# ---- muldiv_unit ----
==> muldiv_unit/final_congestion.png <==
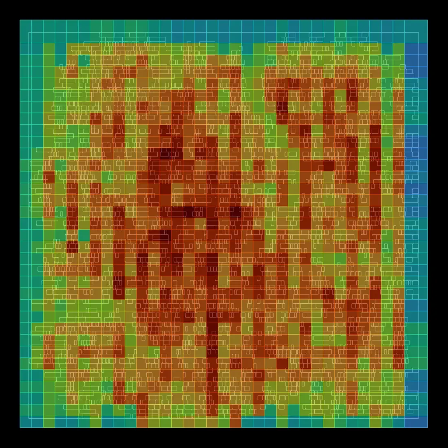

--- src/rtl/muldiv_pkg.sv ---
// Shared definitions for the iterative RV32M multiply/divide unit.
package muldiv_pkg;

    localparam int unsigned XLEN  = 32;
    localparam int unsigned TAG_W = 5;
    localparam int unsigned CNT_W = 5;

    localparam logic [XLEN-1:0] DIV0_QUOT = 32'hFFFF_FFFF;
    localparam logic [XLEN-1:0] INT_MIN   = 32'h8000_0000;

    // RISC-V funct3 encodings for the M extension
    typedef enum logic [2:0] {
        MD_MUL    = 3'd0,
        MD_MULH   = 3'd1,
        MD_MULHSU = 3'd2,
        MD_MULHU  = 3'd3,
        MD_DIV    = 3'd4,
        MD_DIVU   = 3'd5,
        MD_REM    = 3'd6,
        MD_REMU   = 3'd7
    } md_op_e;

    typedef enum logic [1:0] {
        S_IDLE = 2'd0,
        S_MUL  = 2'd1,
        S_DIV  = 2'd2,
        S_DONE = 2'd3
    } state_e;

    // rs1 is interpreted as signed
    function automatic logic op_signed1(input logic [2:0] op);
        return (op == MD_MUL) || (op == MD_MULH) || (op == MD_MULHSU) ||
               (op == MD_DIV) || (op == MD_REM);
    endfunction

    // rs2 is interpreted as signed
    function automatic logic op_signed2(input logic [2:0] op);
        return (op == MD_MUL) || (op == MD_MULH) || (op == MD_DIV) || (op == MD_REM);
    endfunction

endpackage

--- src/rtl/muldiv_operand_cond.sv ---
// Sign detection and conditional negation of two operands.
// fin=0: sign comes from the op's signedness and the operand MSB (operand prep).
// fin=1: sign is forced by fin_neg_a/b (result sign correction).
module muldiv_operand_cond
    import muldiv_pkg::*;
#(
    parameter int unsigned W = XLEN
) (
    input  logic [2:0]   md_op,
    input  logic         fin,
    input  logic         fin_neg_a,
    input  logic         fin_neg_b,
    input  logic [W-1:0] a,
    input  logic [W-1:0] b,
    output logic         neg_a,
    output logic         neg_b,
    output logic [W-1:0] mag_a,
    output logic [W-1:0] mag_b
);

    // Pick the negate condition, then two's-complement where required
    always_comb begin
        neg_a = fin ? fin_neg_a : (op_signed1(md_op) & a[W-1]);
        neg_b = fin ? fin_neg_b : (op_signed2(md_op) & b[W-1]);
        mag_a = neg_a ? (~a + W'(1)) : a;
        mag_b = neg_b ? (~b + W'(1)) : b;
    end

endmodule

--- src/rtl/muldiv_unit.sv ---
// Iterative RV32M multiply/divide unit: shift-add multiply, restoring divide.
// Optional build macro MULDIV_EARLY_OUT_EN: multiply leaves the MUL state as
// soon as the remaining multiplier bits are all zero.
module muldiv_unit
    import muldiv_pkg::*;
(
    input  logic             clk,
    input  logic             reset_n,
    input  logic             req_valid,
    output logic             req_ready,
    input  logic [2:0]       md_op,
    input  logic [XLEN-1:0]  data1,
    input  logic [XLEN-1:0]  data2,
    input  logic [TAG_W-1:0] req_tag,
    input  logic             flush,
    output logic             resp_valid,
    input  logic             resp_ready,
    output logic [XLEN-1:0]  result,
    output logic [TAG_W-1:0] resp_tag,
    output logic             busy
);

    state_e               state, state_d;
    logic [2*XLEN-1:0]    acc, acc_d;       // MUL: product; DIV: {remainder, quotient}
    logic [2*XLEN-1:0]    opb, opb_d;       // MUL: shifted multiplicand; DIV: divisor in low word
    logic [XLEN-1:0]      mplier, mplier_d;
    logic [CNT_W-1:0]     cnt, cnt_d;
    logic [2:0]           op_q, op_d;
    logic [TAG_W-1:0]     tag_q, tag_d;
    logic                 neg_q, neg_q_d;   // product / quotient sign
    logic                 neg_r, neg_r_d;   // remainder sign
    logic [XLEN-1:0]      result_d;
    logic                 resp_valid_d;
    logic [TAG_W-1:0]     resp_tag_d;

    logic                 in_neg1, in_neg2;
    logic [XLEN-1:0]      in_mag1, in_mag2;
    logic [XLEN-1:0]      div_sel;
    logic                 fin_sa, fin_sb;
    logic [2*XLEN-1:0]    fin_prod, fin_div;
    logic [XLEN+1:0]      div_diff;
    logic [XLEN-1:0]      spec_val;
    logic                 unused_fin;

    // Operand magnitudes and signs from the live request
    muldiv_operand_cond #(.W(XLEN)) u_in_cond (
        .md_op     (md_op),
        .fin       (1'b0),
        .fin_neg_a (1'b0),
        .fin_neg_b (1'b0),
        .a         (data1),
        .b         (data2),
        .neg_a     (in_neg1),
        .neg_b     (in_neg2),
        .mag_a     (in_mag1),
        .mag_b     (in_mag2)
    );

    assign div_sel = op_q[1] ? acc[2*XLEN-1:XLEN] : acc[XLEN-1:0];

    // Sign correction of the 64-bit product and of the selected quotient/remainder
    muldiv_operand_cond #(.W(2*XLEN)) u_fin_cond (
        .md_op     (op_q),
        .fin       (1'b1),
        .fin_neg_a (neg_q),
        .fin_neg_b (op_q[1] ? neg_r : neg_q),
        .a         (acc),
        .b         ({{XLEN{1'b0}}, div_sel}),
        .neg_a     (fin_sa),
        .neg_b     (fin_sb),
        .mag_a     (fin_prod),
        .mag_b     (fin_div)
    );

    assign unused_fin = ^{fin_sa, fin_sb, fin_div[2*XLEN-1:XLEN]};

    assign req_ready = (state == S_IDLE) && !flush;
    assign busy      = (state != S_IDLE);

    // Trial subtraction for one restoring-divide step
    assign div_diff = {1'b0, acc[2*XLEN-1:XLEN-1]} - {2'b00, opb[XLEN-1:0]};

    // Value returned by the division special cases
    always_comb begin
        spec_val = '0;
        if (data2 == '0) begin
            spec_val = md_op[1] ? data1 : DIV0_QUOT;
        end else begin
            spec_val = md_op[1] ? '0 : INT_MIN;
        end
    end

    // Next-state and datapath update
    always_comb begin
        state_d      = state;
        acc_d        = acc;
        opb_d        = opb;
        mplier_d     = mplier;
        cnt_d        = cnt;
        op_d         = op_q;
        tag_d        = tag_q;
        neg_q_d      = neg_q;
        neg_r_d      = neg_r;
        result_d     = result;
        resp_valid_d = resp_valid;
        resp_tag_d   = resp_tag;

        if (flush) begin
            state_d      = S_IDLE;
            resp_valid_d = 1'b0;
        end else begin
            case (state)
                S_IDLE: begin
                    if (req_valid) begin
                        op_d    = md_op;
                        tag_d   = req_tag;
                        cnt_d   = '0;
                        neg_q_d = in_neg1 ^ in_neg2;
                        neg_r_d = in_neg1;
                        if (!md_op[2]) begin
                            acc_d    = '0;
                            opb_d    = {{XLEN{1'b0}}, in_mag1};
                            mplier_d = in_mag2;
                            state_d  = S_MUL;
                        end else if ((data2 == '0) ||
                                     (!md_op[0] && (data1 == INT_MIN) && (data2 == '1))) begin
                            acc_d   = {spec_val, spec_val};
                            neg_q_d = 1'b0;
                            neg_r_d = 1'b0;
                            state_d = S_DONE;
                        end else begin
                            acc_d   = {{XLEN{1'b0}}, in_mag1};
                            opb_d   = {{XLEN{1'b0}}, in_mag2};
                            state_d = S_DIV;
                        end
                    end
                end
                S_MUL: begin
                    if (mplier[0]) begin
                        acc_d = acc + opb;
                    end
                    opb_d    = opb << 1;
                    mplier_d = mplier >> 1;
                    cnt_d    = cnt + CNT_W'(1);
`ifdef MULDIV_EARLY_OUT_EN
                    if ((cnt == CNT_W'(XLEN - 1)) || (mplier[XLEN-1:1] == '0)) begin
                        state_d = S_DONE;
                    end
`else
                    if (cnt == CNT_W'(XLEN - 1)) begin
                        state_d = S_DONE;
                    end
`endif
                end
                S_DIV: begin
                    if (!div_diff[XLEN+1]) begin
                        acc_d = {div_diff[XLEN-1:0], acc[XLEN-2:0], 1'b1};
                    end else begin
                        acc_d = {acc[2*XLEN-2:0], 1'b0};
                    end
                    cnt_d = cnt + CNT_W'(1);
                    if (cnt == CNT_W'(XLEN - 1)) begin
                        state_d = S_DONE;
                    end
                end
                S_DONE: begin
                    if (!resp_valid) begin
                        if (op_q[2]) begin
                            result_d = fin_div[XLEN-1:0];
                        end else if (op_q == MD_MUL) begin
                            result_d = fin_prod[XLEN-1:0];
                        end else begin
                            result_d = fin_prod[2*XLEN-1:XLEN];
                        end
                        resp_valid_d = 1'b1;
                        resp_tag_d   = tag_q;
                    end else if (resp_ready) begin
                        resp_valid_d = 1'b0;
                        state_d      = S_IDLE;
                    end
                end
                default: state_d = S_IDLE;
            endcase
        end
    end

    // State and datapath registers
    always_ff @(posedge clk or negedge reset_n) begin
        if (!reset_n) begin
            state      <= S_IDLE;
            acc        <= '0;
            opb        <= '0;
            mplier     <= '0;
            cnt        <= '0;
            op_q       <= '0;
            tag_q      <= '0;
            neg_q      <= 1'b0;
            neg_r      <= 1'b0;
            result     <= '0;
            resp_valid <= 1'b0;
            resp_tag   <= '0;
        end else begin
            state      <= state_d;
            acc        <= acc_d;
            opb        <= opb_d;
            mplier     <= mplier_d;
            cnt        <= cnt_d;
            op_q       <= op_d;
            tag_q      <= tag_d;
            neg_q      <= neg_q_d;
            neg_r      <= neg_r_d;
            result     <= result_d;
            resp_valid <= resp_valid_d;
            resp_tag   <= resp_tag_d;
        end
    end

endmodule
--- config.mk ---
export PLATFORM = sky130hd
export DESIGN_NAME = muldiv_unit
export DESIGN_NICKNAME = d
export VERILOG_FILES = /design/src/rtl/muldiv_pkg.sv /design/src/rtl/muldiv_operand_cond.sv /design/src/rtl/muldiv_unit.sv
export SDC_FILE = /design/constraint.sdc
export NUM_CORES = 1
export LEC_CHECK = 0
export CORE_MARGIN = 5
export CORE_UTILIZATION = 40
export DETAILED_ROUTE_END_ITERATION = 12
export GPL_TIMING_DRIVEN = 0
export PLACE_DENSITY = 0.65
export SYNTH_ARGS = -nofsm -noshare
export SYNTH_HDL_FRONTEND = slang
export SYNTH_SLANG_ARGS = --single-unit
--- constraint.sdc ---
create_clock -name clk -period 4.65 [get_ports clk]
set_input_delay 0.93 -clock clk [delete_from_list [all_inputs] [get_ports clk]]
set_output_delay 0.93 -clock clk [all_outputs]
set_load 0.05 [all_outputs]
# ---- link_pkt_sched ----
--- src/rtl/link_pkt_sched.sv ---
// Packet sequencer: latches RX packets for byte-wise SPI readout and
// collects TX bytes from SPI for MSB-first serialization on sh_en.
module link_pkt_sched #(
  parameter int unsigned PKT_BYTES   = 8,
  parameter int unsigned TIMEOUT_CYC = 65535
) (
  input  logic                          clk,
  input  logic                          rst_n,
  input  logic                          rx_mode,
  input  logic                          pkt_rec,
  input  logic [8*PKT_BYTES-1:0]        shift_data,
  input  logic                          cs,
  input  logic [7:0]                    spi_rx_byte,
  input  logic                          sh_en,
  output logic [7:0]                    spi_tx_byte,
  output logic                          pkt_ld,
  output logic                          shift_rst,
  output logic                          irq,
  output logic                          tx_bit,
  output logic                          tx_active,
  output logic [$clog2(PKT_BYTES)-1:0]  byte_idx,
  output logic                          overrun,
  output logic                          timeout
);

  localparam int unsigned PKT_W = 8 * PKT_BYTES;
  localparam int unsigned IDX_W = $clog2(PKT_BYTES);
  localparam int unsigned BIT_W = $clog2(PKT_W);
  localparam int unsigned TMO_W = 16;

  typedef enum logic [2:0] {
    S_IDLE       = 3'd0,
    S_RX_WAIT    = 3'd1,
    S_RX_READ    = 3'd2,
    S_TX_COLLECT = 3'd3,
    S_TX_SEND    = 3'd4
  } state_e;

  state_e             state_q, state_d;
  logic               cs_s1_q, cs_s2_q, cs_s3_q;
  logic               pkt_rec_q;
  logic [PKT_W-1:0]   pkt_q, pkt_d;
  logic [PKT_W-1:0]   tx_q, tx_d;
  logic [IDX_W-1:0]   byte_idx_q, byte_idx_d;
  logic [BIT_W-1:0]   bit_cnt_q, bit_cnt_d;
  logic [TMO_W-1:0]   tmo_cnt_q, tmo_cnt_d;
  logic [7:0]         spi_tx_byte_q, spi_tx_byte_d;
  logic               pkt_ld_q, pkt_ld_d;
  logic               shift_rst_q, shift_rst_d;
  logic               irq_q, irq_d;
  logic               tx_bit_q, tx_bit_d;
  logic               tx_active_q, tx_active_d;
  logic               overrun_q, overrun_d;
  logic               timeout_q, timeout_d;

  logic               cs_rise_c, cs_fall_c, cs_edge_c;
  logic               pkt_rise_c, last_byte_c, last_bit_c, tmo_hit_c;
  logic [BIT_W-1:0]   tx_sel_c;

  // Edges are taken on the synchronized chip select only.
  assign cs_rise_c   = cs_s2_q & ~cs_s3_q;
  assign cs_fall_c   = ~cs_s2_q & cs_s3_q;
  assign cs_edge_c   = cs_rise_c | cs_fall_c;
  assign pkt_rise_c  = pkt_rec & ~pkt_rec_q;
  assign last_byte_c = (byte_idx_q == IDX_W'(PKT_BYTES - 1));
  assign last_bit_c  = (bit_cnt_q == BIT_W'(PKT_W - 1));
  assign tmo_hit_c   = (state_q == S_RX_READ) && !cs_edge_c &&
                       (tmo_cnt_q == TMO_W'(TIMEOUT_CYC - 1));

  // State register plus all datapath/output flops.
  always_ff @(posedge clk or negedge rst_n) begin
    if (!rst_n) begin
      state_q       <= S_IDLE;
      cs_s1_q       <= 1'b1;
      cs_s2_q       <= 1'b1;
      cs_s3_q       <= 1'b1;
      pkt_rec_q     <= 1'b0;
      pkt_q         <= '0;
      tx_q          <= '0;
      byte_idx_q    <= '0;
      bit_cnt_q     <= '0;
      tmo_cnt_q     <= '0;
      spi_tx_byte_q <= '0;
      pkt_ld_q      <= 1'b0;
      shift_rst_q   <= 1'b0;
      irq_q         <= 1'b0;
      tx_bit_q      <= 1'b0;
      tx_active_q   <= 1'b0;
      overrun_q     <= 1'b0;
      timeout_q     <= 1'b0;
    end else begin
      state_q       <= state_d;
      cs_s1_q       <= cs;
      cs_s2_q       <= cs_s1_q;
      cs_s3_q       <= cs_s2_q;
      pkt_rec_q     <= pkt_rec;
      pkt_q         <= pkt_d;
      tx_q          <= tx_d;
      byte_idx_q    <= byte_idx_d;
      bit_cnt_q     <= bit_cnt_d;
      tmo_cnt_q     <= tmo_cnt_d;
      spi_tx_byte_q <= spi_tx_byte_d;
      pkt_ld_q      <= pkt_ld_d;
      shift_rst_q   <= shift_rst_d;
      irq_q         <= irq_d;
      tx_bit_q      <= tx_bit_d;
      tx_active_q   <= tx_active_d;
      overrun_q     <= overrun_d;
      timeout_q     <= timeout_d;
    end
  end

  // Next-state logic.
  always_comb begin
    state_d = state_q;
    case (state_q)
      S_IDLE:       state_d = rx_mode ? S_RX_WAIT : S_TX_COLLECT;
      S_RX_WAIT: begin
        if (!rx_mode)        state_d = S_IDLE;
        else if (pkt_rise_c) state_d = S_RX_READ;
      end
      S_RX_READ: begin
        if (cs_rise_c && last_byte_c) state_d = S_RX_WAIT;
        else if (tmo_hit_c)           state_d = S_RX_WAIT;
      end
      S_TX_COLLECT: begin
        if (cs_rise_c && last_byte_c)                             state_d = S_TX_SEND;
        else if (!cs_rise_c && rx_mode && (byte_idx_q == '0))     state_d = S_IDLE;
      end
      S_TX_SEND: begin
        if (sh_en && last_bit_c) state_d = S_IDLE;
      end
      default:      state_d = S_IDLE;
    endcase
  end

  // Datapath and registered-output next values.
  always_comb begin
    pkt_d         = pkt_q;
    tx_d          = tx_q;
    byte_idx_d    = byte_idx_q;
    bit_cnt_d     = bit_cnt_q;
    tmo_cnt_d     = tmo_cnt_q;
    pkt_ld_d      = 1'b0;
    shift_rst_d   = 1'b0;
    irq_d         = irq_q;
    overrun_d     = 1'b0;
    timeout_d     = 1'b0;
    spi_tx_byte_d = '0;
    tx_sel_c      = '0;
    case (state_q)
      S_RX_WAIT: begin
        if (rx_mode && pkt_rise_c) begin
          pkt_d      = shift_data;
          pkt_ld_d   = 1'b1;
          byte_idx_d = '0;
          irq_d      = 1'b1;
          tmo_cnt_d  = '0;
        end
      end
      S_RX_READ: begin
        if (cs_edge_c)       tmo_cnt_d = '0;
        else if (!tmo_hit_c) tmo_cnt_d = tmo_cnt_q + TMO_W'(1);
        if (cs_rise_c) begin
          if (last_byte_c) begin
            shift_rst_d = 1'b1;
            irq_d       = 1'b0;
            byte_idx_d  = '0;
          end else begin
            byte_idx_d  = byte_idx_q + IDX_W'(1);
          end
        end else if (tmo_hit_c) begin
          timeout_d   = 1'b1;
          shift_rst_d = 1'b1;
          irq_d       = 1'b0;
          byte_idx_d  = '0;
          tmo_cnt_d   = '0;
        end
        // A new packet during readout is dropped; pkt_q keeps the old one.
        if (pkt_rise_c) overrun_d = 1'b1;
      end
      S_TX_COLLECT: begin
        if (cs_rise_c) begin
          for (int i = 0; i < PKT_BYTES; i++) begin
            if (byte_idx_q == IDX_W'(i)) tx_d[PKT_W-8-8*i +: 8] = spi_rx_byte;
          end
          if (last_byte_c) begin
            byte_idx_d = '0;
            bit_cnt_d  = '0;
          end else begin
            byte_idx_d = byte_idx_q + IDX_W'(1);
          end
        end
      end
      S_TX_SEND: begin
        if (sh_en) bit_cnt_d = last_bit_c ? '0 : bit_cnt_q + BIT_W'(1);
        if (cs_fall_c) overrun_d = 1'b1;
      end
      default: ;
    endcase

    // Registered outputs track the upcoming state so they align with it.
    if (state_d == S_RX_READ) begin
      for (int i = 0; i < PKT_BYTES; i++) begin
        if (byte_idx_d == IDX_W'(i)) spi_tx_byte_d = pkt_d[PKT_W-8-8*i +: 8];
      end
    end
    tx_active_d = (state_d == S_TX_SEND);
    tx_sel_c    = BIT_W'(PKT_W - 1) - bit_cnt_d;
    tx_bit_d    = tx_active_d & tx_d[tx_sel_c];
  end

  assign spi_tx_byte = spi_tx_byte_q;
  assign pkt_ld      = pkt_ld_q;
  assign shift_rst   = shift_rst_q;
  assign irq         = irq_q;
  assign tx_bit      = tx_bit_q;
  assign tx_active   = tx_active_q;
  assign byte_idx    = byte_idx_q;
  assign overrun     = overrun_q;
  assign timeout     = timeout_q;

endmodule

--- config.mk ---
export PLATFORM = sky130hd
export DESIGN_NAME = link_pkt_sched
export DESIGN_NICKNAME = d
export VERILOG_FILES = /design/src/rtl/link_pkt_sched.sv
export SDC_FILE = /design/constraint.sdc
export NUM_CORES = 1
export LEC_CHECK = 0
export ABC_AREA = 0
export CAP_MARGIN = 20
export CORE_UTILIZATION = 50
export CTS_CLUSTER_SIZE = 14
export DETAILED_ROUTE_END_ITERATION = 8
export PLACE_DENSITY = 0.68
export SLEW_MARGIN = 20
export SYNTH_ARGS = -nofsm -noshare
export SYNTH_HDL_FRONTEND = slang
export SYNTH_SLANG_ARGS = --single-unit
--- constraint.sdc ---
create_clock -name clk -period 7.1 [get_ports clk]
set_clock_uncertainty 0.15 [all_clocks]
set_input_delay 1.065 -clock clk [delete_from_list [all_inputs] [get_ports clk]]
set_output_delay 1.065 -clock clk [all_outputs]
set_load 0.005 [all_outputs]
==> link_pkt_sched/cell_classes.png <==
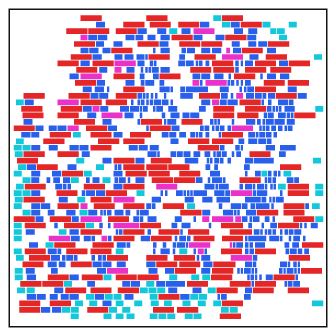
- red: flip-flops (cells 175; share of their area 44%)
- magenta: clock drivers and dummy loads (cells 32; share of their area 5.8%)
- cyan: other buffers and delay cells (cells 97; share of their area 9.8%)
- blue: all other logic (cells 503; share of their area 40%)

==> results.json, link_pkt_sched <==
{
  "clkbuf_count": 19,
  "fp_util": 0.512,
  "p_int_w": 0.00229,
  "ys_warn_count": 0,
  "yosys.area_share.simple": 0.113,
  "total_power_w": 0.00332,
  "endpoint_kind": "flop",
  "powerSeq_w": 0.00142,
  "ant_nets": 0,
  "clk_latency_ps": 430,
  "comb_share": 0.379,
  "dp_cells": 995,
  "dp_hpwl_mm": 13.5,
  "status": "complete, no violations",
  "ys_sh_aoi": 0.104,
  "cp_max_fo": 27,
  "area_leaders": "dfrtp_1, mux2_2, mux2i_1",
  "n_all_buffers": 97,
  "maxCapViolations": 0,
  "drtPass1Iterations": 5,
  "antenna_found_initial": 0,
  "clock_area_frac": 0.0562,
  "yosys.area.top_type": "dfrtp_1",
  "wl_per_cell_um": 18.9,
  "synthMuxAreaShare": 0.204,
  "logic_area_um2": 3850
}
-- link_pkt_sched: flip-flops by register name, summed over array words and instances (netlist names) --
signal / cells
irq: 1
tx_active: 1
pkt_q: 64
cs_s3_q: 1
overrun: 1
cs_s2_q: 1
state_q: 3
byte_idx: 3
timeout: 1
pkt_ld: 1
spi_tx_byte: 8
bit_cnt_q: 6
cs_s1_q: 1
tmo_cnt_q: 16
tx_bit: 1
tx_q: 64
pkt_rec_q: 1
shift_rst: 1
==> muldiv_unit/metal_stack.png <==
Only two layers are drawn.
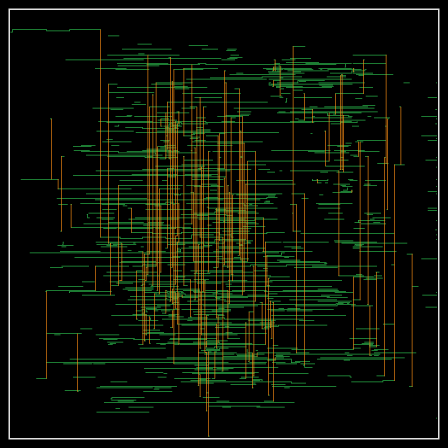
- green: met3 (wire length 11200 um)
- orange: met4 (wire length 6200 um)

## Picture notes: muldiv_unit/final_congestion.png
Total GRT Usage: 0.348
global-route layer with the greatest usage: met2

==> results.json, muldiv_unit <==
{
  "syn_nets": 3056,
  "dp_cells": 3672,
  "maxCapViolations": 1,
  "met2_length_mm": 44.2,
  "die_area_um2": 58200,
  "dpl_cell_area_um2": 23500,
  "grt_pass1_wl_mm": 152,
  "fin_tns_setup_ps": 0,
  "synth_chip_area_um2": 21400,
  "violations": "max-capacitance violations",
  "yosys.area.top_type": "dfrtp_1",
  "flops": 215,
  "hold_class": "input pin to async pin",
  "status": "complete, but fails checks",
  "clock_area_frac": 0.0412,
  "path_class": "input pin to flop",
  "die_x_um": 241,
  "grt_max_degree": 81,
  "finalCritPeriodShare": 0.985,
  "ys_warn_count": 0,
  "grt_pass1_vias": 22511,
  "place_ws_ps": -1040,
  "powerSeq_w": 0.00345,
  "seq_share": 0.220,
  "maxPowerGroup": "combinational logic",
  "endpoint_kind": "flop",
  "drive_above_1_share": 0.0508,
  "crit_path_start": "data2[22]",
  "postSynthAreaPerCell_um2": 7.45
}
==> muldiv_unit: what timing repair did <==
item | 4_1_cts | 5_1_grt
gates resized | 10 | 11
pin swaps | 0 | 1
endpoints found under the setup margin | 25 | 66
==> muldiv_unit: cell families after synthesis <==
kind of cell / synth area share
adder cells (fa/ha/maj): 0.0638
flip-flops: 0.251
AND/OR/NAND/NOR: 0.205
XOR/XNOR: 0.0921
multiplexers: 0.0380
AND-OR/OR-AND: 0.291
buffers and inverters: 0.0591

# ---- control_unit ----
==> control_unit/cell_classes.png <==
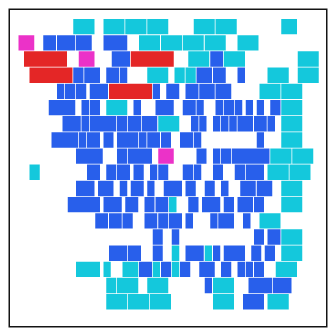

===== config.mk =====
export PLATFORM = sky130hd
export DESIGN_NAME = control_unit
export DESIGN_NICKNAME = d
export VERILOG_FILES = /design/src/rtl/control_unit.sv
export SDC_FILE = /design/constraint.sdc
export NUM_CORES = 1
export LEC_CHECK = 0
export CORE_UTILIZATION = 37
export CTS_CLUSTER_SIZE = 10
export DETAILED_ROUTE_END_ITERATION = 8
export GPL_TIMING_DRIVEN = 0
export PLACE_DENSITY = 0.82
export SLEW_MARGIN = 20
export SYNTH_ARGS = -nofsm -noshare
export SYNTH_HDL_FRONTEND = slang
export SYNTH_SLANG_ARGS = --single-unit

===== constraint.sdc =====
create_clock -name clk -period 5.7 [get_ports clk]
set_input_delay 1.14 -clock clk [delete_from_list [all_inputs] [get_ports clk]]
set_output_delay 1.14 -clock clk [all_outputs]
set_load 0.03 [all_outputs]

===== src/rtl/control_unit.sv =====
// control_unit: hardwired Moore sequencer for the one-bus datapath.
// Fetch T0-T2, per-opcode execute T3-T7, then back to fetch or HALT.
module control_unit #(
    parameter int OP_MSB = 31,
    parameter int OP_W   = 5
) (
    input  logic        clk,
    input  logic        clr,
    input  logic [31:0] ir,
    input  logic        con_ff,
    input  logic        stop,
    output logic        PCout,
    output logic        Zlowout,
    output logic        Zhighout,
    output logic        MDRout,
    output logic        Cout,
    output logic        BAout,
    output logic        Rout,
    output logic        HIout,
    output logic        LOout,
    output logic        MARIn,
    output logic        PCIn,
    output logic        MDRIn,
    output logic        IRIn,
    output logic        YIn,
    output logic        ZIn,
    output logic        RIn,
    output logic        HiIn,
    output logic        LoIn,
    output logic        CONIn,
    output logic        IncPC,
    output logic        Gra,
    output logic        Grb,
    output logic        Grc,
    output logic        read,
    output logic        write,
    output logic        add,
    output logic        subtract,
    output logic        multiply,
    output logic        divide,
    output logic        andSignal,
    output logic        orSignal,
    output logic        run,
    output logic [3:0]  state
);
    localparam logic [3:0] S_RESET = 4'b0000, S_T0 = 4'b0111, S_T1 = 4'b1000, S_T2 = 4'b1001,
                           S_T3 = 4'b1010, S_T4 = 4'b1011, S_T5 = 4'b1100, S_T6 = 4'b1101,
                           S_T7 = 4'b1110, S_HALT = 4'b1111;

    localparam logic [OP_W-1:0] OP_LD = OP_W'(5'b00000), OP_LDI = OP_W'(5'b00001),
                                OP_ST = OP_W'(5'b00010), OP_ADD = OP_W'(5'b00011),
                                OP_SUB = OP_W'(5'b00100), OP_AND = OP_W'(5'b01001),
                                OP_OR = OP_W'(5'b01010), OP_ADDI = OP_W'(5'b01011),
                                OP_ANDI = OP_W'(5'b01100), OP_ORI = OP_W'(5'b01101),
                                OP_MUL = OP_W'(5'b01110), OP_DIV = OP_W'(5'b01111),
                                OP_BRX = OP_W'(5'b10010), OP_MFHI = OP_W'(5'b10111),
                                OP_MFLO = OP_W'(5'b11000), OP_HALT = OP_W'(5'b11010);

    logic [3:0]      r_state;
    logic [3:0]      w_next;
    logic [3:0]      w_end;
    logic [OP_W-1:0] w_op;
    logic w_alu3, w_imm, w_md, w_ldi, w_ld, w_st, w_brx, w_mfhi, w_mflo, w_halt, w_mem, w_zop;
    logic w_t0, w_t1, w_t2, w_t3, w_t4, w_t5, w_t6, w_t7;

    // Shift rather than slice so every ir bit is consumed.
    assign w_op   = OP_W'(ir >> (OP_MSB - OP_W + 1));
    assign w_alu3 = (w_op == OP_ADD) | (w_op == OP_SUB) | (w_op == OP_AND) | (w_op == OP_OR);
    assign w_imm  = (w_op == OP_ADDI) | (w_op == OP_ANDI) | (w_op == OP_ORI);
    assign w_md   = (w_op == OP_MUL) | (w_op == OP_DIV);
    assign w_ldi  = w_op == OP_LDI;
    assign w_ld   = w_op == OP_LD;
    assign w_st   = w_op == OP_ST;
    assign w_brx  = w_op == OP_BRX;
    assign w_mfhi = w_op == OP_MFHI;
    assign w_mflo = w_op == OP_MFLO;
    assign w_halt = w_op == OP_HALT;
    assign w_mem  = w_ld | w_st;
    assign w_end  = (w_alu3 | w_imm | w_ldi) ? S_T5 : w_mem ? S_T7 : (w_md | w_brx) ? S_T6 : S_T3;

    assign w_t0 = r_state == S_T0;
    assign w_t1 = r_state == S_T1;
    assign w_t2 = r_state == S_T2;
    assign w_t3 = r_state == S_T3;
    assign w_t4 = r_state == S_T4;
    assign w_t5 = r_state == S_T5;
    assign w_t6 = r_state == S_T6;
    assign w_t7 = r_state == S_T7;

    always_ff @(posedge clk) begin
        if (clr)
            r_state <= S_RESET;
        else
            r_state <= w_next;
    end

    // T0..T7 are consecutive codes, so stepping is an increment.
    always_comb begin
        w_next = r_state + 4'd1;
        if (r_state == S_HALT)
            w_next = S_HALT;
        else if (r_state < S_T0)
            w_next = S_T0;
        else if (w_t3 && w_halt)
            w_next = S_HALT;
        else if (r_state >= S_T3 && r_state == w_end)
            w_next = stop ? S_HALT : S_T0;
    end

    always_comb begin
        w_zop     = (w_t4 & (w_alu3 | w_imm | w_md | w_ldi | w_mem)) | (w_t5 & w_brx);
        PCout     = w_t0 | (w_t4 & w_brx);
        Zlowout   = w_t1 | (w_t5 & (w_alu3 | w_imm | w_ldi | w_md | w_mem)) | (w_t6 & w_brx & con_ff);
        Zhighout  = w_t6 & w_md;
        MDRout    = w_t2 | (w_t7 & w_ld);
        Cout      = (w_t4 & (w_imm | w_ldi | w_mem)) | (w_t5 & w_brx);
        BAout     = w_t3 & (w_ldi | w_mem);
        Rout      = (w_t3 & (w_alu3 | w_imm | w_md | w_brx)) | (w_t4 & (w_alu3 | w_md)) | (w_t6 & w_st);
        HIout     = w_t3 & w_mfhi;
        LOout     = w_t3 & w_mflo;
        MARIn     = w_t0 | (w_t5 & w_mem);
        PCIn      = w_t1 | (w_t6 & w_brx & con_ff);
        MDRIn     = w_t1 | (w_t6 & w_mem);
        IRIn      = w_t2;
        YIn       = (w_t3 & (w_alu3 | w_imm | w_md | w_ldi | w_mem)) | (w_t4 & w_brx);
        ZIn       = w_t0 | w_zop;
        RIn       = (w_t3 & (w_mfhi | w_mflo)) | (w_t5 & (w_alu3 | w_imm | w_ldi)) | (w_t7 & w_ld);
        HiIn      = w_t6 & w_md;
        LoIn      = w_t5 & w_md;
        CONIn     = w_t3 & w_brx;
        IncPC     = w_t0;
        Gra       = (w_t3 & (w_md | w_brx | w_mfhi | w_mflo)) | (w_t5 & (w_alu3 | w_imm | w_ldi))
                  | (w_t6 & w_st) | (w_t7 & w_ld);
        Grb       = (w_t3 & (w_alu3 | w_imm | w_ldi | w_mem)) | (w_t4 & w_md);
        Grc       = w_t4 & w_alu3;
        read      = w_t1 | (w_t6 & w_ld);
        write     = w_t7 & w_st;
        add       = w_zop & ((w_op == OP_ADD) | (w_op == OP_ADDI) | w_ldi | w_mem | w_brx);
        subtract  = w_zop & (w_op == OP_SUB);
        multiply  = w_zop & (w_op == OP_MUL);
        divide    = w_zop & (w_op == OP_DIV);
        andSignal = w_zop & ((w_op == OP_AND) | (w_op == OP_ANDI));
        orSignal  = w_zop & ((w_op == OP_OR) | (w_op == OP_ORI));
        run       = r_state != S_HALT;
        state     = r_state;
    end
endmodule


# ---- rvmyth_sar_adc_ctrl ----
[config.mk]
export PLATFORM = sky130hd
export DESIGN_NAME = rvmyth_sar_adc_ctrl
export DESIGN_NICKNAME = d
export VERILOG_FILES = /design/src/rtl/rvmyth_sar_adc_ctrl.sv
export SDC_FILE = /design/constraint.sdc
export NUM_CORES = 1
export LEC_CHECK = 0
export CELL_PAD_IN_SITES_DETAIL_PLACEMENT = 1
export CELL_PAD_IN_SITES_GLOBAL_PLACEMENT = 1
export CORE_UTILIZATION = 40
export CTS_BUF_LIST = sky130_fd_sc_hd__clkbuf_8
export CTS_CLUSTER_DIAMETER = 120
export DETAILED_ROUTE_END_ITERATION = 12
export PLACE_DENSITY = 0.77
export SLEW_MARGIN = 15
export SYNTH_ARGS = -nofsm -noshare
export SYNTH_HDL_FRONTEND = slang
export SYNTH_SLANG_ARGS = --single-unit
[constraint.sdc]
create_clock -name clk -period 2.4 [get_ports clk]
set_input_delay 0.36 -clock clk [delete_from_list [all_inputs] [get_ports clk]]
set_output_delay 0.36 -clock clk [all_outputs]
set_load 0.02 [all_outputs]
[src/rtl/rvmyth_sar_adc_ctrl.sv]
// SAR ADC controller: sample/hold, binary search through a reference DAC, registered result with valid pulse.
// Optional macro SAR_AVG4_EN: each start runs 4 conversions and reports their truncated mean.
module rvmyth_sar_adc_ctrl #(
  parameter int unsigned WIDTH         = 10,
  parameter int unsigned SAMPLE_CYCLES = 4,
  parameter int unsigned SETTLE_CYCLES = 1
) (
  input  logic             clk,
  input  logic             reset,
  input  logic             start,
  input  logic             comp,
  output logic             sample_en,
  output logic [WIDTH-1:0] dac_code,
  output logic             busy,
  output logic [WIDTH-1:0] data_out,
  output logic             data_valid,
  output logic             overrun
);

  localparam int unsigned P       = SETTLE_CYCLES + 1;
  localparam int unsigned CNT_MAX = (SAMPLE_CYCLES > P) ? SAMPLE_CYCLES : P;
  localparam int unsigned CW      = $clog2(CNT_MAX + 1);
  localparam logic [CW-1:0]    SAMPLE_LOAD = CW'(SAMPLE_CYCLES - 1);
  localparam logic [CW-1:0]    PHASE_LOAD  = CW'(P - 1);
  localparam logic [WIDTH-1:0] MSB         = WIDTH'(1) << (WIDTH - 1);

  typedef enum logic [1:0] {IDLE, SAMPLE, CONVERT, DONE} state_t;

  state_t           state_q, state_d;
  logic [CW-1:0]    cnt_q, cnt_d;
  logic [WIDTH-1:0] mask_q, mask_d;
  logic             sample_en_q, sample_en_d;
  logic [WIDTH-1:0] dac_code_q, dac_code_d;
  logic             busy_q, busy_d;
  logic [WIDTH-1:0] data_out_q, data_out_d;
  logic             data_valid_q, data_valid_d;
  logic             overrun_q, overrun_d;
  logic [WIDTH-1:0] resolved;
`ifdef SAR_AVG4_EN
  logic [1:0]       conv_q, conv_d;
  logic [WIDTH+1:0] acc_q, acc_d, acc_sum;
`endif

  always_comb begin
    state_d      = state_q;
    cnt_d        = cnt_q;
    mask_d       = mask_q;
    sample_en_d  = sample_en_q;
    dac_code_d   = dac_code_q;
    busy_d       = busy_q;
    data_out_d   = data_out_q;
    data_valid_d = 1'b0;
    overrun_d    = 1'b0;
    // mask_q marks the bit under trial; comp decides whether it survives
    resolved     = comp ? dac_code_q : (dac_code_q & ~mask_q);
`ifdef SAR_AVG4_EN
    conv_d  = conv_q;
    acc_d   = acc_q;
    acc_sum = acc_q + (WIDTH+2)'(resolved);
`endif
    case (state_q)
      IDLE, DONE: begin
        state_d    = IDLE;
        dac_code_d = '0;
        if (start) begin
          state_d     = SAMPLE;
          cnt_d       = SAMPLE_LOAD;
          sample_en_d = 1'b1;
          busy_d      = 1'b1;
`ifdef SAR_AVG4_EN
          conv_d = '0;
          acc_d  = '0;
`endif
        end
      end
      SAMPLE: begin
        overrun_d = start;
        if (cnt_q == '0) begin
          state_d     = CONVERT;
          cnt_d       = PHASE_LOAD;
          mask_d      = MSB;
          dac_code_d  = MSB;
          sample_en_d = 1'b0;
        end else begin
          cnt_d = cnt_q - CW'(1);
        end
      end
      CONVERT: begin
        overrun_d = start;
        if (cnt_q != '0) begin
          cnt_d = cnt_q - CW'(1);
        end else if (!mask_q[0]) begin
          mask_d     = mask_q >> 1;
          dac_code_d = resolved | (mask_q >> 1);
          cnt_d      = PHASE_LOAD;
        end else begin
`ifdef SAR_AVG4_EN
          acc_d = acc_sum;
          if (conv_q != 2'd3) begin
            // Chain straight into the next sample; busy stays high throughout
            conv_d      = conv_q + 2'd1;
            state_d     = SAMPLE;
            cnt_d       = SAMPLE_LOAD;
            sample_en_d = 1'b1;
            dac_code_d  = '0;
          end else begin
            state_d      = DONE;
            data_out_d   = acc_sum[WIDTH+1:2];
            dac_code_d   = acc_sum[WIDTH+1:2];
            data_valid_d = 1'b1;
            busy_d       = 1'b0;
          end
`else
          state_d      = DONE;
          data_out_d   = resolved;
          dac_code_d   = resolved;
          data_valid_d = 1'b1;
          busy_d       = 1'b0;
`endif
        end
      end
      default: state_d = IDLE;
    endcase
  end

  always_ff @(posedge clk) begin
    if (reset) begin
      state_q      <= IDLE;
      cnt_q        <= '0;
      mask_q       <= '0;
      sample_en_q  <= 1'b0;
      dac_code_q   <= '0;
      busy_q       <= 1'b0;
      data_out_q   <= '0;
      data_valid_q <= 1'b0;
      overrun_q    <= 1'b0;
`ifdef SAR_AVG4_EN
      conv_q       <= '0;
      acc_q        <= '0;
`endif
    end else begin
      state_q      <= state_d;
      cnt_q        <= cnt_d;
      mask_q       <= mask_d;
      sample_en_q  <= sample_en_d;
      dac_code_q   <= dac_code_d;
      busy_q       <= busy_d;
      data_out_q   <= data_out_d;
      data_valid_q <= data_valid_d;
      overrun_q    <= overrun_d;
`ifdef SAR_AVG4_EN
      conv_q       <= conv_d;
      acc_q        <= acc_d;
`endif
    end
  end

  assign sample_en  = sample_en_q;
  assign dac_code   = dac_code_q;
  assign busy       = busy_q;
  assign data_out   = data_out_q;
  assign data_valid = data_valid_q;
  assign overrun    = overrun_q;

endmodule

# ---- tick_period_monitor_flat ----
[src/rtl/tick_period_monitor_if.sv]
// Bundles the tick monitor's control inputs and health outputs.
// master drives stimulus and reads status; slave is the monitor.
interface tick_period_monitor_if #(
  parameter int CBITS = 13,
  parameter int KBITS = 8
);
  logic             i_en;
  logic             i_tick_in;
  logic             i_clr_err;
  logic [CBITS-1:0] o_period;
  logic             o_period_vld;
  logic             o_early_err;
  logic             o_late_err;
  logic             o_err_sticky;
  logic             o_locked;
  logic [KBITS-1:0] o_good_cnt;

  modport master (
    output i_en, i_tick_in, i_clr_err,
    input  o_period, o_period_vld, o_early_err, o_late_err,
           o_err_sticky, o_locked, o_good_cnt
  );

  modport slave (
    input  i_en, i_tick_in, i_clr_err,
    output o_period, o_period_vld, o_early_err, o_late_err,
           o_err_sticky, o_locked, o_good_cnt
  );
endinterface

[src/rtl/tick_period_monitor.sv]
// Measures cycles between upstream ticks, flags early/late periods,
// and reports lock status plus a saturating good-period count.
module tick_period_monitor #(
  parameter int EXP_PERIOD = 5001,
  parameter int TOL        = 2,
  parameter int LOCK_CNT   = 4,
  parameter int CBITS      = 13,
  parameter int KBITS      = 8
) (
  input  logic                 clk,
  input  logic                 rst,
  tick_period_monitor_if.slave bus
);
  localparam logic [1:0] ST_IDLE  = 2'd0;
  localparam logic [1:0] ST_SYNC  = 2'd1;
  localparam logic [1:0] ST_TRACK = 2'd2;

  localparam int               RBITS    = $clog2(LOCK_CNT + 1);
  localparam logic [CBITS-1:0] WIN_LO   = CBITS'(EXP_PERIOD - TOL);
  localparam logic [CBITS-1:0] WIN_HI   = CBITS'(EXP_PERIOD + TOL);
  localparam logic [CBITS-1:0] CNT_ONE  = CBITS'(1);
  localparam logic [RBITS-1:0] RUN_MAX  = RBITS'(LOCK_CNT);
  localparam logic [RBITS-1:0] RUN_PRE  = RBITS'(LOCK_CNT - 1);
  localparam logic [RBITS-1:0] RUN_ONE  = RBITS'(1);
  localparam logic [KBITS-1:0] GOOD_MAX = '1;
  localparam logic [KBITS-1:0] GOOD_ONE = KBITS'(1);

  logic [1:0]       r_state;
  logic [CBITS-1:0] r_cnt;
  logic [CBITS-1:0] r_period;
  logic [RBITS-1:0] r_run;
  logic             r_period_vld;
  logic             r_early_err;
  logic             r_late_err;
  logic             r_err_sticky;
  logic             r_locked;
  logic [KBITS-1:0] r_good_cnt;
  logic             w_short;

  assign w_short = (r_cnt < WIN_LO);

  // Clearing err_sticky comes first so a same-cycle error set overrides it.
  always_ff @(posedge clk) begin
    if (rst) begin
      r_state      <= ST_IDLE;
      r_cnt        <= '0;
      r_period     <= '0;
      r_run        <= '0;
      r_period_vld <= 1'b0;
      r_early_err  <= 1'b0;
      r_late_err   <= 1'b0;
      r_err_sticky <= 1'b0;
      r_locked     <= 1'b0;
      r_good_cnt   <= '0;
    end else begin
      r_period_vld <= 1'b0;
      r_early_err  <= 1'b0;
      r_late_err   <= 1'b0;
      if (bus.i_clr_err)
        r_err_sticky <= 1'b0;
      if (!bus.i_en) begin
        r_state  <= ST_IDLE;
        r_cnt    <= '0;
        r_run    <= '0;
        r_locked <= 1'b0;
      end else begin
        case (r_state)
          ST_IDLE: begin
            r_state <= ST_SYNC;
            r_cnt   <= '0;
          end
          ST_SYNC: begin
            if (bus.i_tick_in) begin
              r_state <= ST_TRACK;
              r_cnt   <= CNT_ONE;
            end
          end
          ST_TRACK: begin
            if (bus.i_tick_in) begin
              r_period     <= r_cnt;
              r_period_vld <= 1'b1;
              r_cnt        <= CNT_ONE;
              if (w_short) begin
                r_early_err  <= 1'b1;
                r_err_sticky <= 1'b1;
                r_run        <= '0;
                r_locked     <= 1'b0;
              end else begin
                if (r_run != RUN_MAX)
                  r_run <= r_run + RUN_ONE;
                if (r_run >= RUN_PRE)
                  r_locked <= 1'b1;
                if (r_good_cnt != GOOD_MAX)
                  r_good_cnt <= r_good_cnt + GOOD_ONE;
              end
            end else if (r_cnt == WIN_HI) begin
              // Window closed with no tick: resynchronise on the next one.
              r_late_err   <= 1'b1;
              r_err_sticky <= 1'b1;
              r_run        <= '0;
              r_locked     <= 1'b0;
              r_state      <= ST_SYNC;
              r_cnt        <= '0;
            end else begin
              r_cnt <= r_cnt + CNT_ONE;
            end
          end
          default: begin
            r_state <= ST_IDLE;
            r_cnt   <= '0;
          end
        endcase
      end
    end
  end

  assign bus.o_period     = r_period;
  assign bus.o_period_vld = r_period_vld;
  assign bus.o_early_err  = r_early_err;
  assign bus.o_late_err   = r_late_err;
  assign bus.o_err_sticky = r_err_sticky;
  assign bus.o_locked     = r_locked;
  assign bus.o_good_cnt   = r_good_cnt;
endmodule

[src/flat_wrapper.sv]
// flat-port wrapper written by rule: the top's interface ports become plain ports
module tick_period_monitor_flat 
#(
  parameter int EXP_PERIOD = 5001,
  parameter int TOL        = 2,
  parameter int LOCK_CNT   = 4,
  parameter int CBITS      = 13,
  parameter int KBITS      = 8
)
  (clk, rst, bus_i_en, bus_i_tick_in, bus_i_clr_err, bus_o_period, bus_o_period_vld, bus_o_early_err, bus_o_late_err, bus_o_err_sticky, bus_o_locked, bus_o_good_cnt);
  tick_period_monitor_if #(.CBITS(CBITS), .KBITS(KBITS)) bus_i ();
  input  logic clk;
  input  logic rst;
  input wire logic [$bits(bus_i.i_en)-1:0] bus_i_en;
  input wire logic [$bits(bus_i.i_tick_in)-1:0] bus_i_tick_in;
  input wire logic [$bits(bus_i.i_clr_err)-1:0] bus_i_clr_err;
  output wire logic [$bits(bus_i.o_period)-1:0] bus_o_period;
  output wire logic [$bits(bus_i.o_period_vld)-1:0] bus_o_period_vld;
  output wire logic [$bits(bus_i.o_early_err)-1:0] bus_o_early_err;
  output wire logic [$bits(bus_i.o_late_err)-1:0] bus_o_late_err;
  output wire logic [$bits(bus_i.o_err_sticky)-1:0] bus_o_err_sticky;
  output wire logic [$bits(bus_i.o_locked)-1:0] bus_o_locked;
  output wire logic [$bits(bus_i.o_good_cnt)-1:0] bus_o_good_cnt;
  assign bus_i.i_en = bus_i_en;
  assign bus_i.i_tick_in = bus_i_tick_in;
  assign bus_i.i_clr_err = bus_i_clr_err;
  assign bus_o_period = bus_i.o_period;
  assign bus_o_period_vld = bus_i.o_period_vld;
  assign bus_o_early_err = bus_i.o_early_err;
  assign bus_o_late_err = bus_i.o_late_err;
  assign bus_o_err_sticky = bus_i.o_err_sticky;
  assign bus_o_locked = bus_i.o_locked;
  assign bus_o_good_cnt = bus_i.o_good_cnt;
  tick_period_monitor #(.EXP_PERIOD(EXP_PERIOD), .TOL(TOL), .LOCK_CNT(LOCK_CNT), .CBITS(CBITS), .KBITS(KBITS)) u_core (.clk(clk), .rst(rst), .bus(bus_i));
endmodule
[config.mk]
export PLATFORM = sky130hd
export DESIGN_NAME = tick_period_monitor_flat
export DESIGN_NICKNAME = d
export VERILOG_FILES = /design/src/rtl/tick_period_monitor_if.sv /design/src/rtl/tick_period_monitor.sv /design/src/flat_wrapper.sv
export SDC_FILE = /design/constraint.sdc
export NUM_CORES = 1
export LEC_CHECK = 0
export ABC_AREA = 1
export CAP_MARGIN = 20
export CORE_MARGIN = 3
export CORE_UTILIZATION = 49
export DETAILED_ROUTE_END_ITERATION = 16
export PLACE_DENSITY_LB_ADDON = 0.12
export SKIP_LAST_GASP = 1
export SLEW_MARGIN = 20
export SYNTH_ARGS = -nofsm -noshare
export SYNTH_HDL_FRONTEND = slang
export SYNTH_SLANG_ARGS = --single-unit
[constraint.sdc]
create_clock -name clk -period 1.5 [get_ports clk]
set_input_delay 0.3 -clock clk [delete_from_list [all_inputs] [get_ports clk]]
set_output_delay 0.3 -clock clk [all_outputs]
set_load 0.01 [all_outputs]
# ---- cdb_arbiter_flat ----
--- src/rtl/cdb_arbiter_pkg.sv ---
// ---------------------------------------------------------------------------
// cdb_arbiter_pkg
//   Shared constants for the common-data-bus arbiter: default tag/data
//   widths, default per-source FIFO depth and the result-source encoding
//   that is also driven out on cdb_src.
// ---------------------------------------------------------------------------
package cdb_arbiter_pkg;

    localparam int ROB_ID_W_DEF       = 5;
    localparam int DATA_W_DEF         = 32;
    localparam int FIFO_DEPTH_BIT_DEF = 1;

    // Source encoding; LSB is the reset value of last_grant so ALU wins the
    // first tie after reset or flush.
    typedef enum logic {
        CDB_SRC_ALU = 1'b0,
        CDB_SRC_LSB = 1'b1
    } cdb_src_e;

endpackage

--- src/rtl/cdb_arbiter_if.sv ---
// ---------------------------------------------------------------------------
// cdb_arbiter_if
//   Producer and broadcast signals of the CDB arbiter.
//   master : result producers / consumers side (drives *_valid, *_rob_id,
//            *_val; observes *_ready and the cdb_* broadcast)
//   slave  : the arbiter itself
// ---------------------------------------------------------------------------
interface cdb_arbiter_if
    import cdb_arbiter_pkg::*;
#(
    parameter int ROB_ID_W = ROB_ID_W_DEF,
    parameter int DATA_W   = DATA_W_DEF
);
    logic                alu_valid;
    logic [ROB_ID_W-1:0] alu_rob_id;
    logic [DATA_W-1:0]   alu_val;
    logic                alu_ready;

    logic                lsb_valid;
    logic [ROB_ID_W-1:0] lsb_rob_id;
    logic [DATA_W-1:0]   lsb_val;
    logic                lsb_ready;

    logic                cdb_valid;
    logic [ROB_ID_W-1:0] cdb_rob_id;
    logic [DATA_W-1:0]   cdb_val;
    logic                cdb_src;

    modport master (
        output alu_valid, alu_rob_id, alu_val,
        output lsb_valid, lsb_rob_id, lsb_val,
        input  alu_ready, lsb_ready,
        input  cdb_valid, cdb_rob_id, cdb_val, cdb_src
    );

    modport slave (
        input  alu_valid, alu_rob_id, alu_val,
        input  lsb_valid, lsb_rob_id, lsb_val,
        output alu_ready, lsb_ready,
        output cdb_valid, cdb_rob_id, cdb_val, cdb_src
    );
endinterface

--- src/rtl/cdb_src_fifo.sv ---
// ---------------------------------------------------------------------------
// cdb_src_fifo
//   Small per-source result FIFO (2**DEPTH_BIT entries of W bits).
//   clk_i / rst_ni : clock, async active-low reset
//   en_i           : global ready; low freezes pointers and count
//   flush_i        : synchronous empty, wins over en_i
//   push_i / din_i : write request (ignored when full)
//   pop_i          : read request (ignored when empty)
//   dout_o         : head entry
//   empty_o/full_o : status from current count only
// ---------------------------------------------------------------------------
module cdb_src_fifo #(
    parameter int DEPTH_BIT = 1,
    parameter int W         = 8
) (
    input  logic         clk_i,
    input  logic         rst_ni,
    input  logic         en_i,
    input  logic         flush_i,
    input  logic         push_i,
    input  logic         pop_i,
    input  logic [W-1:0] din_i,
    output logic [W-1:0] dout_o,
    output logic         empty_o,
    output logic         full_o
);
    localparam int                   DEPTH    = 1 << DEPTH_BIT;
    localparam logic [DEPTH_BIT:0]   FULL_CNT = (DEPTH_BIT+1)'(DEPTH);
    localparam logic [DEPTH_BIT:0]   CNT_ONE  = (DEPTH_BIT+1)'(1);
    localparam logic [DEPTH_BIT-1:0] PTR_ONE  = DEPTH_BIT'(1);

    logic [W-1:0]         mem_q [DEPTH];
    logic [DEPTH_BIT-1:0] wr_ptr_q, rd_ptr_q;
    logic [DEPTH_BIT:0]   cnt_q;
    logic                 do_push, do_pop;

    assign empty_o = (cnt_q == '0);
    assign full_o  = (cnt_q == FULL_CNT);
    assign dout_o  = mem_q[rd_ptr_q];

    // Full refuses a push even when the head pops on the same edge.
    assign do_push = en_i && !flush_i && push_i && !full_o;
    assign do_pop  = en_i && !flush_i && pop_i  && !empty_o;

    always_ff @(posedge clk_i or negedge rst_ni) begin
        if (!rst_ni) begin
            wr_ptr_q <= '0;
            rd_ptr_q <= '0;
            cnt_q    <= '0;
        end else if (flush_i) begin
            wr_ptr_q <= '0;
            rd_ptr_q <= '0;
            cnt_q    <= '0;
        end else if (en_i) begin
            if (do_push) wr_ptr_q <= wr_ptr_q + PTR_ONE;
            if (do_pop)  rd_ptr_q <= rd_ptr_q + PTR_ONE;
            case ({do_push, do_pop})
                2'b10:   cnt_q <= cnt_q + CNT_ONE;
                2'b01:   cnt_q <= cnt_q - CNT_ONE;
                default: cnt_q <= cnt_q;
            endcase
        end
    end

    // Storage needs no reset: entries are only visible through the count.
    always_ff @(posedge clk_i) begin
        if (do_push && rst_ni) mem_q[wr_ptr_q] <= din_i;
    end

endmodule

--- src/rtl/cdb_arbiter.sv ---
// ---------------------------------------------------------------------------
// cdb_arbiter
//   Shares the single result broadcast bus between the ALU and LSB result
//   producers. Each source is buffered in a cdb_src_fifo; one head per cycle
//   is granted round-robin and registered onto the cdb_* broadcast.
//   clk_in     : clock
//   rst_in     : async active-low reset
//   rdy_in     : global ready; low holds all state and outputs
//   clear_flag : synchronous flush (mispredict), same effect as reset
//   bus        : producer handshakes and cdb broadcast (slave modport)
// ---------------------------------------------------------------------------
module cdb_arbiter
    import cdb_arbiter_pkg::*;
#(
    parameter int ROB_ID_W       = ROB_ID_W_DEF,
    parameter int DATA_W         = DATA_W_DEF,
    parameter int FIFO_DEPTH_BIT = FIFO_DEPTH_BIT_DEF
) (
    input  logic          clk_in,
    input  logic          rst_in,
    input  logic          rdy_in,
    input  logic          clear_flag,
    cdb_arbiter_if.slave  bus
);
    localparam int EW = ROB_ID_W + DATA_W;

    logic [EW-1:0]       alu_head, lsb_head, gnt_head;
    logic                alu_empty, alu_full, lsb_empty, lsb_full;
    logic                alu_pop, lsb_pop;
    logic                gnt_vld;
    cdb_src_e            gnt_src;

    logic                cdb_valid_q, cdb_valid_d;
    logic [ROB_ID_W-1:0] cdb_rob_q, cdb_rob_d;
    logic [DATA_W-1:0]   cdb_val_q, cdb_val_d;
    cdb_src_e            cdb_src_q, cdb_src_d;
    cdb_src_e            last_q, last_d;

    cdb_src_fifo #(.DEPTH_BIT(FIFO_DEPTH_BIT), .W(EW)) u_alu_fifo (
        .clk_i   (clk_in),
        .rst_ni  (rst_in),
        .en_i    (rdy_in),
        .flush_i (clear_flag),
        .push_i  (bus.alu_valid),
        .pop_i   (alu_pop),
        .din_i   ({bus.alu_rob_id, bus.alu_val}),
        .dout_o  (alu_head),
        .empty_o (alu_empty),
        .full_o  (alu_full)
    );

    cdb_src_fifo #(.DEPTH_BIT(FIFO_DEPTH_BIT), .W(EW)) u_lsb_fifo (
        .clk_i   (clk_in),
        .rst_ni  (rst_in),
        .en_i    (rdy_in),
        .flush_i (clear_flag),
        .push_i  (bus.lsb_valid),
        .pop_i   (lsb_pop),
        .din_i   ({bus.lsb_rob_id, bus.lsb_val}),
        .dout_o  (lsb_head),
        .empty_o (lsb_empty),
        .full_o  (lsb_full)
    );

    assign bus.alu_ready = !alu_full;
    assign bus.lsb_ready = !lsb_full;

    // Round-robin on FIFO heads: on contention the source that did not win
    // last time goes; otherwise whichever is non-empty.
    always_comb begin
        gnt_vld = !alu_empty || !lsb_empty;
        gnt_src = CDB_SRC_ALU;
        if (!alu_empty && !lsb_empty)
            gnt_src = (last_q == CDB_SRC_ALU) ? CDB_SRC_LSB : CDB_SRC_ALU;
        else if (!lsb_empty)
            gnt_src = CDB_SRC_LSB;
    end

    assign alu_pop  = gnt_vld && (gnt_src == CDB_SRC_ALU);
    assign lsb_pop  = gnt_vld && (gnt_src == CDB_SRC_LSB);
    assign gnt_head = (gnt_src == CDB_SRC_LSB) ? lsb_head : alu_head;

    // Idle cycles broadcast all-zero so consumers never latch a stale tag.
    always_comb begin
        cdb_valid_d = gnt_vld;
        cdb_rob_d   = '0;
        cdb_val_d   = '0;
        cdb_src_d   = CDB_SRC_ALU;
        last_d      = last_q;
        if (gnt_vld) begin
            {cdb_rob_d, cdb_val_d} = gnt_head;
            cdb_src_d              = gnt_src;
            last_d                 = gnt_src;
        end
    end

    always_ff @(posedge clk_in or negedge rst_in) begin
        if (!rst_in) begin
            cdb_valid_q <= 1'b0;
            cdb_rob_q   <= '0;
            cdb_val_q   <= '0;
            cdb_src_q   <= CDB_SRC_ALU;
            last_q      <= CDB_SRC_LSB;
        end else if (clear_flag) begin
            cdb_valid_q <= 1'b0;
            cdb_rob_q   <= '0;
            cdb_val_q   <= '0;
            cdb_src_q   <= CDB_SRC_ALU;
            last_q      <= CDB_SRC_LSB;
        end else if (rdy_in) begin
            cdb_valid_q <= cdb_valid_d;
            cdb_rob_q   <= cdb_rob_d;
            cdb_val_q   <= cdb_val_d;
            cdb_src_q   <= cdb_src_d;
            last_q      <= last_d;
        end
    end

    assign bus.cdb_valid  = cdb_valid_q;
    assign bus.cdb_rob_id = cdb_rob_q;
    assign bus.cdb_val    = cdb_val_q;
    assign bus.cdb_src    = cdb_src_q;

endmodule
--- src/flat_wrapper.sv ---
// flat-port wrapper written by rule: the top's interface ports become plain ports
module cdb_arbiter_flat import cdb_arbiter_pkg::*;
#(
    parameter int ROB_ID_W       = ROB_ID_W_DEF,
    parameter int DATA_W         = DATA_W_DEF,
    parameter int FIFO_DEPTH_BIT = FIFO_DEPTH_BIT_DEF
)
  (clk_in, rst_in, rdy_in, clear_flag, bus_alu_valid, bus_alu_rob_id, bus_alu_val, bus_lsb_valid, bus_lsb_rob_id, bus_lsb_val, bus_alu_ready, bus_lsb_ready, bus_cdb_valid, bus_cdb_rob_id, bus_cdb_val, bus_cdb_src);
  cdb_arbiter_if #(.ROB_ID_W(ROB_ID_W), .DATA_W(DATA_W)) bus_i ();
  input  logic clk_in;
  input  logic rst_in;
  input  logic rdy_in;
  input  logic clear_flag;
  input wire logic [$bits(bus_i.alu_valid)-1:0] bus_alu_valid;
  input wire logic [$bits(bus_i.alu_rob_id)-1:0] bus_alu_rob_id;
  input wire logic [$bits(bus_i.alu_val)-1:0] bus_alu_val;
  input wire logic [$bits(bus_i.lsb_valid)-1:0] bus_lsb_valid;
  input wire logic [$bits(bus_i.lsb_rob_id)-1:0] bus_lsb_rob_id;
  input wire logic [$bits(bus_i.lsb_val)-1:0] bus_lsb_val;
  output wire logic [$bits(bus_i.alu_ready)-1:0] bus_alu_ready;
  output wire logic [$bits(bus_i.lsb_ready)-1:0] bus_lsb_ready;
  output wire logic [$bits(bus_i.cdb_valid)-1:0] bus_cdb_valid;
  output wire logic [$bits(bus_i.cdb_rob_id)-1:0] bus_cdb_rob_id;
  output wire logic [$bits(bus_i.cdb_val)-1:0] bus_cdb_val;
  output wire logic [$bits(bus_i.cdb_src)-1:0] bus_cdb_src;
  assign bus_i.alu_valid = bus_alu_valid;
  assign bus_i.alu_rob_id = bus_alu_rob_id;
  assign bus_i.alu_val = bus_alu_val;
  assign bus_i.lsb_valid = bus_lsb_valid;
  assign bus_i.lsb_rob_id = bus_lsb_rob_id;
  assign bus_i.lsb_val = bus_lsb_val;
  assign bus_alu_ready = bus_i.alu_ready;
  assign bus_lsb_ready = bus_i.lsb_ready;
  assign bus_cdb_valid = bus_i.cdb_valid;
  assign bus_cdb_rob_id = bus_i.cdb_rob_id;
  assign bus_cdb_val = bus_i.cdb_val;
  assign bus_cdb_src = bus_i.cdb_src;
  cdb_arbiter #(.ROB_ID_W(ROB_ID_W), .DATA_W(DATA_W), .FIFO_DEPTH_BIT(FIFO_DEPTH_BIT)) u_core (.clk_in(clk_in), .rst_in(rst_in), .rdy_in(rdy_in), .clear_flag(clear_flag), .bus(bus_i));
endmodule
--- config.mk ---
export PLATFORM = sky130hd
export DESIGN_NAME = cdb_arbiter_flat
export DESIGN_NICKNAME = d
export VERILOG_FILES = /design/src/rtl/cdb_arbiter_pkg.sv /design/src/rtl/cdb_arbiter_if.sv /design/src/rtl/cdb_src_fifo.sv /design/src/rtl/cdb_arbiter.sv /design/src/flat_wrapper.sv
export SDC_FILE = /design/constraint.sdc
export NUM_CORES = 1
export LEC_CHECK = 0
export CORE_ASPECT_RATIO = 1.2
export CORE_MARGIN = 2
export CORE_UTILIZATION = 45
export CTS_CLUSTER_DIAMETER = 60
export DETAILED_ROUTE_END_ITERATION = 8
export MAX_ROUTING_LAYER = met4
export PLACE_DENSITY = 0.73
export SLEW_MARGIN = 5
export SYNTH_ARGS = -nofsm -noshare
export SYNTH_HDL_FRONTEND = slang
export SYNTH_SLANG_ARGS = --single-unit
--- constraint.sdc ---
create_clock -name clk_in -period 5.86 [get_ports clk_in]
set_input_delay 1.465 -clock clk_in [delete_from_list [all_inputs] [get_ports clk_in]]
set_output_delay 1.465 -clock clk_in [all_outputs]
set_load 0.01 [all_outputs]

==> gallery <==
Placement by cell class.
Plate I
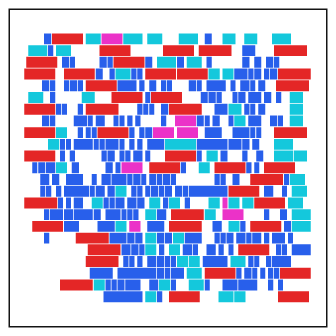
Plate II
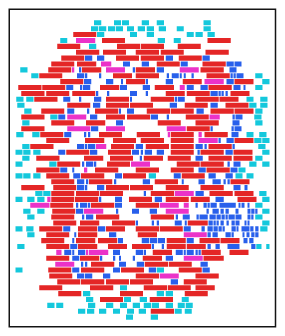
Plate III
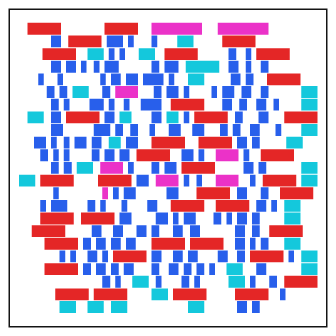
- rvmyth_sar_adc_ctrl = Plate III
- tick_period_monitor_flat = Plate I
- cdb_arbiter_flat = Plate II
The one with the most sequential cells is Plate II.

Key to Plate II:
- magenta: clock drivers and dummy loads (cells 32; share of their area 6.5%)
- cyan: other buffers and delay cells (cells 121; share of their area 13%)
- red: flip-flops (cells 196; share of their area 61%)
- blue: all other logic (cells 250; share of their area 19%)

==> rvmyth_sar_adc_ctrl/pins.png <==
Pins as bars across the die edge, other pins in grey.
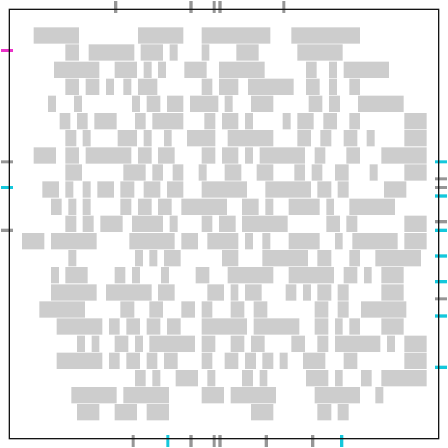
- magenta: clk (pins 1; direction input; edge west)
- cyan: data_out (pins 10; direction output; edge 7 east, 2 south, 1 west)
- all pins by edge: 11 east, 8 south, 5 north, 4 west

==> results.json, rvmyth_sar_adc_ctrl <==
{
  "finalCritPeriodShare": 0.932,
  "io_pins": 28,
  "drv_slew": 0,
  "comb_power_share": 0.300,
  "drtPass1Iterations": 4,
  "route.vias.total": 1614,
  "p_int_w": 0.00134,
  "status": "complete, no violations",
  "fin_nets": 242,
  "ys_seq_share": 0.449,
  "htreeDepth": 2,
  "place_ws_ps": 209,
  "common_cells": "dfxtp_1, a21oi_1, nand2_1, nor2_1, nor2b_1",
  "post_cts.repair.setup_buffers": 0,
  "cts_num_sinks": 39,
  "power_density_nw_per_um2": 927,
  "wl_met1_mm": 2.01,
  "fin_cells": 287,
  "yosys.area.top_type": "dfxtp_1",
  "crit_required_ps": 2550
}
## rvmyth_sar_adc_ctrl: layout by cell type, fill, tap and decap left out, types with 2 or more instances in the layout
master and n:
a21o_1 2, a21oi_1 32, a22oi_1 9, and3_1 2, buf_4 3, bufinv_16 2, clkbuf_8 5, clkdlybuf4s50_1 27
dfxtp_1 39, ha_1 2, inv_1 6, nand2_1 25, nand2b_1 9, nand3_1 2, nand4_1 9, nor2_1 20
nor2b_1 11, nor3_1 3, o21ai_0 3, o21bai_1 2, or3_1 9
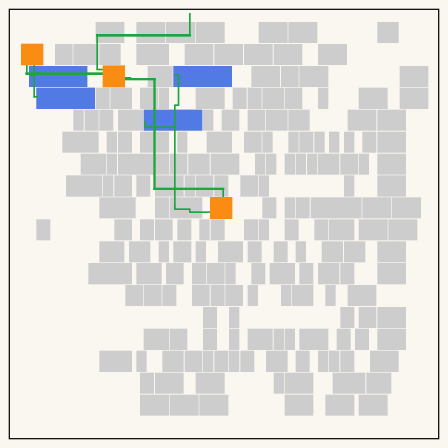
(control_unit/clock_map.png)
- green: clock wires (length 99.1 um)
- blue: flip-flops (count 4)
- orange: cells driving clock nets (count 3)
- routed clock nets: 4

==> control_unit/final_congestion.png <==
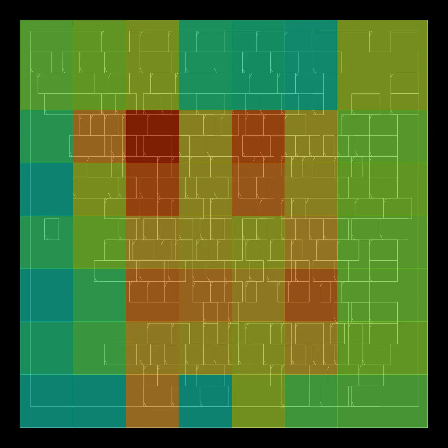
met3 usage: 0.0489
Total GRT Usage: 0.237
GR Util met2: 0.382
Avg WL per Cell: 13.3 um

About control_unit/cell_classes.png:
- cyan: other buffers and delay cells (cells 55; share of their area 35%)
- magenta: cells driving clock nets (cells 3; share of their area 1.6%)
- blue: all other logic (cells 133; share of their area 58%)
- red: flip-flops (cells 4; share of their area 5.7%)

==> results.json, control_unit <==
{
  "ys_seq_share": 0.0828,
  "rrSetupSlack_ps": 3770,
  "syn_to_final_growth_pct": 49.7,
  "drt_iter0_markers": 26,
  "io_buffers": 42,
  "status": "complete, no violations",
  "drtPass1Iterations": 4,
  "setup_viol": 0,
  "drv_slew": 0,
  "cts_tree": "yes",
  "clock_area_frac": 0.0156,
  "fmax_ghz": 0.202,
  "grt_use_met1": 0.325,
  "place_ws_ps": 749,
  "synth_chip_area_um2": 967,
  "slowest_delay_ps": 680,
  "viasPerCell": 5.53,
  "non_clock_buffer_area_share": 0.338,
  "warnings": 56,
  "swShare": 0.398,
  "hp-start": "state[0]"
}
control_unit: kinds of logic after synthesis:
| family | Yosys count | share of synthesized area |
|---|---|---|
| AND/OR/NAND/NOR | 76 | 0.420 |
| AND-OR/OR-AND | 43 | 0.294 |
| buffers and inverters | 16 | 0.0828 |
| XOR/XNOR | 4 | 0.0362 |
| adder cells (fa/ha/maj) | 4 | 0.0517 |
| flip-flops | 4 | 0.0828 |
| multiplexers | 3 | 0.0323 |
control_unit: worst register-to-register path, delay by kind of cell, from the launching register on:
kind | cells | cell delay [ps]
compound gates | 2 | 390
buf+inv | 1 | 200
flops | 1 | 320
simple gates | 4 | 970
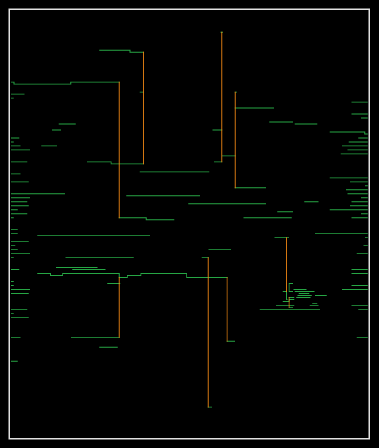
(cdb_arbiter_flat/metal_stack.png)
Only two layers are drawn.
- green: met3 (wire length 842 um)
- orange: met4 (wire length 276 um)

==> results.json, cdb_arbiter_flat <==
{
  "status": "complete, no violations",
  "fin_nets": 666,
  "rsz0062_at_grt": "false",
  "ys_seq_share": 0.747,
  "fin_util": 0.583,
  "cts_hold_buffers": 0,
  "seqCellArea_um2": 5650,
  "cts_num_sinks": 196,
  "finalCritPeriodShare": 0.616,
  "maxPowerGroup": "sequential cells",
  "netSwitchingPower_w": 0.000608,
  "p_leak_nw": 3.27,
  "edf_count": 148,
  "ant_nets": 0,
  "clk_pin_slew_worst_paths_ps": 60,
  "yosys.area.top_type": "edfxtp_1",
  "grt_pass1_wl_mm": 24.4,
  "crit_family": "simple AND/OR/NAND/NOR gates",
  "hold_path_depth": 1,
  "synth_chip_area_um2": 7560,
  "met2_length_mm": 7.89,
  "endpoint_kind": "flop",
  "post_cts.repair.setup_buffers": 0,
  "synthMostInstantiatedCell": "edfxtp_1"
}
==> cdb_arbiter_flat: per-layer routing <==
| metal | track usage | vias to the layer above |
|---|---|---|
| met2 | 0.304 | 153 |
| met5 | - | - |
| li1 | - | 2019 |
| met3 | 0.0458 | 22 |
| met4 | 0.0638 | 0 |
| met1 | 0.232 | 2221 |
==> cdb_arbiter_flat: stage by stage <==
| step | total power (W) | setup slack (ps) |
|---|---|---|
| floorplan | 0.00168 | 1860 |
| global placement | 0.00180 | 1940 |
| detailed placement | 0.00181 | 1790 |
| CTS | 0.00297 | 2240 |
| global route | 0.00305 | 2090 |
| finish | 0.00295 | 2250 |
==> tick_period_monitor_flat/final_congestion.png <==
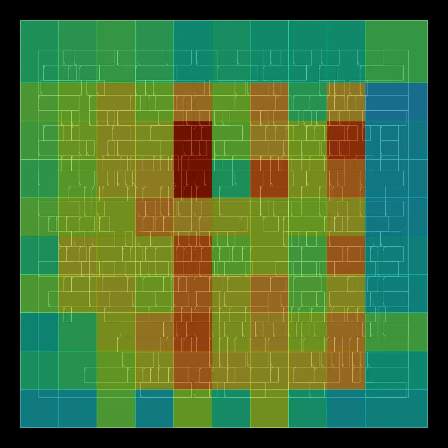
met3 usage: 0.0342
Avg WL per Cell: 12.0 um
Total GRT Usage: 0.188

==> results.json, tick_period_monitor_flat <==
{
  "status": "complete, no violations",
  "path_buffers": 1,
  "hold_class": "flop to flop",
  "worst-path-stages": 9,
  "ys.flops": 44,
  "p_leak_nw": 1.33,
  "core_um2": 4170,
  "post-route-drc-count": 0,
  "met2_length_mm": 2.46,
  "fp_util": 0.533,
  "flop_cell": "dfxtp_1",
  "crit_arrival_ps": 1670,
  "syn_inst": 303,
  "seqPwrFrac": 0.558,
  "ys_warn_count": 0,
  "comb_power_share": 0.072,
  "path_class": "flop to flop",
  "comb_cells": 222,
  "cts_buffers": 5,
  "drv_slew": 0,
  "p_int_w": 0.00161,
  "total_power_w": 0.00211,
  "final.min_clock_period_ps": 1480
}
## tick_period_monitor_flat: kinds of logic (layout without fill, tap and decap cells)
family | Yosys count | after routing | share of synthesized area
simple gates | 162 | 162 | 0.348
flops | 44 | 44 | 0.396
compound gates | 43 | 43 | 0.102
buf+inv | 37 | 97 | 0.0726
xor+xnor | 9 | 9 | 0.0355
fa+ha+maj | 8 | 8 | 0.0450
## tick_period_monitor_flat: layer usage
metal / track usage / vias up
li1: - / 1096
met1: 0.233 / 971
met2: 0.327 / 44
met4: 0.0604 / 0
met3: 0.0342 / 5
met5: 0 / -


==> gallery <==
Metal layers overlaid.
Only two layers are drawn.
picture 1
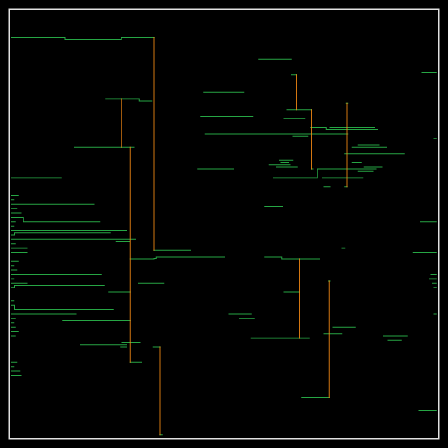
picture 2
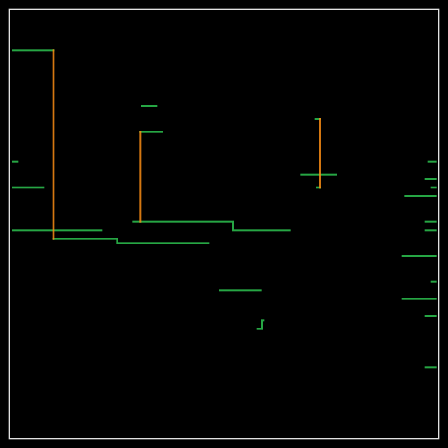
picture 3
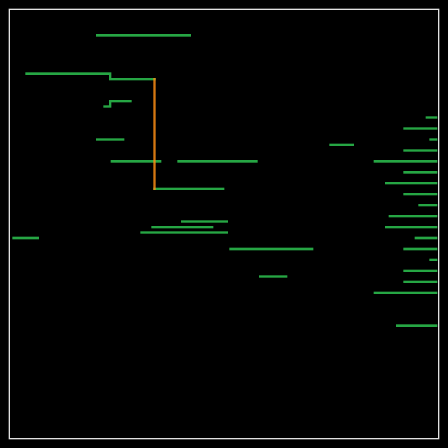
picture 4
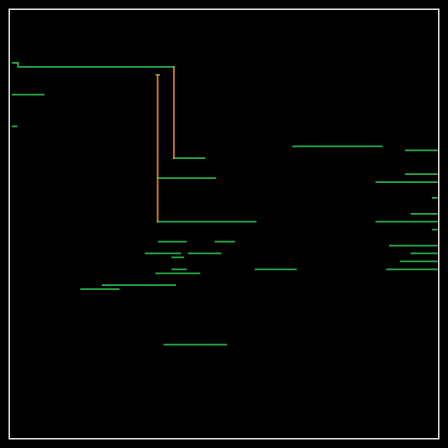
Picture 2 comes from rvmyth_sar_adc_ctrl.
Picture 1 comes from link_pkt_sched.
Picture 4 comes from tick_period_monitor_flat.
Picture 3 comes from control_unit.
- least wire: picture 3


==> notes/layouts.md <==
Pictures saved along the way, in no particular order.

Clock wires, drivers and flops.
(a)
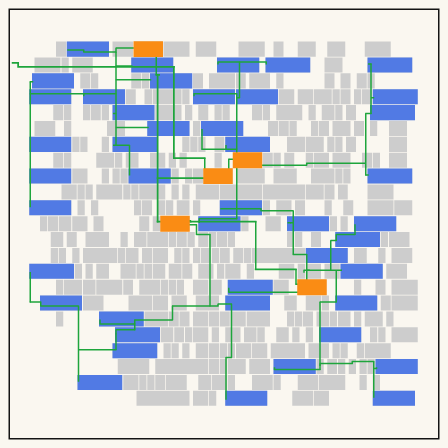
(b)
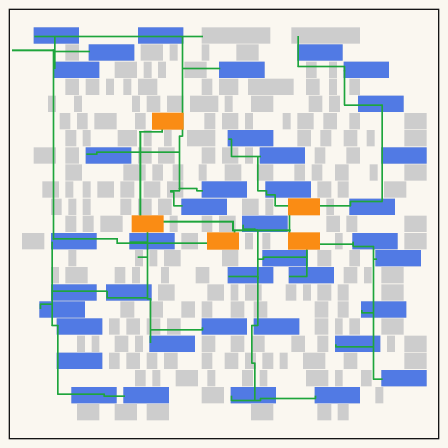
(c)
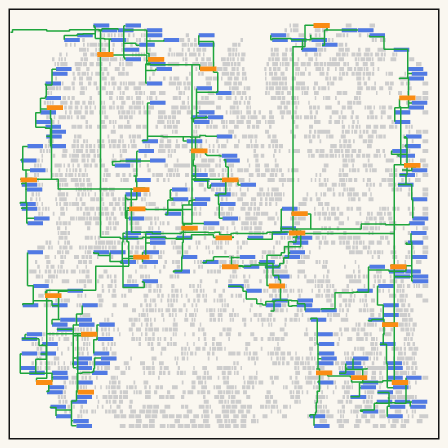
(d)
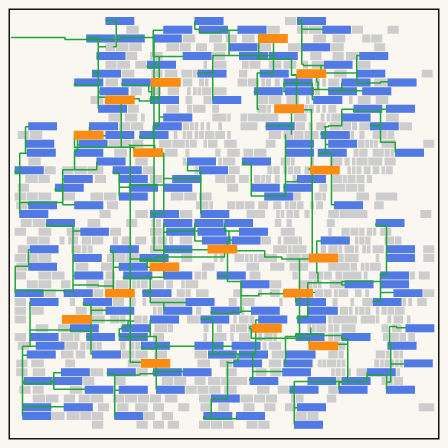
(e)
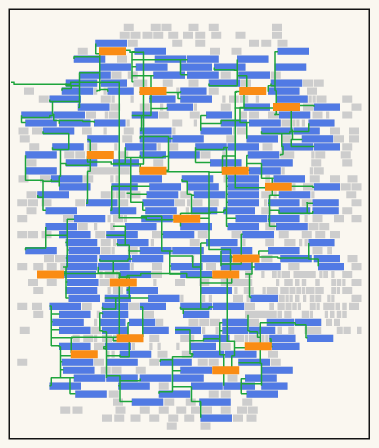
(b) comes from rvmyth_sar_adc_ctrl.
(c) comes from muldiv_unit.
(e) comes from cdb_arbiter_flat.
(d) comes from link_pkt_sched.
(a) comes from tick_period_monitor_flat.

Key to (b):
- orange: cells driving clock nets (count 5)
- green: clock wires (length 483 um)
- blue: flip-flops (count 39)
- routed clock nets: 6
- flops lie: all over the die

Power is estimated from default activity; no workload was simulated.
